# stack_controller

Figure 1. Selected gate families (stack_controller).
Scale: 3 px per um.
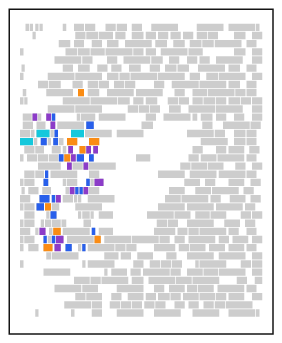

$ cat src/rtl/stack_controller.sv
// Sequencer between the multi-cycle control unit and the stack memory.
// Owns the stack pointer, drives memory strobes and reports done/overflow/underflow.
module stack_controller #(
  parameter int DATA_W = 32,
  parameter int SP_W   = 32,
  parameter int DEPTH  = 64
) (
  input  logic              clk,
  input  logic              rst_n,
  input  logic              push_req,
  input  logic              pop_req,
  input  logic [DATA_W-1:0] push_data,
  input  logic              sp_clear,
  output logic [DATA_W-1:0] pop_data,
  output logic              done,
  output logic              busy,
  output logic              overflow,
  output logic              underflow,
  output logic              full,
  output logic              empty,
  output logic [SP_W-1:0]   mem_sp,
  output logic              mem_push,
  output logic              mem_pop,
  output logic [DATA_W-1:0] mem_data_in,
  input  logic [DATA_W-1:0] mem_data_out
);

  // Request handshake: push_req/pop_req/sp_clear are only looked at while
  // busy is low; done pulses once per completed request (success or error).

  localparam int PTR_W = $clog2(DEPTH + 1);

  typedef enum logic [2:0] {
    IDLE    = 3'd0,
    PUSH_WR = 3'd1,
    POP_RD  = 3'd2,
    POP_CAP = 3'd3,
    ERR     = 3'd4
  } state_t;

  state_t            state;
  state_t            state_nxt;
  logic [PTR_W-1:0]  sp;
  logic [PTR_W-1:0]  sp_addr;
  logic [DATA_W-1:0] data_q;
  logic              err_is_ovf;
  logic              done_nxt;
  logic              ovf_nxt;
  logic              unf_nxt;

  assign full  = (sp == PTR_W'(DEPTH));
  assign empty = (sp == '0);

  always_ff @(posedge clk or negedge rst_n) begin
    if (!rst_n) state <= IDLE;
    else        state <= state_nxt;
  end

  always_comb begin
    state_nxt = state;
    done_nxt  = 1'b0;
    ovf_nxt   = 1'b0;
    unf_nxt   = 1'b0;
    case (state)
      IDLE: begin
        if (sp_clear) begin
          state_nxt = IDLE;
        end else if (push_req) begin
          state_nxt = full ? ERR : PUSH_WR;
        end else if (pop_req) begin
          state_nxt = empty ? ERR : POP_RD;
        end
      end
      PUSH_WR: begin
        state_nxt = IDLE;
        done_nxt  = 1'b1;
      end
      POP_RD:  state_nxt = POP_CAP;
      POP_CAP: begin
        state_nxt = IDLE;
        done_nxt  = 1'b1;
      end
      ERR: begin
        state_nxt = IDLE;
        done_nxt  = 1'b1;
        ovf_nxt   = err_is_ovf;
        unf_nxt   = ~err_is_ovf;
      end
      default: state_nxt = IDLE;
    endcase
  end

  always_ff @(posedge clk or negedge rst_n) begin
    if (!rst_n) begin
      sp         <= '0;
      data_q     <= '0;
      pop_data   <= '0;
      err_is_ovf <= 1'b0;
      done       <= 1'b0;
      overflow   <= 1'b0;
      underflow  <= 1'b0;
    end else begin
      done      <= done_nxt;
      overflow  <= ovf_nxt;
      underflow <= unf_nxt;
      case (state)
        IDLE: begin
          if (sp_clear) begin
            sp <= '0;
          end else if (push_req) begin
            // Error kind is remembered so ERR knows which flag to raise.
            err_is_ovf <= 1'b1;
            if (!full) data_q <= push_data;
          end else if (pop_req) begin
            err_is_ovf <= 1'b0;
          end
        end
        PUSH_WR: sp <= sp + PTR_W'(1);
        POP_CAP: begin
          pop_data <= mem_data_out;
          sp       <= sp - PTR_W'(1);
        end
        default: ;
      endcase
    end
  end

  // Pops address the top occupied slot, one below the next-free pointer.
  assign sp_addr     = (state == POP_RD || state == POP_CAP) ? sp - PTR_W'(1) : sp;
  assign mem_sp      = SP_W'(sp_addr);
  assign mem_push    = (state == PUSH_WR);
  assign mem_pop     = (state == POP_RD) || (state == POP_CAP);
  assign mem_data_in = data_q;
  assign busy        = (state != IDLE);

endmodule
$ cat config.mk
export PLATFORM = sky130hd
export DESIGN_NAME = stack_controller
export DESIGN_NICKNAME = d
export VERILOG_FILES = /design/src/rtl/stack_controller.sv
export SDC_FILE = /design/constraint.sdc
export NUM_CORES = 1
export LEC_CHECK = 0
export CORE_ASPECT_RATIO = 1.25
export CORE_MARGIN = 3
export CORE_UTILIZATION = 44
export DETAILED_ROUTE_END_ITERATION = 16
export MAX_ROUTING_LAYER = met4
export PLACE_DENSITY = 0.85
export SYNTH_ARGS = -nofsm -noshare
export SYNTH_HDL_FRONTEND = slang
export SYNTH_SLANG_ARGS = --single-unit
export TNS_END_PERCENT = 30
$ cat constraint.sdc
create_clock -name clk -period 3.2 [get_ports clk]
set_input_delay 0.64 -clock clk [delete_from_list [all_inputs] [get_ports clk]]
set_output_delay 0.64 -clock clk [all_outputs]
set_load 0.005 [all_outputs]
# cdb_arbiter

$ cat config.mk
export PLATFORM = sky130hd
export DESIGN_NAME = cdb_arbiter
export DESIGN_NICKNAME = d
export VERILOG_FILES = /design/src/rtl/cdb_pkg.sv /design/src/rtl/rr_grant.sv /design/src/rtl/cdb_arbiter.sv
export SDC_FILE = /design/constraint.sdc
export NUM_CORES = 1
export LEC_CHECK = 0
export CORE_MARGIN = 3
export CORE_UTILIZATION = 45
export DETAILED_ROUTE_END_ITERATION = 6
export PLACE_DENSITY = 0.9
export SYNTH_ARGS = -nofsm -noshare
export SYNTH_HDL_FRONTEND = slang
export SYNTH_SLANG_ARGS = --single-unit
$ cat constraint.sdc
create_clock -name clk -period 4.56 [get_ports clk]
set_input_delay 0.912 -clock clk [delete_from_list [all_inputs] [get_ports clk]]
set_output_delay 0.912 -clock clk [all_outputs]
set_load 0.03 [all_outputs]
$ cat src/rtl/cdb_pkg.sv
// Shared CDB definitions used by the reservation stations and the CDB arbiter.
package cdb_pkg;
    localparam int CDB_TAG_W  = 4;
    localparam int CDB_DATA_W = 4;
    // Tag value that is never broadcast; also the tag register's reset value.
    localparam logic [CDB_TAG_W-1:0] TAG_NONE = '0;
endpackage

$ cat src/rtl/rr_grant.sv
// Combinational one-hot grant: first requester found scanning upward from ptr,
// wrapping past N-1 to 0. A pointer tied to 0 gives fixed lowest-index priority.
module rr_grant #(
    parameter int N  = 4,
    parameter int PW = $clog2(N)
) (
    input  logic [N-1:0]  req,
    input  logic [PW-1:0] ptr,
    output logic [N-1:0]  gnt
);
    logic          found;
    logic [PW:0]   sum;
    logic [PW-1:0] idx;

    always_comb begin
        gnt   = '0;
        found = 1'b0;
        sum   = '0;
        idx   = '0;
        for (int k = 0; k < N; k++) begin
            sum = {1'b0, ptr} + (PW+1)'(k);
            if (sum >= (PW+1)'(N)) sum = sum - (PW+1)'(N);
            idx = sum[PW-1:0];
            if (!found && req[idx]) begin
                gnt[idx] = 1'b1;
                found    = 1'b1;
            end
        end
    end
endmodule

$ cat src/rtl/cdb_arbiter.sv
// Common-data-bus arbiter: one grant per cycle, registered CDB broadcast.
// Define CDB_ARB_FIXED_PRIO_EN for fixed lowest-index priority (no rr pointer).
module cdb_arbiter
    import cdb_pkg::*;
#(
    parameter int NUM_SRC  = 4,
    parameter int DATA_W   = CDB_DATA_W,
    parameter int TAG_W    = CDB_TAG_W,
    parameter int TAG_BASE = 1
) (
    input  logic                      clk,
    input  logic                      rst_n,
    input  logic [NUM_SRC-1:0]        src_req,
    input  logic [NUM_SRC*DATA_W-1:0] src_data,
    input  logic                      flush,
    output logic [NUM_SRC-1:0]        src_accepted,
    output logic                      cdb_valid,
    output logic [TAG_W-1:0]          cdb_tag,
    output logic [DATA_W-1:0]         cdb_data
);
    localparam int PTR_W = $clog2(NUM_SRC);

    logic [NUM_SRC-1:0] gnt_raw;
    logic [PTR_W-1:0]   start_ptr;
    logic [PTR_W-1:0]   gidx;
    logic               cdb_valid_q, cdb_valid_d;
    logic [TAG_W-1:0]   cdb_tag_q, cdb_tag_d;
    logic [DATA_W-1:0]  cdb_data_q, cdb_data_d;

`ifdef CDB_ARB_FIXED_PRIO_EN
    assign start_ptr = '0;
`else
    logic [PTR_W-1:0] rr_ptr_q, rr_ptr_d;
    assign start_ptr = rr_ptr_q;
`endif

    rr_grant #(.N(NUM_SRC), .PW(PTR_W)) u_grant (
        .req (src_req),
        .ptr (start_ptr),
        .gnt (gnt_raw)
    );

    // Grant path sees only req/flush/reset/pointer, never src_data.
    assign src_accepted = (rst_n && !flush) ? gnt_raw : '0;

    always_comb begin
        gidx        = '0;
        cdb_valid_d = |src_accepted;
        cdb_tag_d   = cdb_tag_q;
        cdb_data_d  = cdb_data_q;
        for (int i = 0; i < NUM_SRC; i++) begin
            if (src_accepted[i]) begin
                gidx       = PTR_W'(i);
                cdb_data_d = src_data[i*DATA_W +: DATA_W];
            end
        end
        if (cdb_valid_d) cdb_tag_d = TAG_W'(TAG_BASE) + TAG_W'(gidx);
    end

`ifndef CDB_ARB_FIXED_PRIO_EN
    always_comb begin
        rr_ptr_d = rr_ptr_q;
        if (cdb_valid_d) rr_ptr_d = (gidx == PTR_W'(NUM_SRC-1)) ? '0 : gidx + 1'b1;
    end

    always_ff @(posedge clk) begin
        if (!rst_n) rr_ptr_q <= '0;
        else        rr_ptr_q <= rr_ptr_d;
    end
`endif

    always_ff @(posedge clk) begin
        if (!rst_n) begin
            cdb_valid_q <= 1'b0;
            cdb_tag_q   <= TAG_W'(TAG_NONE);
            cdb_data_q  <= '0;
        end else begin
            cdb_valid_q <= cdb_valid_d;
            cdb_tag_q   <= cdb_tag_d;
            cdb_data_q  <= cdb_data_d;
        end
    end

    assign cdb_valid = cdb_valid_q;
    assign cdb_tag   = cdb_tag_q;
    assign cdb_data  = cdb_data_q;
endmodule

Figure 2. Clock routing (stack_controller).
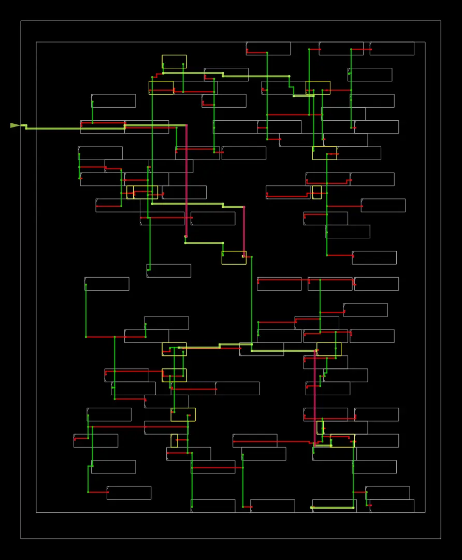
clk sinks: 78
insertion delay to the later sink of the worst-skew pair: 0.34 ns
P_clk: 649 uW

About Figure 1:
- blue: nand cells (cells 22; where left middle)
- cyan: fa/ha/maj cells (cells 3)
- orange: and/or cells (cells 9; where left middle)
- purple: aoi and oai cells (cells 16; where left middle)

==> out/metrics.sh, stack_controller <==
PLACEMENT.IO_BUFFERS=147
WORST_SLACK_ON_HOLD_PATHS_NS=0.459
CTSHTREEMAXLEVEL=3
AREAGROWTHSYNTHTOFINISH_PCT=43.6
FLIP_FLOPS_WITH_A_BUILT_IN_ENABLE=0
OUTCOME='complete, no violations'
COMB-CELL-SHARE_PCT=27.6
ANTENNA_CELLS=0
NETSWITCHINGFRACTION_PCT=29.7
WIRE_LENGTH_OF_THE_FIRST_GLOBAL_ROUTING_PASS_MM=13.0
ROUTEDLENGTHMET1_MM=3.27
POWER.SWITCHING_mW=1.45
SETUP.WORST_PATH.CLASS='reg2out'
SYNTH.MOST_COMMON_CELL='sky130_fd_sc_hd__dfrtp_1'
CRITICAL_PATH.CELL_CHAIN='inv_1 -> nor2_1 -> nand4_1 -> xnor2_1 -> clkdlybuf4s50_1'
DESIGN.CORE.AREA_UM2=7930
POWER_DENSITY_OVER_THE_CELLS_nW_PER_UM2=934
WORST_PATH_LARGEST_CELL_DELAY_NS=0.53
DRT_PASS1_ITERATIONS=4
TOOL_WARNINGS=28
PLACED_AREA_UM2=5070
ANT_NETS=0
VIASPERCELL=4.85
PG_COMB_mW=2.43
RR_ENDPOINT='mem_data_in[24]'
NONCLOCKINVERTERCOUNT=8
CP-ENDPOINT='mem_sp[3]'
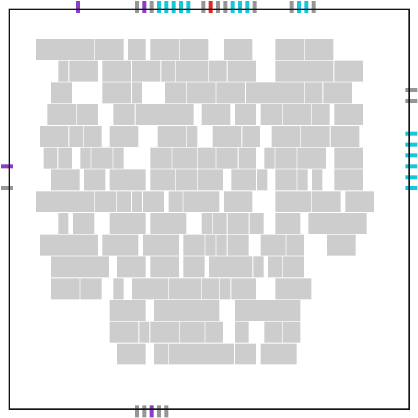
Figure 3: cdb_arbiter, ports around the boundary.
Scale: 8 px per um. Pins as bars across the die edge, other pins in gray.
- purple: cdb_tag (pins 4; direction output; edge 2 top, 1 bottom, 1 left)
- red: rst_n (pins 1; direction input; edge top)
- cyan: src_data (pins 16; direction input; edge 10 top, 6 right)

==> out/metrics.sh, cdb_arbiter <==
CRITICAL_PATH.STARTPOINT_TYPE='primary input'
SYNTH-MAIN-FF-CELL='sky130_fd_sc_hd__dfxtp_1'
YOSYS_WARNINGS=0
WHS_ENDPOINT='cdb_tag[2]'
WORST_CLOCK_SKEW_NS=0.00577
CRITPATHLAUNCH='src_req[2]'
FILLERINSTANCES=136
XOR_AREA_SHARE_PCT=0
GRT_PASS1_VIAS=975
SIMPLE_GATE_AREA_SHARE_PCT=25.7
LEAKAGE_nW=0.507
OUTCOME='complete, no violations'
FINAL-COMB-AREA_UM2=678
STD_CELL_ROWS=15
AVGROUTEDWIREPERCELL_UM=16.0
CP-ENDPOINT='src_accepted[3]'
SYN_AVG_CELL_AREA_UM2=8.72
SEQ_POWER_SHARE_PCT=23.3
SYNTH.MOST_COMMON_CELL='sky130_fd_sc_hd__nand2_1'
WORSTSKEWPAIRLATENCY_NS=0.26
HOLD_PATH_DEPTH=1
SYNTH-CELLS-YOSYS=99
NUMPLACEDINSTANCES=160
HOLDCRITSTARTPOINT='cdb_tag[2]'
DRT_PASS1_ITERATIONS=4
DP_HPWL_MM=2.18
YOSYS-STAT-AREA_UM2=863
FINISH.UTILIZATION_PCT=72.6
REPORT.FINAL.HOLD_VIOL_COUNT=0
NONCLOCKINVERTERCOUNT=5
CTS_TREE='done'
TIMING.SETUP.TNS_NS=0
POWER.GROUP.TOP='combinational logic'
CRITICAL_PATH.CELL_CHAIN='clkdlybuf4s50_1 -> or3b_1 -> a2111o_1 -> nand2_1 -> a311oi_2 -> inv_1 -> clkdlybuf4s50_1'

# rr_arbiter_16

Figure 4. Selected gate families (rr_arbiter_16).
Scale: 4 px per um.
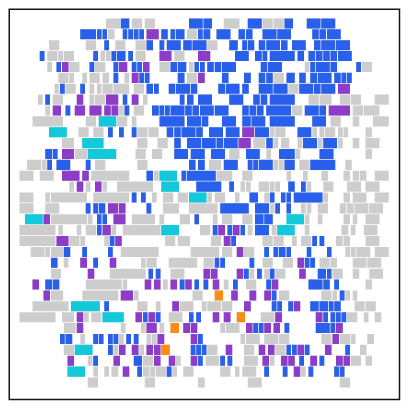

--- config.mk ---
export PLATFORM = sky130hd
export DESIGN_NAME = rr_arbiter_16
export DESIGN_NICKNAME = d
export VERILOG_FILES = /design/src/rtl/rr_arbiter_16_pkg.sv /design/src/rtl/rr_arbiter_16_dec.sv /design/src/rtl/rr_arbiter_16.sv
export SDC_FILE = /design/constraint.sdc
export NUM_CORES = 1
export LEC_CHECK = 0
export ABC_AREA = 1
export CAP_MARGIN = 0
export CORE_MARGIN = 2
export CORE_UTILIZATION = 40
export CTS_BUF_LIST = sky130_fd_sc_hd__clkbuf_4
export DETAILED_ROUTE_END_ITERATION = 7
export PLACE_DENSITY_LB_ADDON = 0.05
export SLEW_MARGIN = 20
export SYNTH_ARGS = -nofsm -noshare
export SYNTH_HDL_FRONTEND = slang
export SYNTH_SLANG_ARGS = --single-unit
--- constraint.sdc ---
create_clock -name clk -period 4 [get_ports clk]
set_input_delay 0.8 -clock clk [delete_from_list [all_inputs] [get_ports clk]]
set_output_delay 0.8 -clock clk [all_outputs]
set_load 0.005 [all_outputs]
--- src/rtl/rr_arbiter_16_pkg.sv ---
// Shared definitions for the 16-way round-robin arbiter.
// Provides requester count, index width and the FSM state encoding.
// Pure definitions: no logic, no latency, no flow control.
package rr_arbiter_16_pkg;

  localparam int ARB_N   = 16;
  localparam int ARB_IDW = 4;

  typedef enum logic {
    ST_IDLE  = 1'b0,
    ST_GRANT = 1'b1
  } arb_state_e;

endpackage

--- src/rtl/rr_arbiter_16_dec.sv ---
// decoder_4X16: expands a 4-bit index into a one-hot 16-bit vector when enabled.
// Latency: purely combinational, zero cycles.
// Backpressure: none; output follows inputs.
// Ports: in = index, en = enable (all-zero output when low), d = one-hot result.
module decoder_4X16
  import rr_arbiter_16_pkg::*;
(
  input  logic [ARB_IDW-1:0] in,
  input  logic               en,
  output logic [ARB_N-1:0]   d
);

  always_comb begin
    d = '0;
    if (en) d[in] = 1'b1;
  end

endmodule

--- src/rtl/rr_arbiter_16.sv ---
// rr_arbiter_16: 16-requester round-robin arbiter with a bounded hold time per owner.
// Latency: gnt rises one cycle after req is first sampled; reset clears gnt asynchronously.
// Backpressure: requesters hold req until granted; en=0 blocks new grants only.
// Ports: clk, rst_n (async active-low), en, req[15:0] in;
//        gnt[15:0] one-hot, gnt_id[3:0] registered owner, gnt_valid registered out.
module rr_arbiter_16
  import rr_arbiter_16_pkg::*;
#(
  parameter int HOLD_MAX = 8,
  parameter int CNT_W    = 4
) (
  input  logic               clk,
  input  logic               rst_n,
  input  logic               en,
  input  logic [ARB_N-1:0]   req,
  output logic [ARB_N-1:0]   gnt,
  output logic [ARB_IDW-1:0] gnt_id,
  output logic               gnt_valid
);

  arb_state_e         r_state;
  logic [ARB_IDW-1:0] r_ptr;
  logic [ARB_IDW-1:0] r_gnt_id;
  logic               r_gnt_valid;
  logic [CNT_W-1:0]   r_hold_cnt;

  arb_state_e         w_state_nxt;
  logic [ARB_IDW-1:0] w_ptr_nxt;
  logic [ARB_IDW-1:0] w_gnt_id_nxt;
  logic               w_gnt_valid_nxt;
  logic [CNT_W-1:0]   w_hold_cnt_nxt;

  logic               w_own_req;
  logic               w_timeout;
  logic               w_release;
  logic [ARB_IDW-1:0] w_ptr_rel;
  logic [ARB_N-1:0]   w_own_mask;
  logic [ARB_N-1:0]   w_req_excl;

  // First set bit of vec scanning ptr, ptr+1, ... wrapping mod 16.
  // Rotating right by ptr turns this into a plain lowest-bit search.
  function automatic logic [ARB_IDW-1:0] f_rr_pick(
    input logic [ARB_N-1:0]   i_vec,
    input logic [ARB_IDW-1:0] i_ptr
  );
    logic [2*ARB_N-1:0] l_dbl;
    logic [ARB_N-1:0]   l_rot;
    logic [ARB_IDW-1:0] l_off;
    l_dbl = {i_vec, i_vec} >> i_ptr;
    l_rot = l_dbl[ARB_N-1:0];
    l_off = '0;
    for (int i = ARB_N - 1; i >= 0; i--) begin
      if (l_rot[i]) l_off = ARB_IDW'(i);
    end
    return i_ptr + l_off;
  endfunction

  assign w_own_req  = req[r_gnt_id];
  assign w_timeout  = (r_hold_cnt == CNT_W'(HOLD_MAX - 1));
  // A dropped request wins over a simultaneous timeout.
  assign w_release  = !w_own_req || w_timeout;
  assign w_ptr_rel  = r_gnt_id + ARB_IDW'(1);
  assign w_own_mask = ARB_N'(1) << r_gnt_id;
  // Only a timed-out owner is excluded, so it yields to any other requester.
  assign w_req_excl = (w_timeout && w_own_req) ? (req & ~w_own_mask) : req;

  always_comb begin
    w_state_nxt     = r_state;
    w_ptr_nxt       = r_ptr;
    w_gnt_id_nxt    = r_gnt_id;
    w_gnt_valid_nxt = r_gnt_valid;
    w_hold_cnt_nxt  = r_hold_cnt;
    case (r_state)
      ST_IDLE: begin
        if (en && |req) begin
          w_gnt_id_nxt    = f_rr_pick(req, r_ptr);
          w_gnt_valid_nxt = 1'b1;
          w_hold_cnt_nxt  = '0;
          w_state_nxt     = ST_GRANT;
        end
      end
      ST_GRANT: begin
        w_hold_cnt_nxt = r_hold_cnt + CNT_W'(1);
        if (w_release) begin
          w_ptr_nxt = w_ptr_rel;
          if (en && |w_req_excl) begin
            // Hand over in the same cycle: no idle gap on gnt_valid.
            w_gnt_id_nxt   = f_rr_pick(w_req_excl, w_ptr_rel);
            w_hold_cnt_nxt = '0;
          end else if (en && w_own_req) begin
            // Timed-out owner is the only requester left: give it a fresh window.
            w_hold_cnt_nxt = '0;
          end else begin
            w_gnt_valid_nxt = 1'b0;
            w_hold_cnt_nxt  = '0;
            w_state_nxt     = ST_IDLE;
          end
        end
      end
    endcase
  end

  always_ff @(posedge clk or negedge rst_n) begin
    if (!rst_n) begin
      r_state     <= ST_IDLE;
      r_ptr       <= '0;
      r_gnt_id    <= '0;
      r_gnt_valid <= 1'b0;
      r_hold_cnt  <= '0;
    end else begin
      r_state     <= w_state_nxt;
      r_ptr       <= w_ptr_nxt;
      r_gnt_id    <= w_gnt_id_nxt;
      r_gnt_valid <= w_gnt_valid_nxt;
      r_hold_cnt  <= w_hold_cnt_nxt;
    end
  end

  assign gnt_id    = r_gnt_id;
  assign gnt_valid = r_gnt_valid;

  // Decoder is enabled by the registered valid, so reset clears gnt without a clock.
  decoder_4X16 u_dec (
    .in (r_gnt_id),
    .en (r_gnt_valid),
    .d  (gnt)
  );

endmodule

# shift_deserializer

## src/rtl/shift_deserializer.sv

```systemverilog
// Serial-in/parallel-out receiver: collects WIDTH strobed bits in a per-frame bit
// order and presents the word with a valid pulse and a pending/ack handshake.
module shift_deserializer #(
    parameter int WIDTH = 8
) (
    input  logic             clk,
    input  logic             rst_n,
    input  logic             cl,
    input  logic             start,
    input  logic             msb_first,
    input  logic             bit_valid,
    input  logic             serial_in,
    input  logic             ack,
    output logic [WIDTH-1:0] dout,
    output logic             dout_valid,
    output logic             pending,
    output logic             busy,
    output logic             overrun
);

    localparam int CW = $clog2(WIDTH);
    localparam logic [CW-1:0] LAST = CW'(WIDTH - 1);

    typedef enum logic {
        IDLE,
        SHIFT
    } state_t;

    state_t           state_q, state_d;
    logic [WIDTH-1:0] sr_q, sr_d;
    logic [WIDTH-1:0] dout_q, dout_d;
    logic [CW-1:0]    cnt_q, cnt_d;
    logic             ord_q, ord_d;
    logic             dout_valid_q, dout_valid_d;
    logic             pending_q, pending_d;
    logic             overrun_q, overrun_d;

    logic             order;
    logic [WIDTH-1:0] base;
    logic [WIDTH-1:0] shifted;
    logic             complete;

    always_comb begin
        state_d      = state_q;
        sr_d         = sr_q;
        dout_d       = dout_q;
        cnt_d        = cnt_q;
        ord_d        = ord_q;
        dout_valid_d = 1'b0;
        pending_d    = pending_q;
        overrun_d    = overrun_q;
        complete     = 1'b0;

        // A start restarts from an empty register with the freshly sampled order,
        // so a bit arriving alongside it shifts into a cleared frame.
        order   = start ? msb_first : ord_q;
        base    = start ? '0 : sr_q;
        shifted = order ? {base[WIDTH-2:0], serial_in} : {serial_in, base[WIDTH-1:1]};

        if (cl) begin
            state_d   = IDLE;
            sr_d      = '0;
            dout_d    = '0;
            cnt_d     = '0;
            ord_d     = 1'b0;
            pending_d = 1'b0;
            overrun_d = 1'b0;
        end else begin
            if (start) begin
                state_d = SHIFT;
                ord_d   = msb_first;
                sr_d    = bit_valid ? shifted : '0;
                cnt_d   = bit_valid ? CW'(1) : '0;
            end else if (state_q == SHIFT && bit_valid) begin
                sr_d = shifted;
                if (cnt_q == LAST) begin
                    complete = 1'b1;
                    cnt_d    = '0;
                    state_d  = IDLE;
                end else begin
                    cnt_d = cnt_q + CW'(1);
                end
            end

            if (ack) begin
                pending_d = 1'b0;
            end
            // A completion wins over a same-cycle ack, which in turn suppresses overrun.
            if (complete) begin
                dout_d       = shifted;
                dout_valid_d = 1'b1;
                pending_d    = 1'b1;
                if (pending_q && !ack) begin
                    overrun_d = 1'b1;
                end
            end
        end
    end

    always_ff @(posedge clk or negedge rst_n) begin
        if (!rst_n) begin
            state_q      <= IDLE;
            sr_q         <= '0;
            dout_q       <= '0;
            cnt_q        <= '0;
            ord_q        <= 1'b0;
            dout_valid_q <= 1'b0;
            pending_q    <= 1'b0;
            overrun_q    <= 1'b0;
        end else begin
            state_q      <= state_d;
            sr_q         <= sr_d;
            dout_q       <= dout_d;
            cnt_q        <= cnt_d;
            ord_q        <= ord_d;
            dout_valid_q <= dout_valid_d;
            pending_q    <= pending_d;
            overrun_q    <= overrun_d;
        end
    end

    assign dout       = dout_q;
    assign dout_valid = dout_valid_q;
    assign pending    = pending_q;
    assign busy       = (state_q == SHIFT);
    assign overrun    = overrun_q;

endmodule

```

## config.mk

```make
export PLATFORM = sky130hd
export DESIGN_NAME = shift_deserializer
export DESIGN_NICKNAME = d
export VERILOG_FILES = /design/src/rtl/shift_deserializer.sv
export SDC_FILE = /design/constraint.sdc
export NUM_CORES = 1
export LEC_CHECK = 0
export ABC_AREA = 1
export CAP_MARGIN = 20
export CORE_MARGIN = 2
export CORE_UTILIZATION = 55
export CTS_CLUSTER_SIZE = 24
export DETAILED_ROUTE_END_ITERATION = 10
export GPL_TIMING_DRIVEN = 0
export MAX_ROUTING_LAYER = met4
export PLACE_DENSITY = 0.87
export RECOVER_POWER = 50
export SLEW_MARGIN = 20
export SYNTH_ARGS = -nofsm -noshare
export SYNTH_HDL_FRONTEND = slang
export SYNTH_SLANG_ARGS = --single-unit
```

## constraint.sdc

```tcl
create_clock -name clk -period 3.9 [get_ports clk]
set_clock_uncertainty 0.1 [all_clocks]
set_input_delay 0.78 -clock clk [delete_from_list [all_inputs] [get_ports clk]]
set_output_delay 0.78 -clock clk [all_outputs]
set_load 0.05 [all_outputs]
```

Figure 5. Selected gate families (shift_deserializer).
Scale: 8 px per um.
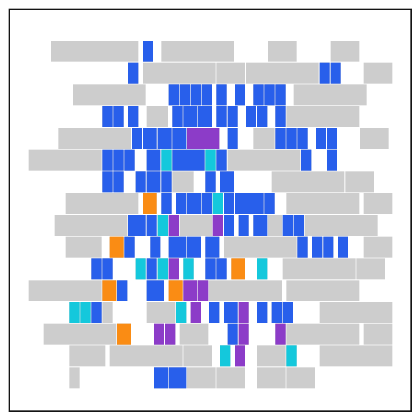
- purple: nor cells (cells 13; where bottom middle)
- orange: aoi and oai cells (cells 6)
- cyan: inv cells (cells 13)
- blue: nand cells (cells 88)

==> out/metrics.sh, shift_deserializer <==
OUTCOME='complete, no violations'
CTS_MADE_BUFFERS=3
NUMPLACEDINSTANCES=195
CTS_SETUP_BUFFERS=0
ROUTED.TOP_LAYER='met4'
POST_SYNTH_MAIN_AREA_CONTRIBUTORS='sky130_fd_sc_hd__dfrtp_1, sky130_fd_sc_hd__nand2_1, sky130_fd_sc_hd__nand3_1'
WORSTPATHBUFFERINVERTERCOUNT=1
LAYOUT.AREA.SEQ_UM2=601
TOP_LOGIC_KIND='simple AND/OR/NAND/NOR gates'
LAYOUT.CLOCK.CELL_AREA_SHARE_PCT=3.69
STD_CELL_ROWS=16
POSTLAYOUTCELLAREA_UM2=1420
SYNTH-CELLS-YOSYS=149
PLACED_AREA_UM2=1390
TIMING.REG2REG.SETUP_SLACK_NS=2.26
N_CLOCK_BUFFER=3
GRT_START_MAX_NET_PINS=25
TOOL_WARNINGS=26
AREAGROWTHSYNTHTOFINISH_PCT=22.1
HOLDCRITSTARTPOINT='dout[2]'
ROUTE.DETAILED.DRC=0
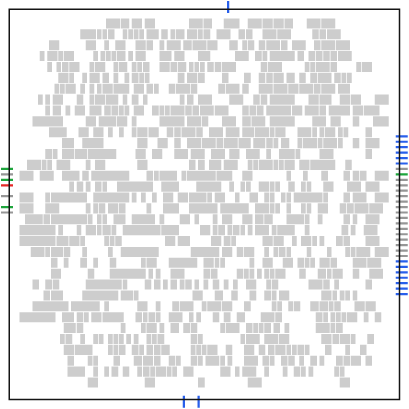
Figure 6: rr_arbiter_16, ports around the boundary.
Scale: 4 px per um. Pins as bars across the die edge, other pins in gray.
- green: gnt_id (pins 4; direction output; edge 3 left, 1 right)
- blue: req (pins 16; direction input; edge 13 right, 2 bottom, 1 top)
- red: rst_n (pins 1; direction input; edge left)

Notes on Figure 4 above:
- cyan: fa/ha/maj cells (cells 15)
- blue: nand cells (cells 300)
- orange: and/or cells (cells 4; where bottom middle)
- purple: aoi and oai cells (cells 99)

==> out/metrics.sh, rr_arbiter_16 <==
OUTCOME='complete, no violations'
NUMPLACEDINSTANCES=820
ANTENNA_CELLS=0
SYNTH.MUX.AREA_FRACTION_PCT=3.46
WHS_ENDPOINT='r_hold_cnt[0]'
YOSYS_REGISTER_BITS=14
FLOORPLAN.NETS=652
CTSHTREEMAXLEVEL=1
WORST_HOLD_PATH_TYPE='reg2reg'
LAYOUT.CLOCK.CELL_AREA_SHARE_PCT=0.448
AVGROUTEDWIREPERCELL_UM=15.0
POSTLAYOUTCELLAREA_UM2=5020
PLACEMENT.IO_BUFFERS=39
FMAX_GHz=0.259
AREAGROWTHSYNTHTOFINISH_PCT=44.5
YOSYS.AREA.TOP_TYPE='sky130_fd_sc_hd__nand2_1'
GLOBALROUTE.BUSIESTLAYER='met2'
WORSTSKEWPAIRLATENCY_NS=0.28

# dest_event_buffer

Figure 7. Routed metal, one color a layer (dest_event_buffer).
Scale: 2 px per um. Only two layers are drawn.
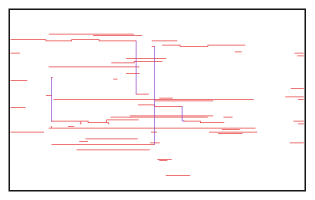

$ cat config.mk
export PLATFORM = sky130hd
export DESIGN_NAME = dest_event_buffer
export DESIGN_NICKNAME = d
export VERILOG_FILES = /design/src/rtl/dest_event_buffer.sv
export SDC_FILE = /design/constraint.sdc
export NUM_CORES = 1
export LEC_CHECK = 0
export CAP_MARGIN = 10
export CORE_ASPECT_RATIO = 0.6
export CORE_MARGIN = 2
export CORE_UTILIZATION = 50
export CTS_BUF_LIST = sky130_fd_sc_hd__clkbuf_8 sky130_fd_sc_hd__clkbuf_16
export CTS_CLUSTER_SIZE = 24
export DETAILED_ROUTE_END_ITERATION = 10
export GPL_TIMING_DRIVEN = 0
export PLACE_DENSITY = 0.71
export SETUP_SLACK_MARGIN = 0.4
export SYNTH_ARGS = -nofsm -noshare
export SYNTH_HDL_FRONTEND = slang
export SYNTH_SLANG_ARGS = --single-unit
$ cat constraint.sdc
create_clock -name dest_clk -period 3.3 [get_ports dest_clk]
set_input_delay 0.825 -clock dest_clk [delete_from_list [all_inputs] [get_ports dest_clk]]
set_output_delay 0.825 -clock dest_clk [all_outputs]
set_load 0.02 [all_outputs]
$ cat src/rtl/dest_event_buffer.sv
// Destination-side event buffer: timestamps each dest_strobe and queues it
// for a valid/ready consumer, with registered stall back to the CDC handshake.
module dest_event_buffer #(
  parameter int DEPTH        = 8,
  parameter int TS_WIDTH     = 16,
  parameter int STALL_THRESH = 6
) (
  input  logic                     dest_clk,
  input  logic                     dest_reset_n,
  input  logic                     dest_strobe,
  output logic                     dest_stall,
  output logic                     evt_valid,
  input  logic                     evt_ready,
  output logic [TS_WIDTH-1:0]      evt_timestamp,
  output logic [$clog2(DEPTH):0]   evt_level,
  output logic                     overflow,
  input  logic                     clear_overflow
);

  localparam int AW = $clog2(DEPTH);
  localparam int LW = AW + 1;

  logic [TS_WIDTH-1:0] ts_cnt;
  logic [TS_WIDTH-1:0] mem [DEPTH];
  logic [AW-1:0]       rd_ptr;
  logic [AW-1:0]       wr_ptr;
  logic [LW-1:0]       level;
  logic [LW-1:0]       level_next;
  logic                full;
  logic                pop;
  logic                push;
  logic                drop;

  assign full      = (level == LW'(DEPTH));
  assign evt_valid = (level != '0);
  assign pop       = evt_valid & evt_ready;
  // a pop frees the head slot this cycle, so a full buffer still accepts
  assign push      = dest_strobe & (~full | pop);
  assign drop      = dest_strobe & full & ~pop;

  always_comb begin
    level_next = level + LW'(push) - LW'(pop);
  end

  assign evt_level     = level;
  assign evt_timestamp = evt_valid ? mem[rd_ptr] : '0;

  always_ff @(posedge dest_clk or negedge dest_reset_n) begin
    if (!dest_reset_n) begin
      ts_cnt     <= '0;
      rd_ptr     <= '0;
      wr_ptr     <= '0;
      level      <= '0;
      dest_stall <= 1'b0;
      overflow   <= 1'b0;
    end else begin
      ts_cnt     <= ts_cnt + TS_WIDTH'(1);
      level      <= level_next;
      dest_stall <= (level_next >= LW'(STALL_THRESH));
      if (push)
        wr_ptr <= wr_ptr + AW'(1);
      if (pop)
        rd_ptr <= rd_ptr + AW'(1);
      if (drop)
        overflow <= 1'b1;
      else if (clear_overflow)
        overflow <= 1'b0;
    end
  end

  always_ff @(posedge dest_clk) begin
    if (push)
      mem[wr_ptr] <= ts_cnt;
  end

endmodule

# cla_nibble_serial_adder

**config.mk**
```make
export PLATFORM = sky130hd
export DESIGN_NAME = cla_nibble_serial_adder
export DESIGN_NICKNAME = d
export VERILOG_FILES = /design/src/rtl/cla_nibble_serial_adder.sv
export SDC_FILE = /design/constraint.sdc
export NUM_CORES = 1
export LEC_CHECK = 0
export CORE_UTILIZATION = 53
export CTS_CLUSTER_DIAMETER = 40
export DETAILED_ROUTE_END_ITERATION = 10
export PLACE_DENSITY_LB_ADDON = 0.12
export SYNTH_ARGS = -nofsm -noshare
export SYNTH_HDL_FRONTEND = slang
export SYNTH_SLANG_ARGS = --single-unit
```
**constraint.sdc**
```tcl
create_clock -name clk -period 4.9 [get_ports clk]
set_input_delay 0.98 -clock clk [delete_from_list [all_inputs] [get_ports clk]]
set_output_delay 0.98 -clock clk [all_outputs]
set_load 0.03 [all_outputs]
```
**src/rtl/cla_nibble_serial_adder.sv**
```systemverilog
// -----------------------------------------------------------------------------
// cla_nibble_serial_adder
//
// Purpose: multi-cycle WIDTH-bit adder built around one 4-bit carry-lookahead
// slice. The operands are walked one nibble per clock, least-significant
// nibble first. A registered carry chains the nibbles together.
// A start/ready/done handshake lets a host issue one addition at a time.
//
// Ports:
//   clk    - clock; all state changes on the rising edge
//   rst    - synchronous, active-high reset
//   start  - request an addition (accepted only while ready = 1)
//   a, b   - WIDTH-bit operands, latched on the accepting edge
//   cin    - carry into nibble 0, latched on the accepting edge
//   ready  - idle and able to accept start
//   done   - one-cycle pulse: sum/cout/ovf are final
//   sum    - result register
//   cout   - carry out of the most significant nibble
//   ovf    - two's-complement overflow of the latched operands
//
// Also contains carry_lookahead_4bit, the single adder slice.
// -----------------------------------------------------------------------------

module carry_lookahead_4bit (
    input  logic [3:0] x,
    input  logic [3:0] y,
    input  logic       cin,
    output logic [3:0] s,
    output logic       cout
);
    logic [3:0] p_s;
    logic [3:0] g_s;
    logic [4:0] c_s;

    // Generate/propagate terms and the flattened lookahead carry equations
    always_comb begin
        p_s    = x ^ y;
        g_s    = x & y;
        c_s[0] = cin;
        c_s[1] = g_s[0] | (p_s[0] & cin);
        c_s[2] = g_s[1] | (p_s[1] & g_s[0]) | (p_s[1] & p_s[0] & cin);
        c_s[3] = g_s[2] | (p_s[2] & g_s[1]) | (p_s[2] & p_s[1] & g_s[0])
               | (p_s[2] & p_s[1] & p_s[0] & cin);
        c_s[4] = g_s[3] | (p_s[3] & g_s[2]) | (p_s[3] & p_s[2] & g_s[1])
               | (p_s[3] & p_s[2] & p_s[1] & g_s[0])
               | (p_s[3] & p_s[2] & p_s[1] & p_s[0] & cin);
        s      = p_s ^ c_s[3:0];
        cout   = c_s[4];
    end
endmodule

module cla_nibble_serial_adder #(
    parameter int WIDTH = 16
) (
    input  logic             clk,
    input  logic             rst,
    input  logic             start,
    input  logic [WIDTH-1:0] a,
    input  logic [WIDTH-1:0] b,
    input  logic             cin,
    output logic             ready,
    output logic             done,
    output logic [WIDTH-1:0] sum,
    output logic             cout,
    output logic             ovf
);
    localparam int N     = WIDTH / 4;
    localparam int IDX_W = (N > 1) ? $clog2(N) : 1;
    localparam logic [IDX_W-1:0] IDX_LAST = IDX_W'(N - 1);

    typedef enum logic [1:0] {
        ST_IDLE = 2'd0,
        ST_RUN  = 2'd1,
        ST_DONE = 2'd2
    } state_t;

    state_t           state_r;
    logic [IDX_W-1:0] idx_r;
    logic [WIDTH-1:0] a_r;
    logic [WIDTH-1:0] b_r;
    logic             carry_r;
    logic [WIDTH-1:0] sum_r;
    logic             cout_r;
    logic             ovf_r;
    logic             ready_r;
    logic             done_r;

    logic [WIDTH-1:0] a_sh_s;
    logic [WIDTH-1:0] b_sh_s;
    logic [3:0]       a_nib_s;
    logic [3:0]       b_nib_s;
    logic [3:0]       cla_s;
    logic             cla_cout_s;
    logic [WIDTH-1:0] nib_pos_s;

    // Select the current nibble by shifting it down to bit 0 (idx * 4)
    always_comb begin
        a_sh_s    = a_r >> {idx_r, 2'b00};
        b_sh_s    = b_r >> {idx_r, 2'b00};
        a_nib_s   = a_sh_s[3:0];
        b_nib_s   = b_sh_s[3:0];
        // Place the slice result at its nibble position; sum is cleared on
        // accept, so OR-ing it in keeps nibbles above idx reading zero.
        nib_pos_s = WIDTH'(cla_s) << {idx_r, 2'b00};
    end

    carry_lookahead_4bit u_cla (
        .x    (a_nib_s),
        .y    (b_nib_s),
        .cin  (carry_r),
        .s    (cla_s),
        .cout (cla_cout_s)
    );

    // Control FSM with the operand, carry and result registers
    always_ff @(posedge clk) begin
        if (rst) begin
            state_r <= ST_IDLE;
            idx_r   <= '0;
            a_r     <= '0;
            b_r     <= '0;
            carry_r <= 1'b0;
            sum_r   <= '0;
            cout_r  <= 1'b0;
            ovf_r   <= 1'b0;
            ready_r <= 1'b1;
            done_r  <= 1'b0;
        end else begin
            case (state_r)
                ST_IDLE: begin
                    done_r <= 1'b0;
                    if (start) begin
                        a_r     <= a;
                        b_r     <= b;
                        carry_r <= cin;
                        sum_r   <= '0;
                        cout_r  <= 1'b0;
                        ovf_r   <= 1'b0;
                        idx_r   <= '0;
                        ready_r <= 1'b0;
                        state_r <= ST_RUN;
                    end else begin
                        ready_r <= 1'b1;
                    end
                end
                ST_RUN: begin
                    sum_r   <= sum_r | nib_pos_s;
                    carry_r <= cla_cout_s;
                    if (idx_r == IDX_LAST) begin
                        // Final nibble: its S[3] is the result sign bit
                        cout_r  <= cla_cout_s;
                        ovf_r   <= (a_r[WIDTH-1] == b_r[WIDTH-1]) &&
                                   (cla_s[3] != a_r[WIDTH-1]);
                        done_r  <= 1'b1;
                        idx_r   <= '0;
                        state_r <= ST_DONE;
                    end else begin
                        idx_r   <= idx_r + IDX_W'(1);
                    end
                end
                ST_DONE: begin
                    done_r  <= 1'b0;
                    ready_r <= 1'b1;
                    state_r <= ST_IDLE;
                end
                default: begin
                    state_r <= ST_IDLE;
                    idx_r   <= '0;
                    carry_r <= 1'b0;
                    ready_r <= 1'b1;
                    done_r  <= 1'b0;
                end
            endcase
        end
    end

    assign ready = ready_r;
    assign done  = done_r;
    assign sum   = sum_r;
    assign cout  = cout_r;
    assign ovf   = ovf_r;
endmodule

```
Figure 8. Selected gate families (dest_event_buffer).
Scale: 3 px per um.
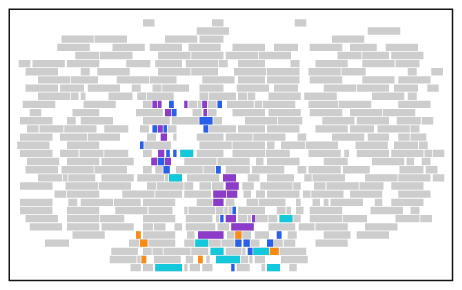
- orange: aoi and oai cells (cells 6)
- blue: nand cells (cells 21)
- cyan: fa/ha/maj cells (cells 9; where bottom middle)
- purple: nor cells (cells 20)

Notes on Figure 7 above:
- red: metal 3 (wire length 994 um)
- purple: metal 4 (wire length 106 um)

==> out/metrics.sh, dest_event_buffer <==
SYNTH-MAIN-FF-CELL='sky130_fd_sc_hd__edfxtp_1'
TIMING.SETUP.TNS_NS=0
WORST_EP_REQUIRED_TIME_NS=2.47
NETSWITCHINGFRACTION_PCT=31.1
NUMPLACEDINSTANCES=522
OUTCOME='complete, no violations'
FINALNONFILLERCELLS=562
HOLD_PATH_DEPTH=2
TIMING.REG2REG.SETUP_SLACK_NS=0.56
CTS_TREE='done'
LAYOUT_SETUP_WS_NS=0.158
PLACEMENT.IO_BUFFERS=27
SETUP.WORST_PATH.END_CLASS='primary output'
PG_COMB_mW=2.87
SEQUENTIAL_AREA_SHARE_AFTER_SYNTHESIS_PCT=73.8
POWER_DENSITY_OVER_THE_CELLS_nW_PER_UM2=970
POST_CTS.RESIZED_INSTANCES=124
GLOBALROUTE.BUSIESTLAYER='met1'
LAYOUT.CELLS.LARGEST_CLASS='sequential cells'
CRITICAL_PATH.CELL_CHAIN='inv_2 -> ha_4 -> or3b_1 -> buf_6 -> and2_4 -> buf_8 -> buf_12 -> a22o_1 -> buf_6'
CP-ENDPOINT='evt_timestamp[8]'
COMB-CELL-SHARE_PCT=20.7
POSTLAYOUTCELLAREA_UM2=7690
USE_MET1_PCT=30.4
ROUTED.TOP_LAYER='met4'
TOP_LOGIC_KIND='multiplexers'
TALLY_OF_UNIQUE_SKY130HD_CELLS_USED_AFTER_SYNTHESIS=34
HOLDCRITSTARTPOINT='overflow'
LARGEST_REGISTER='mem'
POWER.CLOCK.TOTAL_mW=2.03
CRIT_PATH_TOP_DELAY_CELL='sky130_fd_sc_hd__dfrtp_1'
POWER_FRAC_CLOCK_PCT=27.2
YOSYS_REGISTER_BITS=156
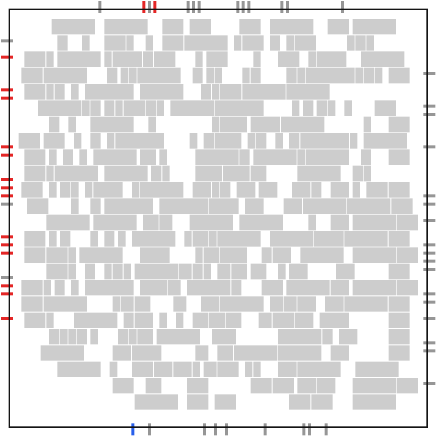
Figure 9: cla_nibble_serial_adder, ports around the boundary.
Scale: 6 px per um. Pins as bars across the die edge, other pins in gray.
- red: a (pins 16; direction input; edge 14 left, 2 top)
- blue: ovf (pins 1; direction output; edge bottom)
- all pins by edge: 17 left, 17 right, 13 top, 9 bottom

==> out/metrics.sh, cla_nibble_serial_adder <==
SYNTH_ASYNC_SR_FLOP_SHARE_PCT=0
OUTCOME='complete, no violations'
SYNTHCELLS=259
WORST_SLACK_ON_HOLD_PATHS_NS=0.453
RSZ0062_AT_GRT='no'
CRITPATHLAUNCH='idx_r[1]'
WIRELENGTH_MM=4.79
LAYOUT_SETUP_WS_NS=2.14
FINISH.UTILIZATION_PCT=71.3
YOSYS-STAT-AREA_UM2=2410
WELL_TAP_COUNT=52
LEAKAGE_nW=1.20
CLOCK_TREE.BUFFER_DEPTH=2
SIGNAL_BUFFERS=57
POWER.CLOCK.TOTAL_uW=362
YOSYS.AREA_SHARE.ADDER_PCT=3.95
DESIGN.CORE.AREA_UM2=4350
CP_NUM_CELLS=6
LAYOUT.AREA.SEQ_UM2=1140
SLEW_VIOL_FINAL=0
AO_OA_AREA_SHARE_PCT=17.4
FLOORPLAN.NETS=302
FINALNONFILLERCELLS=365
TOP_LOGIC_KIND='simple AND/OR/NAND/NOR gates'
TOP_LEVEL_PORTS=56
YOSYS.AREA.TOP_TYPE='sky130_fd_sc_hd__dfxtp_1'
COMB-CELL-SHARE_PCT=37.2
MET2WIRELENGTH_MM=2.24
CTS_SETUP_BUFFERS=0
TRACK_USAGE_PCT=22.0
NUMPLACEDINSTANCES=349
ROUTED.TOP_LAYER='met4'
WORST_HOLD_PATH_TYPE='reg2reg'
CTS_SINKS=57
POSTLAYOUTCELLAREA_UM2=3110
CRIT-REG2REG-LAUNCH='idx_r[1]'
PLACE.GP.CONGESTION=0.728
FILLERINSTANCES=357
SH_SEQ_AREA_PCT=36.7
SYNTH.MOST_COMMON_CELL='sky130_fd_sc_hd__nand2_1'
LAYOUT.CELLS.LARGEST_CLASS='combinational gates'
XOR_AREA_SHARE_PCT=1.09
POWER.GROUP.TOP='registers'
LAY_TOP_CELLS='sky130_fd_sc_hd__nand2_1, sky130_fd_sc_hd__dfxtp_1, sky130_fd_sc_hd__clkdlybuf4s50_1'
CRIT_PATH_TOP_DELAY_CELL='sky130_fd_sc_hd__dfxtp_1'

# iq_corr_accum

Figure 10. Routed metal, one color a layer (iq_corr_accum).
Scale: 1 px per um. Only two layers are drawn.
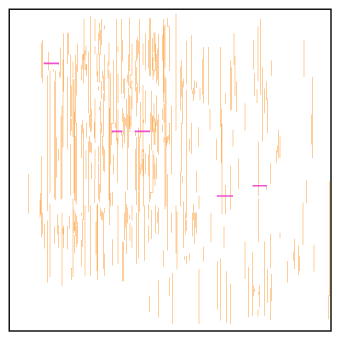

`src/rtl/iq_corr_pkg.sv`:
```
// Shared types and helpers for the iq_corr_accum streaming complex correlator.
// Optional build macro IQCORR_NORM_EN is consumed by the top level, not here.
package iq_corr_pkg;

    typedef logic signed [15:0] iq_t;

    typedef struct packed {
        iq_t i;
        iq_t q;
    } cplx_t;

    typedef logic signed [32:0] prod_t;
    typedef logic signed [63:0] weight_t;

    typedef struct packed {
        weight_t i;
        weight_t q;
    } wpair_t;

    typedef enum logic {
        EMPTY = 1'b0,
        FULL  = 1'b1
    } slot_state_t;

    function automatic weight_t widen(input prod_t p);
        return weight_t'(p);
    endfunction

    // Block mean with round-half-up; a shift of zero passes the sum through.
    function automatic weight_t norm_mean(input weight_t s, input int unsigned sh);
        weight_t rnd;
        rnd = (sh == 0) ? '0 : (weight_t'(1) <<< (sh - 1));
        return (s + rnd) >>> sh;
    endfunction

endpackage

```
`src/rtl/iq_corr_accum_cmac_conj.sv`:
```
// Two-stage registered complex multiply x*conj(r): input register, then product register.
// Both stages freeze while i_hold is asserted so an in-flight beat survives a stall.
module cmac_conj
    import iq_corr_pkg::*;
(
    input  logic  clk,
    input  logic  rst_n,
    input  logic  i_en,
    input  logic  i_hold,
    input  cplx_t i_x,
    input  cplx_t i_r,
    output prod_t o_re,
    output prod_t o_im
);

    cplx_t r_x;
    cplx_t r_r;
    prod_t r_re;
    prod_t r_im;
    prod_t w_re;
    prod_t w_im;

    always_ff @(posedge clk or negedge rst_n) begin
        if (!rst_n) begin
            r_x <= '0;
            r_r <= '0;
        end else if (i_en) begin
            r_x <= i_x;
            r_r <= i_r;
        end
    end

    // Operands are sign-extended to 33 bits first so the sum cannot wrap.
    assign w_re = prod_t'(r_x.i) * prod_t'(r_r.i) + prod_t'(r_x.q) * prod_t'(r_r.q);
    assign w_im = prod_t'(r_x.q) * prod_t'(r_r.i) - prod_t'(r_x.i) * prod_t'(r_r.q);

    always_ff @(posedge clk or negedge rst_n) begin
        if (!rst_n) begin
            r_re <= '0;
            r_im <= '0;
        end else if (!i_hold) begin
            r_re <= w_re;
            r_im <= w_im;
        end
    end

    assign o_re = r_re;
    assign o_im = r_im;

endmodule

```
`src/rtl/iq_corr_accum.sv`:
```
// Streaming complex correlator: accumulates x*conj(r) over 2**LOG2_N beats and emits one weight pair.
// Build macro IQCORR_NORM_EN: output the rounded block mean instead of the raw sum.
module iq_corr_accum
    import iq_corr_pkg::*;
#(
    parameter int LOG2_N = 4
) (
    input  logic               clk,
    input  logic               rst_n,
    input  logic               clr,
    input  logic               s_valid,
    output logic               s_ready,
    input  logic signed [15:0] s_xi,
    input  logic signed [15:0] s_xq,
    input  logic signed [15:0] s_ri,
    input  logic signed [15:0] s_rq,
    output logic               m_valid,
    input  logic               m_ready,
    output logic signed [63:0] m_wi,
    output logic signed [63:0] m_wq,
    output slot_state_t        o_dbg_slot
);

    localparam int CNT_W = (LOG2_N == 0) ? 1 : LOG2_N;
    localparam logic [CNT_W-1:0] CNT_LAST = CNT_W'((1 << LOG2_N) - 1);

    // Handshakes: a beat transfers on a rising edge where valid & ready are both high;
    // valid never depends on ready, and a held weight stays stable until it transfers.

    logic [CNT_W-1:0] r_cnt;
    logic             r_v0, r_f0, r_l0;
    logic             r_p_valid, r_p_first, r_p_last;
    wpair_t           r_acc;
    wpair_t           r_slot;
    slot_state_t      r_state;
    slot_state_t      w_state_nxt;

    logic   w_stall;
    logic   w_accept;
    logic   w_first;
    logic   w_last;
    logic   w_consume;
    logic   w_write;
    cplx_t  w_x;
    cplx_t  w_r;
    prod_t  w_p_re;
    prod_t  w_p_im;
    wpair_t w_p;
    wpair_t w_sum;
    wpair_t w_out;

    assign w_x = '{i: s_xi, q: s_xq};
    assign w_r = '{i: s_ri, q: s_rq};

    assign w_stall  = r_p_valid & r_p_last & (r_state == FULL) & ~m_ready;
    assign s_ready  = ~w_stall & ~clr;
    assign w_accept = s_valid & s_ready;
    assign w_first  = (r_cnt == '0);
    assign w_last   = (r_cnt == CNT_LAST);

    always_ff @(posedge clk or negedge rst_n) begin
        if (!rst_n) begin
            r_cnt <= '0;
        end else if (clr) begin
            r_cnt <= '0;
        end else if (w_accept) begin
            r_cnt <= w_last ? '0 : r_cnt + 1'b1;
        end
    end

    cmac_conj u_cmac (
        .clk    (clk),
        .rst_n  (rst_n),
        .i_en   (w_accept),
        .i_hold (w_stall),
        .i_x    (w_x),
        .i_r    (w_r),
        .o_re   (w_p_re),
        .o_im   (w_p_im)
    );

    // Tags travel alongside the multiplier's two register stages.
    always_ff @(posedge clk or negedge rst_n) begin
        if (!rst_n) begin
            r_v0      <= 1'b0;
            r_f0      <= 1'b0;
            r_l0      <= 1'b0;
            r_p_valid <= 1'b0;
            r_p_first <= 1'b0;
            r_p_last  <= 1'b0;
        end else if (clr) begin
            r_v0      <= 1'b0;
            r_p_valid <= 1'b0;
        end else if (!w_stall) begin
            r_v0      <= w_accept;
            r_f0      <= w_first;
            r_l0      <= w_last;
            r_p_valid <= r_v0;
            r_p_first <= r_f0;
            r_p_last  <= r_l0;
        end
    end

    assign w_p.i     = widen(w_p_re);
    assign w_p.q     = widen(w_p_im);
    assign w_sum.i   = r_p_first ? w_p.i : r_acc.i + w_p.i;
    assign w_sum.q   = r_p_first ? w_p.q : r_acc.q + w_p.q;
    assign w_consume = r_p_valid & ~w_stall;
    assign w_write   = w_consume & r_p_last;

`ifdef IQCORR_NORM_EN
    assign w_out.i = norm_mean(w_sum.i, LOG2_N);
    assign w_out.q = norm_mean(w_sum.q, LOG2_N);
`else
    assign w_out = w_sum;
`endif

    always_ff @(posedge clk or negedge rst_n) begin
        if (!rst_n) begin
            r_acc <= '0;
        end else if (w_consume) begin
            r_acc <= w_sum;
        end
    end

    always_comb begin
        w_state_nxt = r_state;
        case (r_state)
            EMPTY: if (w_write) w_state_nxt = FULL;
            FULL:  if (m_ready && !w_write) w_state_nxt = EMPTY;
            default: w_state_nxt = EMPTY;
        endcase
    end

    always_ff @(posedge clk or negedge rst_n) begin
        if (!rst_n) begin
            r_state <= EMPTY;
            r_slot  <= '0;
        end else begin
            r_state <= w_state_nxt;
            if (w_write) begin
                r_slot <= w_out;
            end
        end
    end

    assign m_valid    = (r_state == FULL);
    assign m_wi       = r_slot.i;
    assign m_wq       = r_slot.q;
    assign o_dbg_slot = r_state;

endmodule

```
`config.mk`:
```
export PLATFORM = sky130hd
export DESIGN_NAME = iq_corr_accum
export DESIGN_NICKNAME = d
export VERILOG_FILES = /design/src/rtl/iq_corr_pkg.sv /design/src/rtl/iq_corr_accum_cmac_conj.sv /design/src/rtl/iq_corr_accum.sv
export SDC_FILE = /design/constraint.sdc
export NUM_CORES = 2
export LEC_CHECK = 0
export CAP_MARGIN = 25
export CORE_MARGIN = 1
export CORE_UTILIZATION = 65
export CTS_CLUSTER_SIZE = 25
export DETAILED_ROUTE_END_ITERATION = 10
export HOLD_SLACK_MARGIN = 0.1
export PLACE_DENSITY = 0.94
export SLEW_MARGIN = 30
export SYNTH_ARGS = -nofsm -noshare
export SYNTH_HDL_FRONTEND = slang
export SYNTH_SLANG_ARGS = --single-unit
```
`constraint.sdc`:
```
create_clock -name clk -period 9.5 [get_ports clk]
set_clock_uncertainty 0.1 [all_clocks]
set_input_delay 0.95 -clock clk [delete_from_list [all_inputs] [get_ports clk]]
set_output_delay 0.95 -clock clk [all_outputs]
set_load 0.05 [all_outputs]
```
# pipe_hazard_ctrl

===== config.mk =====
export PLATFORM = sky130hd
export DESIGN_NAME = pipe_hazard_ctrl
export DESIGN_NICKNAME = d
export VERILOG_FILES = /design/src/rtl/pipe_hazard_ctrl.sv
export SDC_FILE = /design/constraint.sdc
export NUM_CORES = 1
export LEC_CHECK = 0
export CORE_MARGIN = 2
export CORE_UTILIZATION = 53
export DETAILED_ROUTE_END_ITERATION = 7
export PLACE_DENSITY_LB_ADDON = 0.2
export SYNTH_ARGS = -nofsm -noshare
export SYNTH_HDL_FRONTEND = slang
export SYNTH_SLANG_ARGS = --single-unit

===== constraint.sdc =====
create_clock -name clk -period 3.9 [get_ports clk]
set_clock_uncertainty 0.15 [all_clocks]
set_input_delay 1.17 -clock clk [delete_from_list [all_inputs] [get_ports clk]]
set_output_delay 1.17 -clock clk [all_outputs]
set_load 0.01 [all_outputs]

===== src/rtl/pipe_hazard_ctrl.sv =====
// Pipeline hazard controller: load-use interlock, redirect flush and MUL/DIV freeze
// with a bounded wait, plus saturating stall/flush event counters.
module pipe_hazard_ctrl #(
    parameter int unsigned MD_TIMEOUT = 64
) (
    input  logic        clk,
    input  logic        rst,
    input  logic [4:0]  id_rs1,
    input  logic [4:0]  id_rs2,
    input  logic        id_uses_rs1,
    input  logic        id_uses_rs2,
    input  logic [4:0]  ex_rd,
    input  logic        ex_mem_read,
    input  logic        ex_redirect,
    input  logic        ex_md_start,
    input  logic        md_done,
    output logic        pc_enable,
    output logic        if_id_enable,
    output logic        id_ex_enable,
    output logic        ex_mem_enable,
    output logic        if_id_flush,
    output logic        id_ex_flush,
    output logic        ex_mem_flush,
    output logic [15:0] stall_cnt,
    output logic [15:0] flush_cnt,
    output logic        md_err
);

    typedef enum logic [1:0] {
        ST_RUN     = 2'd0,
        ST_MD_WAIT = 2'd1,
        ST_ERR     = 2'd2
    } state_t;

    // Last wait-counter value still spent in MD_WAIT before giving up.
    localparam logic [15:0] WAIT_LAST = 16'(MD_TIMEOUT - 1);

    state_t      r_state;
    state_t      w_state_nxt;
    logic [15:0] r_wait_cnt;
    logic [15:0] r_stall_cnt;
    logic [15:0] r_flush_cnt;
    logic        r_md_err;

    logic w_load_use;
    logic w_rs1_hit;
    logic w_rs2_hit;
    logic w_timeout;
    logic w_md_enter;
    logic w_md_waiting;
    logic w_redirect_evt;

    assign w_rs1_hit  = id_uses_rs1 && (id_rs1 == ex_rd);
    assign w_rs2_hit  = id_uses_rs2 && (id_rs2 == ex_rd);
    assign w_load_use = ex_mem_read && (ex_rd != 5'd0) && (w_rs1_hit || w_rs2_hit);
    assign w_timeout  = (r_wait_cnt == WAIT_LAST);

    // Redirect outranks a MUL/DIV start, which outranks a load-use stall.
    assign w_redirect_evt = (r_state == ST_RUN) && ex_redirect;
    assign w_md_enter     = (r_state == ST_RUN) && !ex_redirect && ex_md_start;
    assign w_md_waiting   = (r_state == ST_MD_WAIT) && !md_done;

    // State register
    always_ff @(posedge clk) begin
        // NOTE: rst is tested inside the clocked block only, so reset takes effect on a
        // clock edge; all sequential state uses non-blocking assignments to avoid races.
        if (!rst) begin
            r_state <= ST_RUN;
        end else begin
            r_state <= w_state_nxt;
        end
    end

    // Next-state logic
    always_comb begin
        // NOTE: default assignment first so no path through the case leaves a latch.
        w_state_nxt = r_state;
        unique case (r_state)
            ST_RUN: begin
                if (w_md_enter) begin
                    w_state_nxt = ST_MD_WAIT;
                end
            end
            ST_MD_WAIT: begin
                if (md_done) begin
                    w_state_nxt = ST_RUN;
                end else if (w_timeout) begin
                    w_state_nxt = ST_ERR;
                end
            end
            ST_ERR: begin
                w_state_nxt = ST_ERR;
            end
            default: begin
                w_state_nxt = ST_RUN;
            end
        endcase
    end

    // Output logic; everything held low while reset is asserted.
    always_comb begin
        pc_enable     = 1'b0;
        if_id_enable  = 1'b0;
        id_ex_enable  = 1'b0;
        ex_mem_enable = 1'b0;
        if_id_flush   = 1'b0;
        id_ex_flush   = 1'b0;
        ex_mem_flush  = 1'b0;
        if (rst) begin
            unique case (r_state)
                ST_RUN: begin
                    if (ex_redirect) begin
                        pc_enable     = 1'b1;
                        if_id_enable  = 1'b1;
                        id_ex_enable  = 1'b1;
                        ex_mem_enable = 1'b1;
                        if_id_flush   = 1'b1;
                        id_ex_flush   = 1'b1;
                    end else if (ex_md_start) begin
                        ex_mem_enable = 1'b1;
                        ex_mem_flush  = 1'b1;
                    end else if (w_load_use) begin
                        id_ex_enable  = 1'b1;
                        ex_mem_enable = 1'b1;
                        id_ex_flush   = 1'b1;
                    end else begin
                        pc_enable     = 1'b1;
                        if_id_enable  = 1'b1;
                        id_ex_enable  = 1'b1;
                        ex_mem_enable = 1'b1;
                    end
                end
                ST_MD_WAIT: begin
                    if (md_done) begin
                        pc_enable     = 1'b1;
                        if_id_enable  = 1'b1;
                        id_ex_enable  = 1'b1;
                        ex_mem_enable = 1'b1;
                    end else begin
                        ex_mem_enable = 1'b1;
                        ex_mem_flush  = 1'b1;
                    end
                end
                default: begin
                    // ERR (and any illegal encoding) keeps the whole pipeline frozen.
                end
            endcase
        end
    end

    // MUL/DIV wait counter and sticky timeout flag
    always_ff @(posedge clk) begin
        if (!rst) begin
            r_wait_cnt <= 16'd0;
            r_md_err   <= 1'b0;
        end else begin
            if (w_md_enter) begin
                r_wait_cnt <= 16'd0;
            end else if (w_md_waiting) begin
                r_wait_cnt <= r_wait_cnt + 16'd1;
            end
            if (w_md_waiting && w_timeout) begin
                r_md_err <= 1'b1;
            end
        end
    end

    // Saturating event counters
    always_ff @(posedge clk) begin
        if (!rst) begin
            r_stall_cnt <= 16'd0;
            r_flush_cnt <= 16'd0;
        end else begin
            if (!pc_enable && (r_stall_cnt != 16'hFFFF)) begin
                r_stall_cnt <= r_stall_cnt + 16'd1;
            end
            if (w_redirect_evt && (r_flush_cnt != 16'hFFFF)) begin
                r_flush_cnt <= r_flush_cnt + 16'd1;
            end
        end
    end

    assign stall_cnt = r_stall_cnt;
    assign flush_cnt = r_flush_cnt;
    assign md_err    = r_md_err;

endmodule


# lane_array_serializer

[src/rtl/lane_array_serializer.sv]
// Lane-vector to beat serializer: LANES x WIDTH in, BEAT_LANES lanes per beat, lowest lanes first; 1-cycle accept-to-beat,
// in_ready low while beats are stalled or pending. Define SER_SKIP_EMPTY_EN to skip beats whose mask slice is all zero.
module lane_array_serializer #(
   parameter  int LANES      = 16,
   parameter  int WIDTH      = 32,
   parameter  int BEAT_LANES = 4,
   localparam int BEATS      = LANES / BEAT_LANES,
   localparam int BIDX_W     = (BEATS > 1) ? $clog2(BEATS) : 1
) (
   input  logic                        clk,
   input  logic                        rst_n,
   input  logic                        in_valid,
   output logic                        in_ready,
   input  logic [LANES*WIDTH-1:0]      in_data,
   input  logic [LANES-1:0]            in_mask,
   output logic                        out_valid,
   input  logic                        out_ready,
   output logic [BEAT_LANES*WIDTH-1:0] out_data,
   output logic [BEAT_LANES-1:0]       out_mask,
   output logic [BIDX_W-1:0]           out_beat,
   output logic                        out_last,
   output logic                        busy
);

   generate
      if (LANES % BEAT_LANES != 0) begin : g_bad_cfg
         $fatal(1, "lane_array_serializer: LANES must be a multiple of BEAT_LANES");
      end
   endgenerate

   typedef enum logic {IDLE, SEND} state_t;

   state_t                        state, state_d;
   logic [BIDX_W-1:0]             beat_q, beat_d;
   logic                          last_q, last_d;
   logic [LANES*WIDTH-1:0]        held_q, held_d;
   logic [LANES-1:0]              hmask_q, hmask_d;
   logic [BEAT_LANES*WIDTH-1:0]   odata_q, odata_d;
   logic [BEAT_LANES-1:0]         omask_q, omask_d;
   logic [BEATS-1:0]              in_ne, hold_ne;
   logic                          accept;

   function automatic logic [BEAT_LANES*WIDTH-1:0] beat_data(input logic [LANES*WIDTH-1:0] d,
                                                             input logic [LANES-1:0] m,
                                                             input logic [BIDX_W-1:0] b);
      logic [BEAT_LANES*WIDTH-1:0] r;
      r = '0;
      for (int k = 0; k < BEATS; k++) begin
         if (b == BIDX_W'(k)) begin
            for (int j = 0; j < BEAT_LANES; j++) begin
               if (m[k*BEAT_LANES+j]) r[j*WIDTH +: WIDTH] = d[(k*BEAT_LANES+j)*WIDTH +: WIDTH];
            end
         end
      end
      return r;
   endfunction

   function automatic logic [BEAT_LANES-1:0] beat_mask(input logic [LANES-1:0] m,
                                                       input logic [BIDX_W-1:0] b);
      logic [BEAT_LANES-1:0] r;
      r = '0;
      for (int k = 0; k < BEATS; k++) begin
         if (b == BIDX_W'(k)) r = m[k*BEAT_LANES +: BEAT_LANES];
      end
      return r;
   endfunction

   // Lowest beat at or above start that is marked as carrying data.
   function automatic logic [BIDX_W-1:0] first_from(input logic [BEATS-1:0] ne, input int start);
      logic [BIDX_W-1:0] r;
      r = '0;
      for (int k = BEATS - 1; k >= 0; k--) begin
         if (k >= start && ne[k]) r = BIDX_W'(k);
      end
      return r;
   endfunction

   function automatic logic is_last(input logic [BEATS-1:0] ne, input logic [BIDX_W-1:0] b);
      logic r;
      r = 1'b1;
      for (int k = 0; k < BEATS; k++) begin
         if (k > int'(b) && ne[k]) r = 1'b0;
      end
      return r;
   endfunction

`ifdef SER_SKIP_EMPTY_EN
   function automatic logic [BEATS-1:0] nonempty(input logic [LANES-1:0] m);
      logic [BEATS-1:0] r;
      for (int k = 0; k < BEATS; k++) r[k] = |m[k*BEAT_LANES +: BEAT_LANES];
      return r;
   endfunction

   assign in_ne   = nonempty(in_mask);
   assign hold_ne = nonempty(hmask_q);
`else
   assign in_ne   = '1;
   assign hold_ne = '1;
`endif

   assign in_ready = (state == IDLE) || (state == SEND && last_q && out_ready);
   assign accept   = in_valid && in_ready;

   always_comb begin
      state_d = state;
      beat_d  = beat_q;
      last_d  = last_q;
      held_d  = held_q;
      hmask_d = hmask_q;
      odata_d = odata_q;
      omask_d = omask_q;
      if (accept) begin
         // Covers both IDLE and the final-beat handshake, so vectors follow with no bubble.
         held_d  = in_data;
         hmask_d = in_mask;
         if (|in_ne) begin
            state_d = SEND;
            beat_d  = first_from(in_ne, 0);
            last_d  = is_last(in_ne, beat_d);
            odata_d = beat_data(in_data, in_mask, beat_d);
            omask_d = beat_mask(in_mask, beat_d);
         end else begin
            state_d = IDLE;
            beat_d  = '0;
            last_d  = 1'b0;
         end
      end else if (state == SEND && out_ready) begin
         if (last_q) begin
            state_d = IDLE;
            beat_d  = '0;
            last_d  = 1'b0;
         end else begin
            beat_d  = first_from(hold_ne, int'(beat_q) + 1);
            last_d  = is_last(hold_ne, beat_d);
            odata_d = beat_data(held_q, hmask_q, beat_d);
            omask_d = beat_mask(hmask_q, beat_d);
         end
      end
   end

   always_ff @(posedge clk or negedge rst_n) begin
      if (!rst_n) begin
         state   <= IDLE;
         beat_q  <= '0;
         last_q  <= 1'b0;
         held_q  <= '0;
         hmask_q <= '0;
         odata_q <= '0;
         omask_q <= '0;
      end else begin
         state   <= state_d;
         beat_q  <= beat_d;
         last_q  <= last_d;
         held_q  <= held_d;
         hmask_q <= hmask_d;
         odata_q <= odata_d;
         omask_q <= omask_d;
      end
   end

   assign out_valid = (state == SEND);
   assign busy      = (state == SEND);
   assign out_beat  = beat_q;
   assign out_last  = last_q;
   assign out_data  = odata_q;
   assign out_mask  = omask_q;

endmodule

[config.mk]
export PLATFORM = sky130hd
export DESIGN_NAME = lane_array_serializer
export DESIGN_NICKNAME = d
export VERILOG_FILES = /design/src/rtl/lane_array_serializer.sv
export SDC_FILE = /design/constraint.sdc
export NUM_CORES = 2
export LEC_CHECK = 0
export CAP_MARGIN = 20
export CORE_MARGIN = 1
export CORE_UTILIZATION = 31
export DETAILED_ROUTE_END_ITERATION = 12
export GPL_TIMING_DRIVEN = 0
export PLACE_DENSITY_LB_ADDON = 0.25
export SYNTH_ARGS = -nofsm -noshare
export SYNTH_HDL_FRONTEND = slang
export SYNTH_SLANG_ARGS = --single-unit
[constraint.sdc]
create_clock -name clk -period 5.2 [get_ports clk]
set_input_delay 0.52 -clock clk [delete_from_list [all_inputs] [get_ports clk]]
set_output_delay 0.52 -clock clk [all_outputs]
set_load 0.01 [all_outputs]
Figure 11. Clock routing (iq_corr_accum).
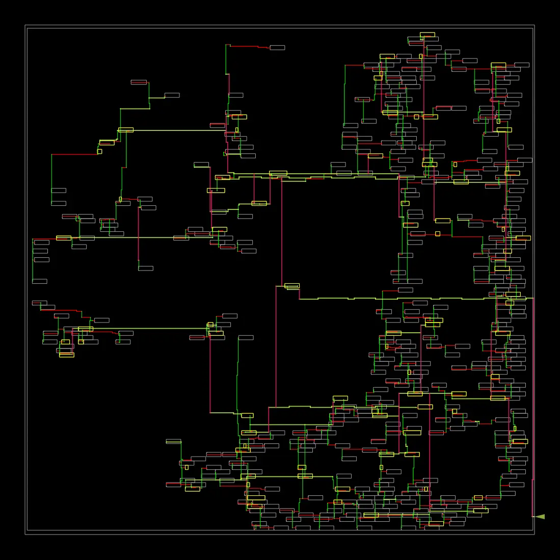
CTS Buf Count: 48
insertion delay to the later sink of the worst-skew pair: 0.67 ns
clk sinks: 397

## Picture notes: Figure 10
- magenta: metal 5 (wire length 64.4 um)
- orange: metal 4 (wire length 12600 um)

==> out/metrics.sh, iq_corr_accum <==
OUTCOME='complete, no violations'
WIRELENGTH_MM=184
TIMING_WORST_SLEW_PIN_VALUE_NS=1.11
TIMING.FINAL.SETUP_VIOLATIONS=0
GRT_OVERFLOW_TOTAL=0
COMB-CELL-SHARE_PCT=70.5
DIE_AREA_UM2=103000
POST_SYNTH_MAIN_AREA_CONTRIBUTORS='sky130_fd_sc_hd__fa_1, sky130_fd_sc_hd__dfrtp_1, sky130_fd_sc_hd__ha_1'
FP_UTIL_PCT=65.7
LARGEST_REG_FLOPS=128
FLOORPLAN.NETS=9078
SYNTH.MOST_COMMON_CELL='sky130_fd_sc_hd__inv_1'
CRITPATHLAUNCH='u_cmac.r_x[11]'
VIASPERCELL=6.12
ANTENNA_CELLS=2
N_CLOCK_BUFFER=63
MET3_USAGE_PCT=8.02
YOSYS_WARNINGS=0
TIMING.MAX_CAP.VIOLATIONS=0
POST_SYNTH_MOST_FREQUENT_CELLS='sky130_fd_sc_hd__inv_1, sky130_fd_sc_hd__fa_1, sky130_fd_sc_hd__nand2_1, sky130_fd_sc_hd__ha_1, sky130_fd_sc_hd__and2_1'
FILLERINSTANCES=7088
AREAGROWTHSYNTHTOFINISH_PCT=7.45
CP_MAX_FO=16
SYNTH_ASYNC_SR_FLOP_SHARE_PCT=100
MET2WIRELENGTH_MM=83.4
CP_NUM_CELLS=28
CLK_PIN_SLEW_NS=0.06
ROUTEDLENGTHMET1_MM=67.7
DRT_FIRST_ITER_VIOLATIONS=5191
ROUTE.DETAILED.DRC=0
LAYOUT.CELLS.LARGEST_CLASS='combinational gates'
ANT_NETS=0
WORST_EP_REQUIRED_TIME_NS=10.00
ROUTED.TOP_LAYER='met5'
GLOBALROUTE.BUSIESTLAYER='met2'
FLIP_FLOPS_WITH_A_BUILT_IN_ENABLE=0
CRIT_ARRIVAL_NS=9.66
LARGEST_REGISTER='r_acc'
TIMING.REG2REG.SETUP_SLACK_NS=0.34
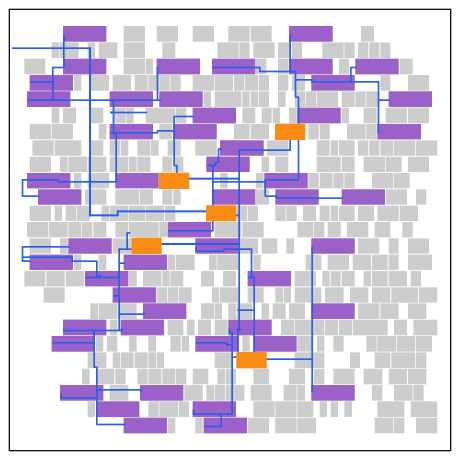
Figure 12: pipe_hazard_ctrl, routed clock nets over the placement.
Scale: 6 px per um.
- orange: clock drivers (count 5)
- blue: clock wires (length 593 um)
- purple: flip-flops (count 51)
- routed clock nets: 6

==> out/metrics.sh, pipe_hazard_ctrl <==
CRITPATHLAUNCH='ex_redirect'
AREAGROWTHSYNTHTOFINISH_PCT=32.3
OUTCOME='complete, no violations'
WORSTSKEWPAIRLATENCY_NS=0.30
DESIGN.CORE.AREA_UM2=4690
WORST_PATH_LARGEST_CELL_DELAY_NS=0.49
PRE_CTS_WS_NS=-0.647
CRIT_ARRIVAL_NS=2.49
NUMPLACEDINSTANCES=422
TRACK_USAGE_PCT=21.1
WORSTREGTOREGCELLS=7
POST_SYNTH_MAIN_AREA_CONTRIBUTORS='sky130_fd_sc_hd__dfxtp_1, sky130_fd_sc_hd__xor2_1, sky130_fd_sc_hd__nor2_1'
SYNTH-MAIN-FF-CELL='sky130_fd_sc_hd__dfxtp_1'
WIRELENGTH_MM=5.68
FINAL_PERIOD_MINUS_WORST_SETUP_SLACK_NS=3.81
PLACE.GP.CONGESTION=0.796
GRT_OVERFLOW_TOTAL=0
TIMING.REG2REG.SETUP_SLACK_NS=1.53
CTS_TREE='done'
GRT_START_MAX_NET_PINS=31
FINALNONFILLERCELLS=433
CLOCK_TREE.BUFFER_DEPTH=2
YOSYS-STAT-AREA_UM2=2550
SH_SEQ_AREA_PCT=30.3
YOSYS.AREA_SHARE.ADDER_PCT=1.47
SETUP.WORST_PATH.END_CLASS='primary output'
ROUTED.TOP_LAYER='met4'
FINISH.UTILIZATION_PCT=71.8
XOR_AREA_SHARE_PCT=12.4
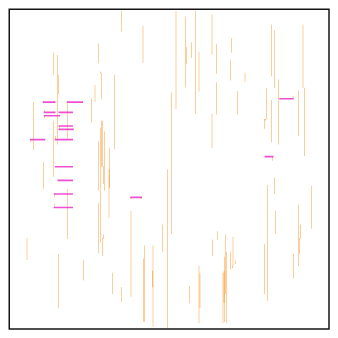
Figure 13: lane_array_serializer, routed metal, one color a layer.
Scale: 1 px per um. Only two layers are drawn.
- orange: metal 4 (wire length 3680 um)
- magenta: metal 5 (wire length 216 um)

==> out/metrics.sh, lane_array_serializer <==
CRITICAL-PATH-TOP-DELAY-FAMILY='buffers and inverters'
COMB-CELL-SHARE_PCT=29.0
GRT_PASS1_VIAS=29000
FILLERINSTANCES=9940
FINAL_PERIOD_MINUS_WORST_SETUP_SLACK_NS=3.08
CLOCK_TREE.BUFFER_DEPTH=3
SLEW_VIOL_FINAL=0
ROUTEDLENGTHMET1_MM=58.0
FP_UTIL_PCT=31.4
CLK_PIN_SLEW_NS=0.06
SYNTH.TOP_CELL.AREA_SHARE_PCT=53.6
GRT_START_MAX_NET_PINS=114
XOR_AREA_SHARE_PCT=0
FMAX_GHz=0.325
TRACK_USAGE_PCT=25.8
TALLY_OF_UNIQUE_SKY130HD_CELLS_USED_AFTER_SYNTHESIS=40
YOSYS.AREA.TOP_TYPE='sky130_fd_sc_hd__dfrtp_1'
OUTCOME='complete, no violations'
HOLDCRITSTARTPOINT='in_data[495]'
MET3_USAGE_PCT=4.89
CRIT_PATH_TOP_DELAY_CELL='sky130_fd_sc_hd__clkdlybuf4s50_1'
ANTENNA_FOUND_INITIAL=25
CTS_MADE_BUFFERS=79
ROUTE.DETAILED.DRC=0
CRITICAL_PATH.CELL_CHAIN='a21bo_4 -> buf_8 -> clkdlybuf4s50_1'
ROUTED.TOP_LAYER='met5'
DESIGN.CORE.AREA_UM2=98700
SYNTH-MAIN-FF-CELL='sky130_fd_sc_hd__dfrtp_1'
NETLIST_AREA_UM2=31000
CRIT-REG2REG-LAUNCH='out_beat[0]'
YOSYS_REGISTER_BITS=664
POSTLAYOUTCELLAREA_UM2=42100
GRT_OVERFLOW_TOTAL=0
DRT_FIRST_ITER_VIOLATIONS=2148
TIMING.REG2REG.SETUP_SLACK_NS=2.20
ANTENNA_CELLS=6
FINISH.UTILIZATION_PCT=42.6
VIASPERCELL=5.13

==> layout pictures side by side <==
Ports around the boundary.
panel A
Scale: 1 px per um. Pins as bars across the die edge, other pins in gray.
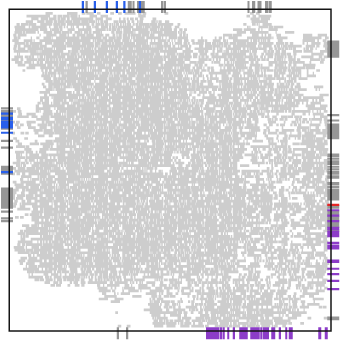
panel B
Scale: 4 px per um. Pins as bars across the die edge, other pins in gray.
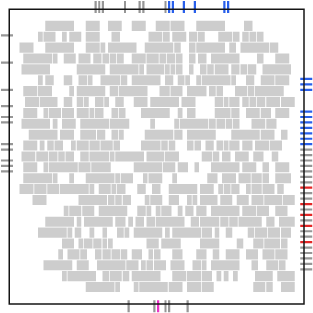
panel C
Scale: 1 px per um. Pins as bars across the die edge, other pins in gray.
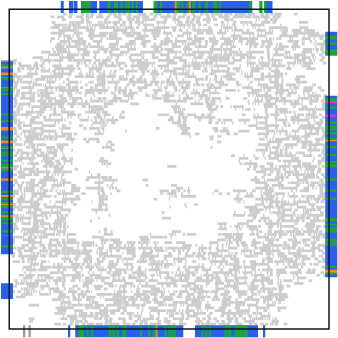
Panel B is pipe_hazard_ctrl.
Panel C is lane_array_serializer.
Panel A is iq_corr_accum.


# roe_mc_ctrl

Figure 14. Routed clock nets over the placement (roe_mc_ctrl).
Scale: 8 px per um.
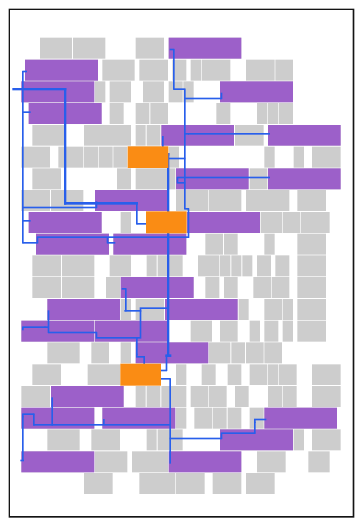

===== src/rtl/roe_mc_ctrl_pkg.sv =====
// ============================================================================
// Module  : roe_mc_ctrl_pkg
// Brief   : Shared encodings and types for the R.O.E. multi-cycle controller.
// Revision: 1.0 - initial release
// ============================================================================
`default_nettype none

package roe_mc_ctrl_pkg;

    typedef enum logic [2:0] {
        OP_REG   = 3'd0,
        OP_ARITH = 3'd1,
        OP_SHIFT = 3'd2,
        OP_HARD  = 3'd3,
        OP_SLT   = 3'd4,
        OP_XOR   = 3'd5,
        OP_AND   = 3'd6,
        OP_OR    = 3'd7
    } op_code_t;

    typedef enum logic [1:0] {
        FN_REDEF  = 2'd0,
        FN_LW     = 2'd1,
        FN_SW     = 2'd2,
        FN_BRANCH = 2'd3
    } func_code_t;

    typedef enum logic [3:0] {
        ALU_NOP    = 4'd0,
        ALU_ADD    = 4'd1,
        ALU_SUB    = 4'd2,
        ALU_SHIFTL = 4'd3,
        ALU_SHIFTR = 4'd4,
        ALU_SLB    = 4'd5,
        ALU_SLT    = 4'd6,
        ALU_XOR    = 4'd7,
        ALU_AND    = 4'd8,
        ALU_OR     = 4'd9,
        ALU_BNZ    = 4'd10
    } alu_code_t;

    typedef enum logic [2:0] {
        ST_IDLE   = 3'd0,
        ST_FETCH  = 3'd1,
        ST_DECODE = 3'd2,
        ST_EXEC   = 3'd3,
        ST_MEM    = 3'd4,
        ST_WB     = 3'd5,
        ST_HALT   = 3'd6,
        ST_ERROR  = 3'd7
    } ctrl_state_t;

    localparam logic [3:0] HALT_OPERAND = 4'hF;

    typedef struct packed {
        alu_code_t alu;
        logic      is_lw;
        logic      is_sw;
        logic      is_br;
        logic      is_halt;
        logic      wr_en;
    } ctrl_dec_t;

    function automatic logic is_mem_op(input ctrl_dec_t d);
        return d.is_lw | d.is_sw;
    endfunction

endpackage

`default_nettype wire


===== src/rtl/roe_instr_decode.sv =====
// ============================================================================
// Module  : roe_instr_decode
// Brief   : Combinational instruction decoder: instruction word to ctrl_dec_t.
// Revision: 1.0 - initial release
// ============================================================================
`default_nettype none

module roe_instr_decode
    import roe_mc_ctrl_pkg::*;
#(
    parameter int INSTR_W = 9
) (
    input  logic [INSTR_W-1:0] instr_i,
    output ctrl_dec_t          dec_o
);

    op_code_t   op_w;
    func_code_t func_w;

    assign op_w   = op_code_t'(instr_i[8:6]);
    assign func_w = func_code_t'(instr_i[1:0]);

    always_comb begin
        dec_o       = '0;
        dec_o.alu   = ALU_NOP;
        dec_o.wr_en = 1'b1;
        case (op_w)
            OP_ARITH: dec_o.alu = instr_i[0] ? ALU_SUB : ALU_ADD;
            OP_SHIFT: dec_o.alu = instr_i[0] ? ALU_SHIFTR : ALU_SHIFTL;
            OP_HARD:  dec_o.alu = ALU_SLB;
            OP_SLT:   dec_o.alu = ALU_SLT;
            OP_XOR:   dec_o.alu = ALU_XOR;
            OP_AND:   dec_o.alu = ALU_AND;
            OP_OR:    dec_o.alu = ALU_OR;
            OP_REG: begin
                case (func_w)
                    FN_LW: begin
                        dec_o.alu   = ALU_ADD;
                        dec_o.is_lw = 1'b1;
                    end
                    FN_SW: begin
                        dec_o.alu   = ALU_ADD;
                        dec_o.is_sw = 1'b1;
                        dec_o.wr_en = 1'b0;
                    end
                    FN_BRANCH: begin
                        dec_o.alu   = ALU_BNZ;
                        dec_o.is_br = 1'b1;
                        dec_o.wr_en = 1'b0;
                    end
                    FN_REDEF: begin
                        dec_o.alu = ALU_SLB;
                        // A REDEF carrying the all-ones operand is the halt instruction
                        if (instr_i[5:2] == HALT_OPERAND) begin
                            dec_o.is_halt = 1'b1;
                            dec_o.wr_en   = 1'b0;
                        end
                    end
                endcase
            end
        endcase
    end

endmodule

`default_nettype wire


===== src/rtl/roe_mc_ctrl.sv =====
// ============================================================================
// Module  : roe_mc_ctrl
// Brief   : Multi-cycle FETCH/DECODE/EXEC/MEM/WB sequencer with ack timeouts.
//           Define ROE_CTRL_PERF_EN to add cycle/instruction counters.
// Revision: 1.0 - initial release
// ============================================================================
`default_nettype none

module roe_mc_ctrl
    import roe_mc_ctrl_pkg::*;
#(
    parameter int INSTR_W     = 9,
    parameter int MEM_TIMEOUT = 15,
    parameter int TO_W        = 4
) (
    input  logic               clk,
    input  logic               rst_n,
    input  logic               start,
    output logic               instr_req,
    input  logic               instr_ack,
    input  logic [INSTR_W-1:0] instr,
    output logic [3:0]         alu_op,
    input  logic               alu_zero,
    output logic               reg_we,
    output logic               wb_sel,
    output logic               pc_en,
    output logic               pc_load,
    output logic               dmem_req,
    output logic               dmem_we,
    input  logic               dmem_ack,
    output logic               busy,
    output logic               done,
    output logic               err
`ifdef ROE_CTRL_PERF_EN
    ,
    output logic [15:0]        cyc_cnt,
    output logic [15:0]        instr_cnt
`endif
);

    localparam logic [TO_W-1:0] TO_LAST = TO_W'(MEM_TIMEOUT - 1);

    ctrl_state_t        state_q, state_d;
    logic [INSTR_W-1:0] instr_q, instr_d;
    ctrl_dec_t          dec_w, dec_q, dec_d;
    logic               taken_q, taken_d;
    logic [TO_W-1:0]    to_cnt_q, to_cnt_d;
    logic               err_q, err_d;
    logic               done_q, done_d;
    logic               start_ok;
    logic               timeout_hit;

    roe_instr_decode #(
        .INSTR_W (INSTR_W)
    ) u_decode (
        .instr_i (instr_q),
        .dec_o   (dec_w)
    );

    assign start_ok    = start && ((state_q == ST_IDLE) || (state_q == ST_HALT) ||
                                   (state_q == ST_ERROR));
    // Counter holds the number of cycles already waited, so this is the last allowed wait cycle
    assign timeout_hit = (to_cnt_q == TO_LAST);

    always_comb begin
        state_d  = state_q;
        instr_d  = instr_q;
        dec_d    = dec_q;
        taken_d  = taken_q;
        to_cnt_d = '0;
        err_d    = err_q;
        done_d   = 1'b0;
        case (state_q)
            ST_IDLE: begin
                if (start_ok) state_d = ST_FETCH;
            end
            ST_FETCH: begin
                if (instr_ack) begin
                    instr_d = instr;
                    state_d = ST_DECODE;
                end else if (timeout_hit) begin
                    state_d = ST_ERROR;
                    err_d   = 1'b1;
                end else begin
                    to_cnt_d = to_cnt_q + 1'b1;
                end
            end
            ST_DECODE: begin
                dec_d = dec_w;
                if (dec_w.is_halt) begin
                    state_d = ST_HALT;
                    done_d  = 1'b1;
                end else begin
                    state_d = ST_EXEC;
                end
            end
            ST_EXEC: begin
                taken_d = dec_q.is_br && !alu_zero;
                state_d = is_mem_op(dec_q) ? ST_MEM : ST_WB;
            end
            ST_MEM: begin
                if (dmem_ack) begin
                    state_d = ST_WB;
                end else if (timeout_hit) begin
                    state_d = ST_ERROR;
                    err_d   = 1'b1;
                end else begin
                    to_cnt_d = to_cnt_q + 1'b1;
                end
            end
            ST_WB: begin
                state_d = ST_FETCH;
            end
            ST_HALT, ST_ERROR: begin
                if (start_ok) begin
                    state_d = ST_FETCH;
                    err_d   = 1'b0;
                end
            end
            default: state_d = ST_IDLE;
        endcase
    end

    always_ff @(posedge clk or negedge rst_n) begin
        if (!rst_n) begin
            state_q  <= ST_IDLE;
            instr_q  <= '0;
            dec_q    <= '0;
            taken_q  <= 1'b0;
            to_cnt_q <= '0;
            err_q    <= 1'b0;
            done_q   <= 1'b0;
        end else begin
            state_q  <= state_d;
            instr_q  <= instr_d;
            dec_q    <= dec_d;
            taken_q  <= taken_d;
            to_cnt_q <= to_cnt_d;
            err_q    <= err_d;
            done_q   <= done_d;
        end
    end

    assign instr_req = (state_q == ST_FETCH);
    assign dmem_req  = (state_q == ST_MEM);
    assign dmem_we   = (state_q == ST_MEM) && dec_q.is_sw;
    assign reg_we    = (state_q == ST_WB) && dec_q.wr_en;
    assign wb_sel    = (state_q == ST_WB) && dec_q.is_lw;
    assign pc_load   = (state_q == ST_WB) && taken_q;
    assign pc_en     = (state_q == ST_WB) && !taken_q;
    assign busy      = (state_q == ST_FETCH) || (state_q == ST_DECODE) ||
                       (state_q == ST_EXEC)  || (state_q == ST_MEM)    ||
                       (state_q == ST_WB);
    assign alu_op    = dec_q.alu;
    assign done      = done_q;
    assign err       = err_q;

`ifdef ROE_CTRL_PERF_EN
    logic [15:0] cyc_cnt_q;
    logic [15:0] instr_cnt_q;

    always_ff @(posedge clk or negedge rst_n) begin
        if (!rst_n) begin
            cyc_cnt_q   <= '0;
            instr_cnt_q <= '0;
        end else if (start_ok) begin
            cyc_cnt_q   <= '0;
            instr_cnt_q <= '0;
        end else begin
            if (busy) cyc_cnt_q <= cyc_cnt_q + 16'd1;
            // Retire on WB, or on the DECODE that hands off to HALT
            if ((state_q == ST_WB) || done_d) instr_cnt_q <= instr_cnt_q + 16'd1;
        end
    end

    assign cyc_cnt   = cyc_cnt_q;
    assign instr_cnt = instr_cnt_q;
`endif

endmodule

`default_nettype wire


===== config.mk =====
export PLATFORM = sky130hd
export DESIGN_NAME = roe_mc_ctrl
export DESIGN_NICKNAME = d
export VERILOG_FILES = /design/src/rtl/roe_mc_ctrl_pkg.sv /design/src/rtl/roe_instr_decode.sv /design/src/rtl/roe_mc_ctrl.sv
export SDC_FILE = /design/constraint.sdc
export NUM_CORES = 1
export LEC_CHECK = 0
export CAP_MARGIN = 20
export CORE_ASPECT_RATIO = 1.5
export CORE_UTILIZATION = 56
export CTS_BUF_LIST = sky130_fd_sc_hd__clkbuf_8
export DETAILED_ROUTE_END_ITERATION = 8
export PLACE_DENSITY = 0.86
export SLEW_MARGIN = 20
export SYNTH_ARGS = -nofsm -noshare
export SYNTH_HDL_FRONTEND = slang
export SYNTH_SLANG_ARGS = --single-unit

===== constraint.sdc =====
create_clock -name clk -period 4.1 [get_ports clk]
set_clock_uncertainty 0.1 [all_clocks]
set_input_delay 1.025 -clock clk [delete_from_list [all_inputs] [get_ports clk]]
set_output_delay 1.025 -clock clk [all_outputs]
set_load 0.02 [all_outputs]

# color_convert_pipe

## src/rtl/color_convert_pipe.sv

```systemverilog
// BT.601 full-range RGB <-> YCbCr converter. It is a four-stage pipeline with
// per-beat mode selection, one global stall enable and a saturating count of clamp events.
module color_convert_pipe #(
    parameter int DATA_WIDTH = 8,
    parameter int CNT_WIDTH  = 16
) (
    input  logic                    clk,
    input  logic                    rst,
    input  logic [3*DATA_WIDTH-1:0] in_data,
    input  logic                    in_mode,
    input  logic                    in_valid,
    output logic                    in_ready,
    input  logic                    in_last,
    output logic [3*DATA_WIDTH-1:0] out_data,
    output logic                    out_valid,
    input  logic                    out_ready,
    output logic                    out_last,
    input  logic                    sat_clr,
    output logic [CNT_WIDTH-1:0]    sat_cnt
);

    localparam int AW    = DATA_WIDTH + 2;
    localparam int PW    = AW + 12;
    localparam int SW    = PW + 2;
    localparam int HALF  = 1 << (DATA_WIDTH - 1);
    localparam int MAXV  = (1 << DATA_WIDTH) - 1;
    localparam int ROUND = 512;

    // Rows give the output components and columns give the input components (c0,c1,c2).
    localparam logic signed [11:0] FWD_COEF [3][3] = '{
        '{ 12'sd306,  12'sd601,  12'sd117},
        '{-12'sd173, -12'sd339,  12'sd512},
        '{ 12'sd512, -12'sd429, -12'sd83 }};
    localparam logic signed [11:0] INV_COEF [3][3] = '{
        '{12'sd1024,  12'sd0,    12'sd1436},
        '{12'sd1024, -12'sd352, -12'sd731 },
        '{12'sd1024,  12'sd1815, 12'sd0   }};

    logic                 en;
    logic signed [AW-1:0] a_next [3];
    logic signed [AW-1:0] s1_a [3];
    logic                 s1_valid, s1_mode, s1_last;
    logic signed [PW-1:0] p_next [3][3];
    logic signed [PW-1:0] s2_p [3][3];
    logic                 s2_valid, s2_mode, s2_last;
    logic signed [SW-1:0] s3_sum [3];
    logic                 s3_valid, s3_mode, s3_last;
    logic signed [SW-1:0] shifted [3];
    logic [3*DATA_WIDTH-1:0] res_data;
    logic [2:0]           clip;
    logic [1:0]           clip_cnt;
    logic [1:0]           out_ncl;
    logic [CNT_WIDTH:0]   sat_sum;

    assign en       = !out_valid || out_ready;
    assign in_ready = en;

    // Chroma is re-centred around zero only in inverse mode; luma and RGB stay unsigned.
    always_comb begin
        for (int k = 0; k < 3; k++) begin
            a_next[k] = $signed({2'b00, in_data[k*DATA_WIDTH +: DATA_WIDTH]});
            if (in_mode && k != 0)
                a_next[k] = a_next[k] - AW'(HALF);
        end
    end

    always_comb begin
        for (int r = 0; r < 3; r++)
            for (int c = 0; c < 3; c++)
                p_next[r][c] = PW'(s1_a[c]) *
                               PW'(s1_mode ? INV_COEF[r][c] : FWD_COEF[r][c]);
    end

    // Rounding uses an arithmetic shift, so negative sums floor before the clamp sees them.
    always_comb begin
        res_data = '0;
        clip     = '0;
        for (int r = 0; r < 3; r++) begin
            shifted[r] = (s3_sum[r] + SW'(ROUND)) >>> 10;
            if (!s3_mode && r != 0)
                shifted[r] = shifted[r] + SW'(HALF);
            if (shifted[r][SW-1]) begin
                res_data[r*DATA_WIDTH +: DATA_WIDTH] = '0;
                clip[r] = 1'b1;
            end else if (shifted[r] > SW'(MAXV)) begin
                res_data[r*DATA_WIDTH +: DATA_WIDTH] = {DATA_WIDTH{1'b1}};
                clip[r] = 1'b1;
            end else begin
                res_data[r*DATA_WIDTH +: DATA_WIDTH] = shifted[r][DATA_WIDTH-1:0];
            end
        end
        clip_cnt = 2'(clip[0]) + 2'(clip[1]) + 2'(clip[2]);
    end

    always_ff @(posedge clk or posedge rst) begin
        if (rst) begin
            s1_valid <= 1'b0;
            s1_mode  <= 1'b0;
            s1_last  <= 1'b0;
            s2_valid <= 1'b0;
            s2_mode  <= 1'b0;
            s2_last  <= 1'b0;
            s3_valid <= 1'b0;
            s3_mode  <= 1'b0;
            s3_last  <= 1'b0;
            out_valid <= 1'b0;
            out_last  <= 1'b0;
            out_data  <= '0;
            out_ncl   <= '0;
            for (int k = 0; k < 3; k++) begin
                s1_a[k]   <= '0;
                s3_sum[k] <= '0;
                for (int c = 0; c < 3; c++)
                    s2_p[k][c] <= '0;
            end
        end else if (en) begin
            s1_valid <= in_valid;
            s1_mode  <= in_mode;
            s1_last  <= in_last;
            s2_valid <= s1_valid;
            s2_mode  <= s1_mode;
            s2_last  <= s1_last;
            s3_valid <= s2_valid;
            s3_mode  <= s2_mode;
            s3_last  <= s2_last;
            out_valid <= s3_valid;
            out_last  <= s3_last;
            out_data  <= res_data;
            out_ncl   <= clip_cnt;
            for (int k = 0; k < 3; k++) begin
                s1_a[k]   <= a_next[k];
                s3_sum[k] <= SW'(s2_p[k][0]) + SW'(s2_p[k][1]) + SW'(s2_p[k][2]);
                for (int c = 0; c < 3; c++)
                    s2_p[k][c] <= p_next[k][c];
            end
        end
    end

    assign sat_sum = {1'b0, sat_cnt} + (CNT_WIDTH+1)'(out_ncl);

    // A clear wins over a same-cycle increment, and the counter pins at all-ones.
    always_ff @(posedge clk or posedge rst) begin
        if (rst)
            sat_cnt <= '0;
        else if (sat_clr)
            sat_cnt <= '0;
        else if (out_valid && out_ready)
            sat_cnt <= sat_sum[CNT_WIDTH] ? {CNT_WIDTH{1'b1}} : sat_sum[CNT_WIDTH-1:0];
    end

endmodule

```

## config.mk

```make
export PLATFORM = sky130hd
export DESIGN_NAME = color_convert_pipe
export DESIGN_NICKNAME = d
export VERILOG_FILES = /design/src/rtl/color_convert_pipe.sv
export SDC_FILE = /design/constraint.sdc
export NUM_CORES = 2
export LEC_CHECK = 0
export CAP_MARGIN = 20
export CORE_ASPECT_RATIO = 0.5
export CORE_MARGIN = 2
export CORE_UTILIZATION = 30
export DETAILED_ROUTE_END_ITERATION = 8
export PLACE_DENSITY = 0.49
export SLEW_MARGIN = 40
export SYNTH_ARGS = -nofsm -noshare
export SYNTH_HDL_FRONTEND = slang
export SYNTH_SLANG_ARGS = --single-unit
```

## constraint.sdc

```tcl
create_clock -name clk -period 19.6 [get_ports clk]
set_clock_uncertainty 0.1 [all_clocks]
set_input_delay 3.92 -clock clk [delete_from_list [all_inputs] [get_ports clk]]
set_output_delay 3.92 -clock clk [all_outputs]
set_load 0.03 [all_outputs]
```

# jtkiwi_shram_arb

==> src/rtl/jtkiwi_shram_arb.sv <==
// Access sequencer for the 8 kB work RAM shared by the main and sub Z80s.
// Build macro JTKIWI_SHR_RR_EN selects round-robin tie-break; default is main-wins.
module jtkiwi_shram_arb #(
  parameter int AW = 13,
  parameter int DW = 8
) (
  input  logic          clk,
  input  logic          rst,
  input  logic          main_cs,
  input  logic          main_rnw,
  input  logic [AW-1:0] main_addr,
  input  logic [DW-1:0] main_din,
  output logic [DW-1:0] main_dout,
  output logic          main_wait,
  input  logic          sub_cs,
  input  logic          sub_rnw,
  input  logic [AW-1:0] sub_addr,
  input  logic [DW-1:0] sub_din,
  output logic [DW-1:0] sub_dout,
  output logic          sub_wait,
  output logic [AW-1:0] ram_addr,
  output logic [DW-1:0] ram_din,
  output logic          ram_we,
  input  logic [DW-1:0] ram_dout,
  output logic [7:0]    st_dout
);

  typedef enum logic [2:0] {
    ST_IDLE   = 3'd0,
    ST_M_ADDR = 3'd1,
    ST_M_DATA = 3'd2,
    ST_S_ADDR = 3'd3,
    ST_S_DATA = 3'd4
  } state_t;

  localparam logic OWN_MAIN = 1'b0;
  localparam logic OWN_SUB  = 1'b1;

  state_t        state_q, state_d;
  logic          served_m_q, served_m_d;
  logic          served_s_q, served_s_d;
  logic          last_owner_q, last_owner_d;
  logic [DW-1:0] main_dout_q, main_dout_d;
  logic [DW-1:0] sub_dout_q, sub_dout_d;
  logic [DW-1:0] ram_din_q, ram_din_d;
  logic [AW-1:0] ram_addr_q, ram_addr_d;
  logic          ram_we_q, ram_we_d;
  logic          pend_m, pend_s;
  logic          grant_m, grant_s, done_m, done_s;

  assign pend_m    = main_cs & ~served_m_q;
  assign pend_s    = sub_cs & ~served_s_q;
  assign main_wait = pend_m;
  assign sub_wait  = pend_s;
  assign main_dout = main_dout_q;
  assign sub_dout  = sub_dout_q;
  assign ram_addr  = ram_addr_q;
  assign ram_din   = ram_din_q;
  assign ram_we    = ram_we_q;
  assign st_dout   = {3'd0, last_owner_q, served_s_q, served_m_q, state_q[1:0]};

  // Next-state: grant, address/data phases and completion bookkeeping
  always_comb begin
    state_d      = state_q;
    last_owner_d = last_owner_q;
    main_dout_d  = main_dout_q;
    sub_dout_d   = sub_dout_q;
    ram_addr_d   = ram_addr_q;
    ram_din_d    = ram_din_q;
    ram_we_d     = 1'b0;
    grant_m      = 1'b0;
    grant_s      = 1'b0;
    done_m       = 1'b0;
    done_s       = 1'b0;
    case (state_q)
      ST_IDLE: begin
        if (pend_m && pend_s) begin
`ifdef JTKIWI_SHR_RR_EN
          if (last_owner_q == OWN_SUB) begin
            grant_m = 1'b1;
          end else begin
            grant_s = 1'b1;
          end
`else
          grant_m = 1'b1;
`endif
        end else if (pend_m) begin
          grant_m = 1'b1;
        end else if (pend_s) begin
          grant_s = 1'b1;
        end else begin
          grant_m = 1'b0;
        end
      end
      ST_M_ADDR: begin
        if (main_rnw) begin
          state_d = ST_M_DATA;
        end else begin
          done_m = 1'b1;
        end
      end
      ST_M_DATA: begin
        main_dout_d = ram_dout;
        done_m      = 1'b1;
      end
      ST_S_ADDR: begin
        if (sub_rnw) begin
          state_d = ST_S_DATA;
        end else begin
          done_s = 1'b1;
        end
      end
      ST_S_DATA: begin
        sub_dout_d = ram_dout;
        done_s     = 1'b1;
      end
      default: state_d = ST_IDLE;
    endcase
    // A finishing access hands the RAM straight to a waiting peer, no idle bubble
    if (done_m) begin
      last_owner_d = OWN_MAIN;
      if (pend_s) begin
        grant_s = 1'b1;
      end else begin
        state_d = ST_IDLE;
      end
    end else if (done_s) begin
      last_owner_d = OWN_SUB;
      if (pend_m) begin
        grant_m = 1'b1;
      end else begin
        state_d = ST_IDLE;
      end
    end else begin
      last_owner_d = last_owner_q;
    end
    if (grant_m) begin
      state_d    = ST_M_ADDR;
      ram_addr_d = main_addr;
      ram_din_d  = main_din;
      ram_we_d   = ~main_rnw;
    end else if (grant_s) begin
      state_d    = ST_S_ADDR;
      ram_addr_d = sub_addr;
      ram_din_d  = sub_din;
      ram_we_d   = ~sub_rnw;
    end else begin
      ram_we_d = 1'b0;
    end
    served_m_d = main_cs & (served_m_q | done_m);
    served_s_d = sub_cs & (served_s_q | done_s);
  end

  // State and output registers
  always_ff @(posedge clk or posedge rst) begin
    if (rst) begin
      state_q      <= ST_IDLE;
      served_m_q   <= 1'b0;
      served_s_q   <= 1'b0;
      last_owner_q <= OWN_SUB;
      main_dout_q  <= {DW{1'b0}};
      sub_dout_q   <= {DW{1'b0}};
      ram_addr_q   <= {AW{1'b0}};
      ram_din_q    <= {DW{1'b0}};
      ram_we_q     <= 1'b0;
    end else begin
      state_q      <= state_d;
      served_m_q   <= served_m_d;
      served_s_q   <= served_s_d;
      last_owner_q <= last_owner_d;
      main_dout_q  <= main_dout_d;
      sub_dout_q   <= sub_dout_d;
      ram_addr_q   <= ram_addr_d;
      ram_din_q    <= ram_din_d;
      ram_we_q     <= ram_we_d;
    end
  end

endmodule

==> config.mk <==
export PLATFORM = sky130hd
export DESIGN_NAME = jtkiwi_shram_arb
export DESIGN_NICKNAME = d
export VERILOG_FILES = /design/src/rtl/jtkiwi_shram_arb.sv
export SDC_FILE = /design/constraint.sdc
export NUM_CORES = 1
export LEC_CHECK = 0
export CAP_MARGIN = 15
export CORE_AREA = 2 2 69 87
export CTS_CLUSTER_SIZE = 28
export DETAILED_ROUTE_END_ITERATION = 6
export DIE_AREA = 0 0 71 89
export GPL_TIMING_DRIVEN = 0
export PLACE_DENSITY_LB_ADDON = 0.25
export SLEW_MARGIN = 30
export SYNTH_ARGS = -nofsm -noshare
export SYNTH_HDL_FRONTEND = slang
export SYNTH_SLANG_ARGS = --single-unit
==> constraint.sdc <==
create_clock -name clk -period 4.5 [get_ports clk]
set_input_delay 1.35 -clock clk [delete_from_list [all_inputs] [get_ports clk]]
set_output_delay 1.35 -clock clk [all_outputs]
set_load 0.05 [all_outputs]
# fpu_muldiv_seq

==> src/rtl/fpu_muldiv_pkg.sv <==
// Shared definitions for the iterative multiply/divide responder.
// Holds the FPUOp encodings, the controller state enum and the constant
// returned for a divide by zero.
package fpu_muldiv_pkg;

  localparam logic [2:0] OP_MULT  = 3'b000;  // signed multiply
  localparam logic [2:0] OP_MULTU = 3'b001;  // unsigned multiply
  localparam logic [2:0] OP_DIV   = 3'b010;  // signed divide
  localparam logic [2:0] OP_DIVU  = 3'b011;  // unsigned divide

  localparam logic [31:0] DIV_ZERO_RESULT = 32'hFFFF_FFFF;

  typedef enum logic [1:0] {
    ST_IDLE = 2'd0,
    ST_CALC = 2'd1,
    ST_FIX  = 2'd2,
    ST_DONE = 2'd3
  } fpu_state_e;

endpackage

==> src/rtl/fpu_muldiv_seq_muldiv_step.sv <==
// One radix-2 iteration of the multiply/divide datapath (combinational).
// Ports:
//   is_div   - 1: restoring-divide step, 0: shift-add multiply step
//   acc      - 2*WIDTH accumulator {hi, lo}
//   operand  - multiplicand (multiply) or divisor (divide), both magnitudes
//   acc_next - accumulator after this iteration
// Multiply: lo holds the unconsumed multiplier bits, hi the partial sum.
//   Add the multiplicand into hi when lo[0] is set, then shift the whole
//   accumulator right, pulling the adder carry into the top.
// Divide: hi holds the partial remainder, lo the dividend bits still to be
//   consumed (MSB first) and, from the bottom, the quotient bits produced.
module muldiv_step
  import fpu_muldiv_pkg::*;
#(
  parameter int unsigned WIDTH = 32
) (
  input  logic                 is_div,
  input  logic [2*WIDTH-1:0]   acc,
  input  logic [WIDTH-1:0]     operand,
  output logic [2*WIDTH-1:0]   acc_next
);

  logic [WIDTH-1:0] hi;
  logic [WIDTH-1:0] lo;
  logic [WIDTH:0]   add_sum;
  logic [WIDTH:0]   shifted;
  logic [WIDTH:0]   trial;

  always_comb begin
    hi      = acc[2*WIDTH-1:WIDTH];
    lo      = acc[WIDTH-1:0];
    add_sum = {1'b0, hi} + (lo[0] ? {1'b0, operand} : {(WIDTH+1){1'b0}});
    shifted = {hi, lo[WIDTH-1]};
    // The remainder is always below the divisor, so shifted fits in WIDTH+1
    // bits and the top bit of trial is a clean borrow indicator.
    trial   = shifted - {1'b0, operand};
    if (is_div) begin
      if (trial[WIDTH]) begin
        acc_next = {shifted[WIDTH-1:0], lo[WIDTH-2:0], 1'b0};
      end else begin
        acc_next = {trial[WIDTH-1:0], lo[WIDTH-2:0], 1'b1};
      end
    end else begin
      acc_next = {add_sum, lo[WIDTH-1:1]};
    end
  end

endmodule

==> src/rtl/fpu_muldiv_seq.sv <==
// Iterative 32-bit multiply/divide responder.
// Ports:
//   clk, rst         - clock, synchronous active-high reset
//   req_valid/ready  - request handshake; FPUOp, A, B qualify the request
//   resp_valid/ready - response handshake; F, div_zero, ill_op qualify it
//   dbg_state        - current controller state, for observation only
// Handshake: a transfer happens on a rising edge where valid and ready are
// both high. req_ready is high only in IDLE. resp_valid, once high, stays
// high with F and flags frozen until a cycle where resp_ready is high.
// Operands are converted to magnitudes on accept; 32 unsigned iterations
// run in CALC and the sign is applied in FIX. resp_valid is registered off
// the DONE state, so it rises one edge after DONE is entered.
module fpu_muldiv_seq
  import fpu_muldiv_pkg::*;
#(
  parameter int unsigned WIDTH = 32
) (
  input  logic             clk,
  input  logic             rst,
  input  logic             req_valid,
  output logic             req_ready,
  input  logic [2:0]       FPUOp,
  input  logic [WIDTH-1:0] A,
  input  logic [WIDTH-1:0] B,
  output logic             resp_valid,
  input  logic             resp_ready,
  output logic [WIDTH-1:0] F,
  output logic             div_zero,
  output logic             ill_op,
  output fpu_state_e       dbg_state
);

  localparam int unsigned CW = $clog2(WIDTH);
  localparam logic [CW-1:0] CNT_LAST = CW'(WIDTH - 1);

  fpu_state_e state_q, state_d;

  logic [CW-1:0]      cnt_q;
  logic [2*WIDTH-1:0] acc_q;
  logic [2*WIDTH-1:0] acc_next;
  logic [WIDTH-1:0]   opnd_q;
  logic               is_div_q;
  logic               sign_q;

  // Request decode, only meaningful in IDLE.
  logic             op_illegal;
  logic             op_is_div;
  logic             op_signed;
  logic             b_zero;
  logic [WIDTH-1:0] mag_a;
  logic [WIDTH-1:0] mag_b;
  logic             resp_fire;

  always_comb begin
    op_illegal = FPUOp[2];
    op_is_div  = FPUOp[1];
    op_signed  = ~FPUOp[0];
    b_zero     = (B == '0);
    mag_a      = (op_signed && A[WIDTH-1]) ? -A : A;
    mag_b      = (op_signed && B[WIDTH-1]) ? -B : B;
  end

  assign resp_fire = resp_valid & resp_ready;
  assign req_ready = (state_q == ST_IDLE);
  assign dbg_state = state_q;

  muldiv_step #(.WIDTH(WIDTH)) u_step (
    .is_div   (is_div_q),
    .acc      (acc_q),
    .operand  (opnd_q),
    .acc_next (acc_next)
  );

  always_ff @(posedge clk) begin
    if (rst) state_q <= ST_IDLE;
    else     state_q <= state_d;
  end

  always_comb begin
    state_d = state_q;
    unique case (state_q)
      ST_IDLE: begin
        if (req_valid) begin
          if (op_illegal)             state_d = ST_DONE;
          else if (op_is_div && b_zero) state_d = ST_DONE;
          else                        state_d = ST_CALC;
        end
      end
      ST_CALC: if (cnt_q == CNT_LAST) state_d = ST_FIX;
      ST_FIX:  state_d = ST_DONE;
      ST_DONE: if (resp_fire) state_d = ST_IDLE;
      default: state_d = ST_IDLE;
    endcase
  end

  always_ff @(posedge clk) begin
    if (rst) begin
      cnt_q      <= '0;
      acc_q      <= '0;
      opnd_q     <= '0;
      is_div_q   <= 1'b0;
      sign_q     <= 1'b0;
      F          <= '0;
      div_zero   <= 1'b0;
      ill_op     <= 1'b0;
      resp_valid <= 1'b0;
    end else begin
      unique case (state_q)
        ST_IDLE: begin
          if (req_valid) begin
            is_div_q <= op_is_div;
            sign_q   <= op_signed & (A[WIDTH-1] ^ B[WIDTH-1]);
            // Dividend / multiplier sits in the low half; the other operand
            // is held steady for all iterations.
            acc_q    <= {{WIDTH{1'b0}}, mag_a};
            opnd_q   <= mag_b;
            cnt_q    <= '0;
            ill_op   <= op_illegal;
            div_zero <= ~op_illegal & op_is_div & b_zero;
            if (op_illegal)               F <= '0;
            else if (op_is_div && b_zero) F <= WIDTH'(DIV_ZERO_RESULT);
          end
        end
        ST_CALC: begin
          acc_q <= acc_next;
          cnt_q <= cnt_q + 1'b1;
        end
        ST_FIX: begin
          // Low half is the product's low bits or the quotient; negating the
          // magnitude gives the correctly wrapped signed result.
          F <= sign_q ? -acc_q[WIDTH-1:0] : acc_q[WIDTH-1:0];
        end
        ST_DONE: begin
          if (resp_fire) begin
            resp_valid <= 1'b0;
            div_zero   <= 1'b0;
            ill_op     <= 1'b0;
          end else begin
            resp_valid <= 1'b1;
          end
        end
        default: ;
      endcase
    end
  end

endmodule
==> config.mk <==
export PLATFORM = sky130hd
export DESIGN_NAME = fpu_muldiv_seq
export DESIGN_NICKNAME = d
export VERILOG_FILES = /design/src/rtl/fpu_muldiv_pkg.sv /design/src/rtl/fpu_muldiv_seq_muldiv_step.sv /design/src/rtl/fpu_muldiv_seq.sv
export SDC_FILE = /design/constraint.sdc
export NUM_CORES = 1
export LEC_CHECK = 0
export CORE_ASPECT_RATIO = 0.7
export CORE_UTILIZATION = 55
export CTS_BUF_LIST = sky130_fd_sc_hd__clkbuf_16
export CTS_CLUSTER_SIZE = 28
export DETAILED_ROUTE_END_ITERATION = 7
export HOLD_SLACK_MARGIN = 0.05
export PLACE_DENSITY = 0.82
export SYNTH_ARGS = -nofsm -noshare
export SYNTH_HDL_FRONTEND = slang
export SYNTH_HIERARCHICAL = 1
export SYNTH_SLANG_ARGS = --single-unit
==> constraint.sdc <==
create_clock -name clk -period 4.9 [get_ports clk]
set_input_delay 0.98 -clock clk [delete_from_list [all_inputs] [get_ports clk]]
set_output_delay 0.98 -clock clk [all_outputs]
set_load 0.01 [all_outputs]

==> screenshots <==
Clock routing.
image #1
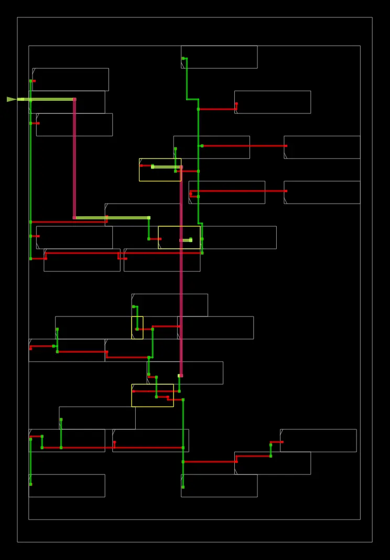
image #2
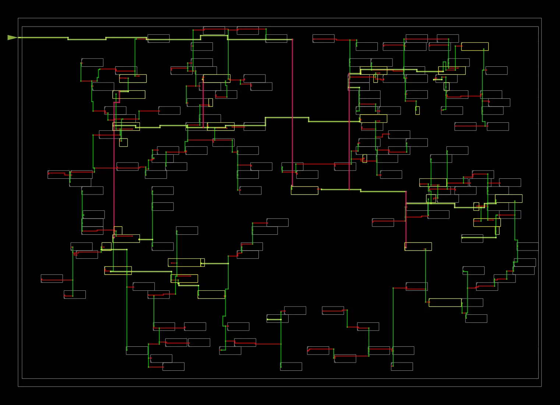
image #3
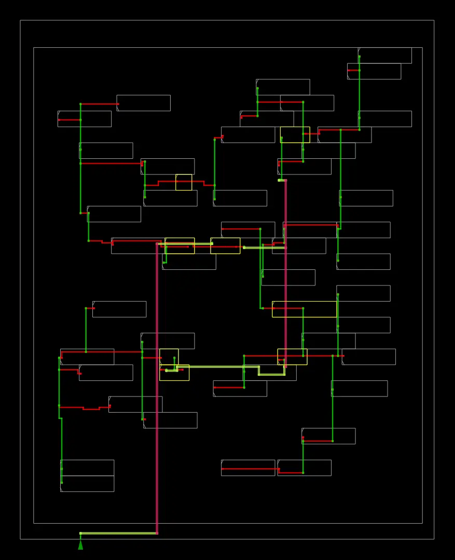
image #4
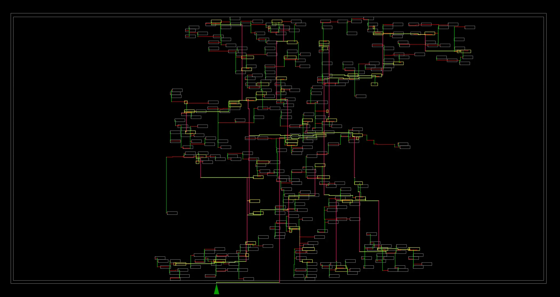
image #3: jtkiwi_shram_arb
image #2: fpu_muldiv_seq
image #4: color_convert_pipe
image #1: roe_mc_ctrl

Figure 15. Routed metal, one color a layer (roe_mc_ctrl).
Scale: 4 px per um. Only two layers are drawn.
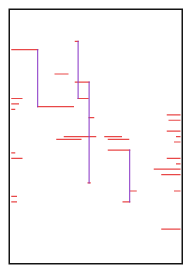
- red: metal 3 (wire length 99.8 um)
- purple: metal 4 (wire length 66.6 um)

About Figure 14:
- orange: clock drivers (count 3)
- blue: clock wires (length 284 um)
- purple: flip-flops (count 27)
- flops lie: all over the die

==> out/metrics.sh, roe_mc_ctrl <==
DRT_FIRST_ITER_VIOLATIONS=25
FILLERINSTANCES=180
OUTCOME='complete, no violations'
TRACK_USAGE_PCT=22.8
NUMBER_OF_SEQUENTIAL_CELLS_IN_THE_LAYOUT=27
CRIT_ARRIVAL_NS=2.11
NETLIST_AREA_UM2=1400
SYNTH_ASYNC_SR_FLOP_SHARE_PCT=100
HORIZONTAL_DIE_DIMENSION_UM=42.8
CRIT_PATH_TOP_DELAY_CELL='sky130_fd_sc_hd__dfrtp_1'
PLACEMENT.IO_BUFFERS=28
WORSTSKEWPAIRLATENCY_NS=0.27
CTS_TREE='done'
GRT_OVERFLOW_TOTAL=0
CRITPATHLAUNCH='state_q[2]'
SIMPLE_GATE_AREA_SHARE_PCT=20.2
CTS_MADE_BUFFERS=3
SYNTH.TOP_CELL.AREA_SHARE_PCT=48.2
HOLDCRITSTARTPOINT='instr_q[4]'
CTS_SETUP_BUFFERS=0
CTS_SINKS=27
LAYOUT_SETUP_WS_NS=0.862
SYNTHCELLS=141
WORSTPATHBUFFERINVERTERCOUNT=1
YOSYS-STAT-AREA_UM2=1400
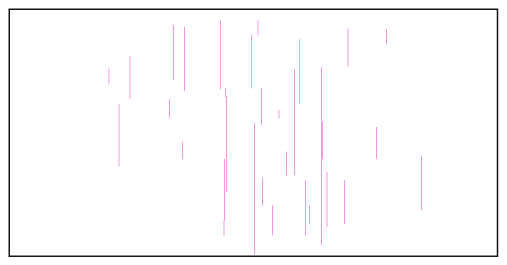
Figure 16: color_convert_pipe, the metal 4 layer.
Scale: 1 px per um.
- longest straight run: 178 um
- main direction: vertical
- wire length on this layer: 1540 um
- share of all routed wire: 1.8%

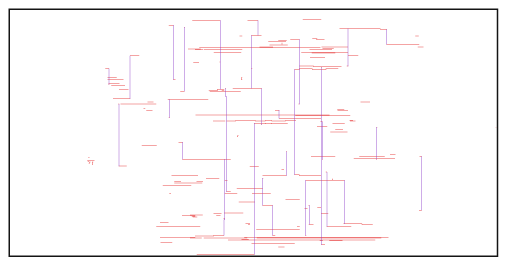
Figure 17: color_convert_pipe, routed metal, one color a layer.
Scale: 1 px per um. Only two layers are drawn.
- purple: metal 4 (wire length 1540 um)
- red: metal 3 (wire length 2830 um)

==> out/metrics.sh, color_convert_pipe <==
CRITICAL_PATH.STARTPOINT_TYPE='primary input'
FP_UTIL_PCT=30.3
MET3_USAGE_PCT=1.76
N_CLOCK_BUFFER=45
PATH_COMMON_CELL='sky130_fd_sc_hd__clkdlybuf4s50_1'
TIMING.MAX_CAP.VIOLATIONS=0
RR_ENDPOINT='s2_p[42]'
USE_MET1_PCT=22.9
NONCLOCKINVERTERCOUNT=672
POST_SYNTH_MAIN_AREA_CONTRIBUTORS='sky130_fd_sc_hd__fa_1, sky130_fd_sc_hd__dfrtp_1, sky130_fd_sc_hd__ha_1'
RSZ0062_AT_GRT='no'
WORSTSKEWPAIRLATENCY_NS=0.58
HORIZONTAL_DIE_DIMENSION_UM=487
WORSTREGTOREGCELLS=19
TIMING.REG2REG.SETUP_SLACK_NS=12.83
CTS_TREE='done'
SEQUENTIAL_AREA_SHARE_AFTER_SYNTHESIS_PCT=21.2
TIMING.MAX_SLEW.REL_SLACK_PCT=46.5
POSTLAYOUTCELLAREA_UM2=38900
PRE_CTS_WS_NS=9.29
WIRELENGTH_MM=88.1
NETLIST_AREA_UM2=35000
NUMPLACEDINSTANCES=5295
WELL_TAP_COUNT=1530
POST_ROUTE_CELLS_DRIVE_ABOVE_1_SHARE_PCT=3.24
CTS_SINKS=296
PLACEMENT.IO_BUFFERS=73
YOSYS.AREA.TOP_TYPE='sky130_fd_sc_hd__fa_1'
HOLDCRITSTARTPOINT='s3_valid'
OUTCOME='complete, no violations'
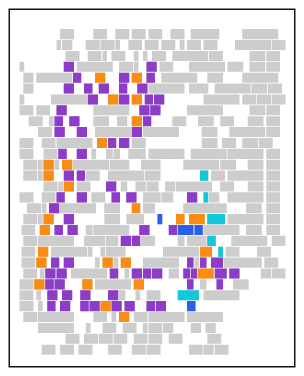
Figure 18: jtkiwi_shram_arb, selected gate families.
Scale: 4 px per um.
- purple: aoi and oai cells (cells 74)
- orange: and/or cells (cells 26)
- cyan: nor cells (cells 6)
- blue: nand cells (cells 4)

==> out/metrics.sh, jtkiwi_shram_arb <==
WORST_SLACK_ON_HOLD_PATHS_NS=0.510
ANTENNA_FOUND_INITIAL=0
TIMING.SETUP.TNS_NS=0
YOSYS-STAT-AREA_UM2=2440
CRIT_PATH_TOP_DELAY_CELL='sky130_fd_sc_hd__clkdlybuf4s50_1'
SEQUENTIAL_AREA_SHARE_AFTER_SYNTHESIS_PCT=45.2
SH_SEQ_AREA_PCT=30.1
LARGEST_REG_FLOPS=13
OUTCOME='complete, no violations'
TOP_LOGIC_KIND='AND-OR/OR-AND gates'
GRT_UTIL_MET2_PCT=37.1
FILLERINSTANCES=455
POSTLAYOUTCELLAREA_UM2=3660
HOLDCRITSTARTPOINT='sub_dout[3]'
WORST_CLOCK_SKEW_NS=0.00348
CLOCK_TREE.BUFFER_DEPTH=2
WORST_EP_REQUIRED_TIME_NS=3.15
YOSYS_REGISTER_BITS=44
CTSROOTBUFFERMASTER='sky130_fd_sc_hd__clkbuf_8'
POST_CTS.RESIZED_INSTANCES=0
FP_UTIL_PCT=44.8
YOSYS_WARNINGS=0
SETUP.WORST_PATH.CLASS='in2out'
AO_OA_AREA_SHARE_PCT=22.1
FINAL_PERIOD_MINUS_WORST_SETUP_SLACK_NS=4.41
SYNTHCELLS=229
WORST_HOLD_PATH_TYPE='reg2reg'
RR_ENDPOINT='ram_addr[12]'
TIMING.MAX_CAP.VIOLATIONS=0
LAYOUT.AREA.SEQ_UM2=1100
ANT_NETS=0
GLOBALROUTE.BUSIESTLAYER='met2'
XOR_AREA_SHARE_PCT=0
LAY_TOP_CELLS='sky130_fd_sc_hd__clkdlybuf4s50_1, sky130_fd_sc_hd__dfrtp_1, sky130_fd_sc_hd__inv_1'
PRE_CTS_WS_NS=0.0766
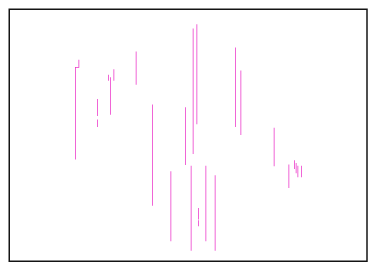
Figure 19: fpu_muldiv_seq, the metal 4 layer.
Scale: 2 px per um.
- longest straight run: 62.6 um
- share of all routed wire: 1.6%
- nets with wire on the layer: 21
- main direction: vertical
- wire length on this layer: 579 um

==> out/metrics.sh, fpu_muldiv_seq <==
AREAGROWTHSYNTHTOFINISH_PCT=15.7
LAYOUT.CELLS.LARGEST_CLASS='combinational gates'
FLOORPLAN.NETS=1710
NUMBER_OF_SEQUENTIAL_CELLS_IN_THE_LAYOUT=140
SIMPLE_GATE_AREA_SHARE_PCT=20.4
WIRELENGTH_MM=37.1
SYNTH-CELLS-YOSYS=1563
GRT_OVERFLOW_TOTAL=0
TIMING_WORST_SLEW_PIN_VALUE_NS=1.16
FINISH.UTILIZATION_PCT=65.7
HORIZONTAL_DIE_DIMENSION_UM=178
NUMPLACEDINSTANCES=1886
VIAS=12400
MIN_PERIOD_OVER_PERIOD_PCT=83.9
LAYOUT_SETUP_WS_NS=0.791
WORST_HOLD_PATH_TYPE='reg2reg'
SYNTH.MOST_COMMON_CELL='sky130_fd_sc_hd__nor2_1'
FLIP_FLOPS_WITH_A_BUILT_IN_ENABLE=0
OUTCOME='complete, no violations'
HOLD_PATH_DEPTH=2
WELL_TAP_COUNT=276
CP_NUM_CELLS=14
SYNTH-MAIN-FF-CELL='sky130_fd_sc_hd__dfxtp_1'
SETUP.WORST_PATH.END_CLASS='flop'
HOLDCRITSTARTPOINT='ill_op'
PLACED_AREA_UM2=13200
REPORT.FINAL.HOLD_VIOL_COUNT=0
DP_HPWL_MM=27.1
CRIT_PATH_TOP_DELAY_CELL='sky130_fd_sc_hd__dfxtp_1'
SIGNAL_BUFFERS=135
PLACEMENT.IO_BUFFERS=108
ANTENNA_CELLS=0
SYNTH.TOP_CELL.AREA_SHARE_PCT=23.5
WORST_EP_REQUIRED_TIME_NS=5.20
MOST_COMMON_LIBRARY_CELL_IN_THE_LAYOUT_IGNORING_FILL_AND_TAPS='sky130_fd_sc_hd__nor2_1'


==> screenshots <==
Ports around the boundary.
picture 1
Scale: 6 px per um. Pins as bars across the die edge, other pins in gray.
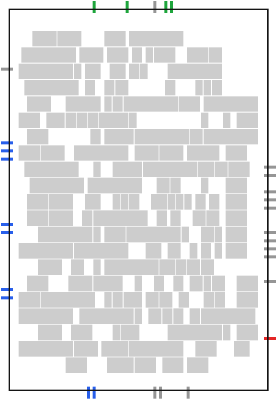
picture 2
Scale: 1 px per um. Pins as bars across the die edge, other pins in gray.
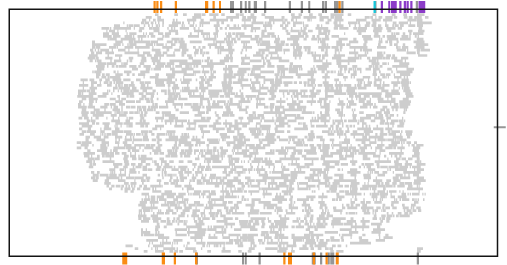
picture 3
Scale: 8 px per um. Pins as bars across the die edge, other pins in gray.
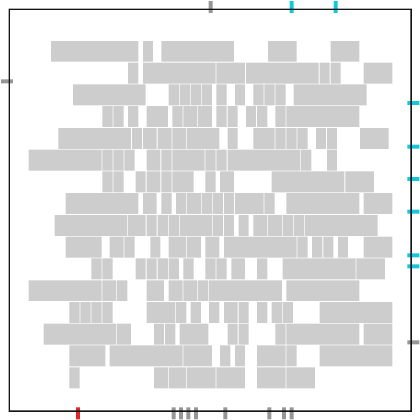
picture 4
Scale: 2 px per um. Pins as bars across the die edge, other pins in gray.
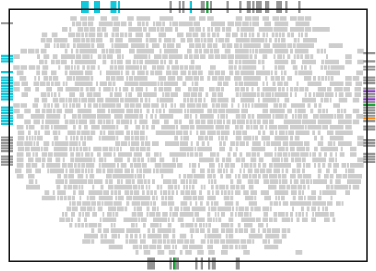
picture 5
Scale: 3 px per um. Pins as bars across the die edge, other pins in gray.
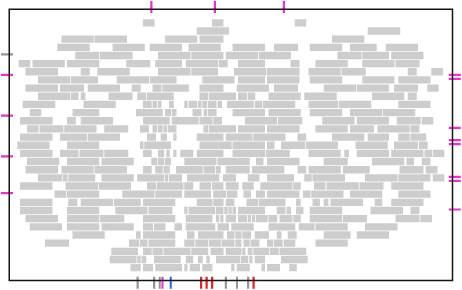
picture 6
Scale: 4 px per um. Pins as bars across the die edge, other pins in gray.
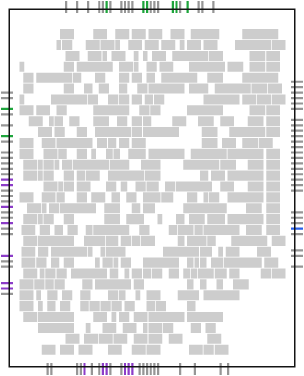
The one with the fewest pins is picture 3.
picture 5 -> dest_event_buffer
picture 3 -> shift_deserializer
picture 4 -> fpu_muldiv_seq
picture 2 -> color_convert_pipe
picture 6 -> jtkiwi_shram_arb
picture 1 -> roe_mc_ctrl


==> screenshots <==
Clock routing.
(a)
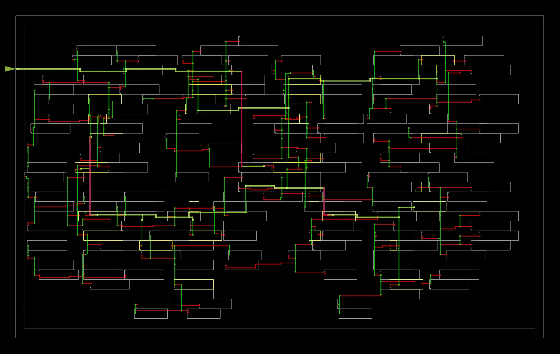
(b)
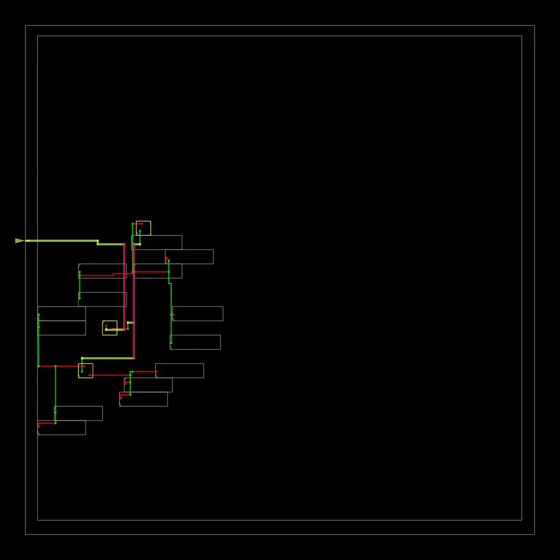
(c)
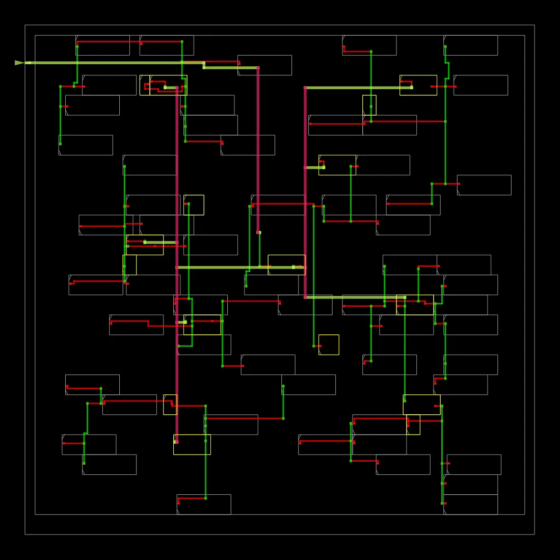
(d)
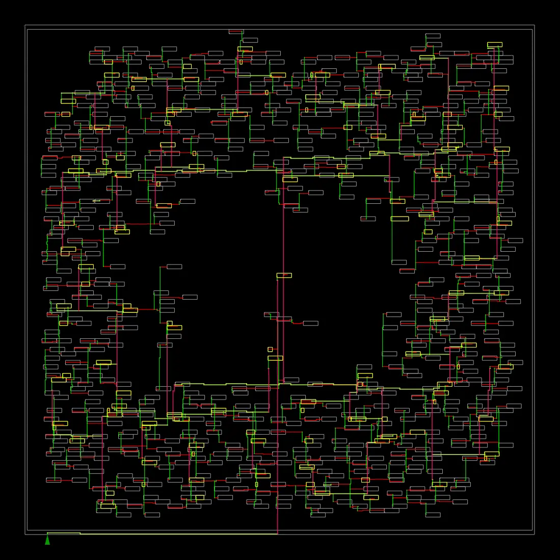
(e)
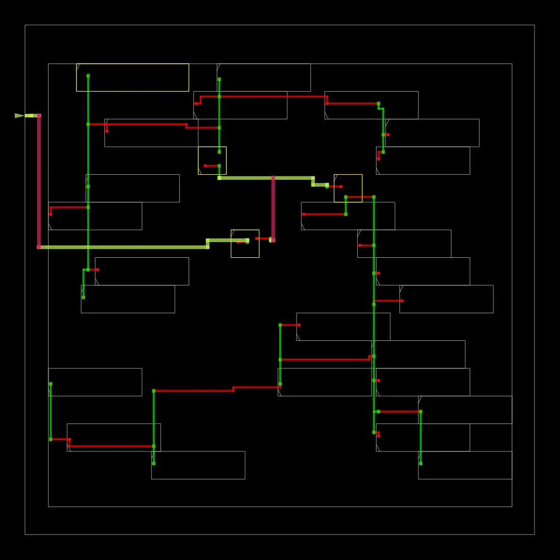
(f)
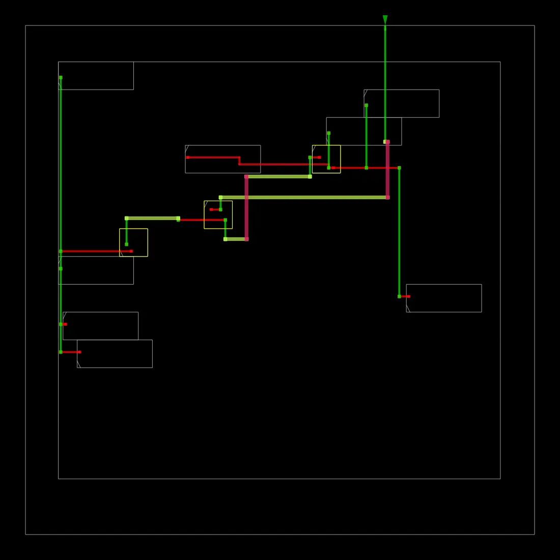
cla_nibble_serial_adder -> (c)
shift_deserializer -> (e)
cdb_arbiter -> (f)
lane_array_serializer -> (d)
dest_event_buffer -> (a)
rr_arbiter_16 -> (b)
The one with the most sequential cells is (d).
The one with the fewest sequential cells is (f).

No activity file was given, so power comes from the tool's default toggle rates.
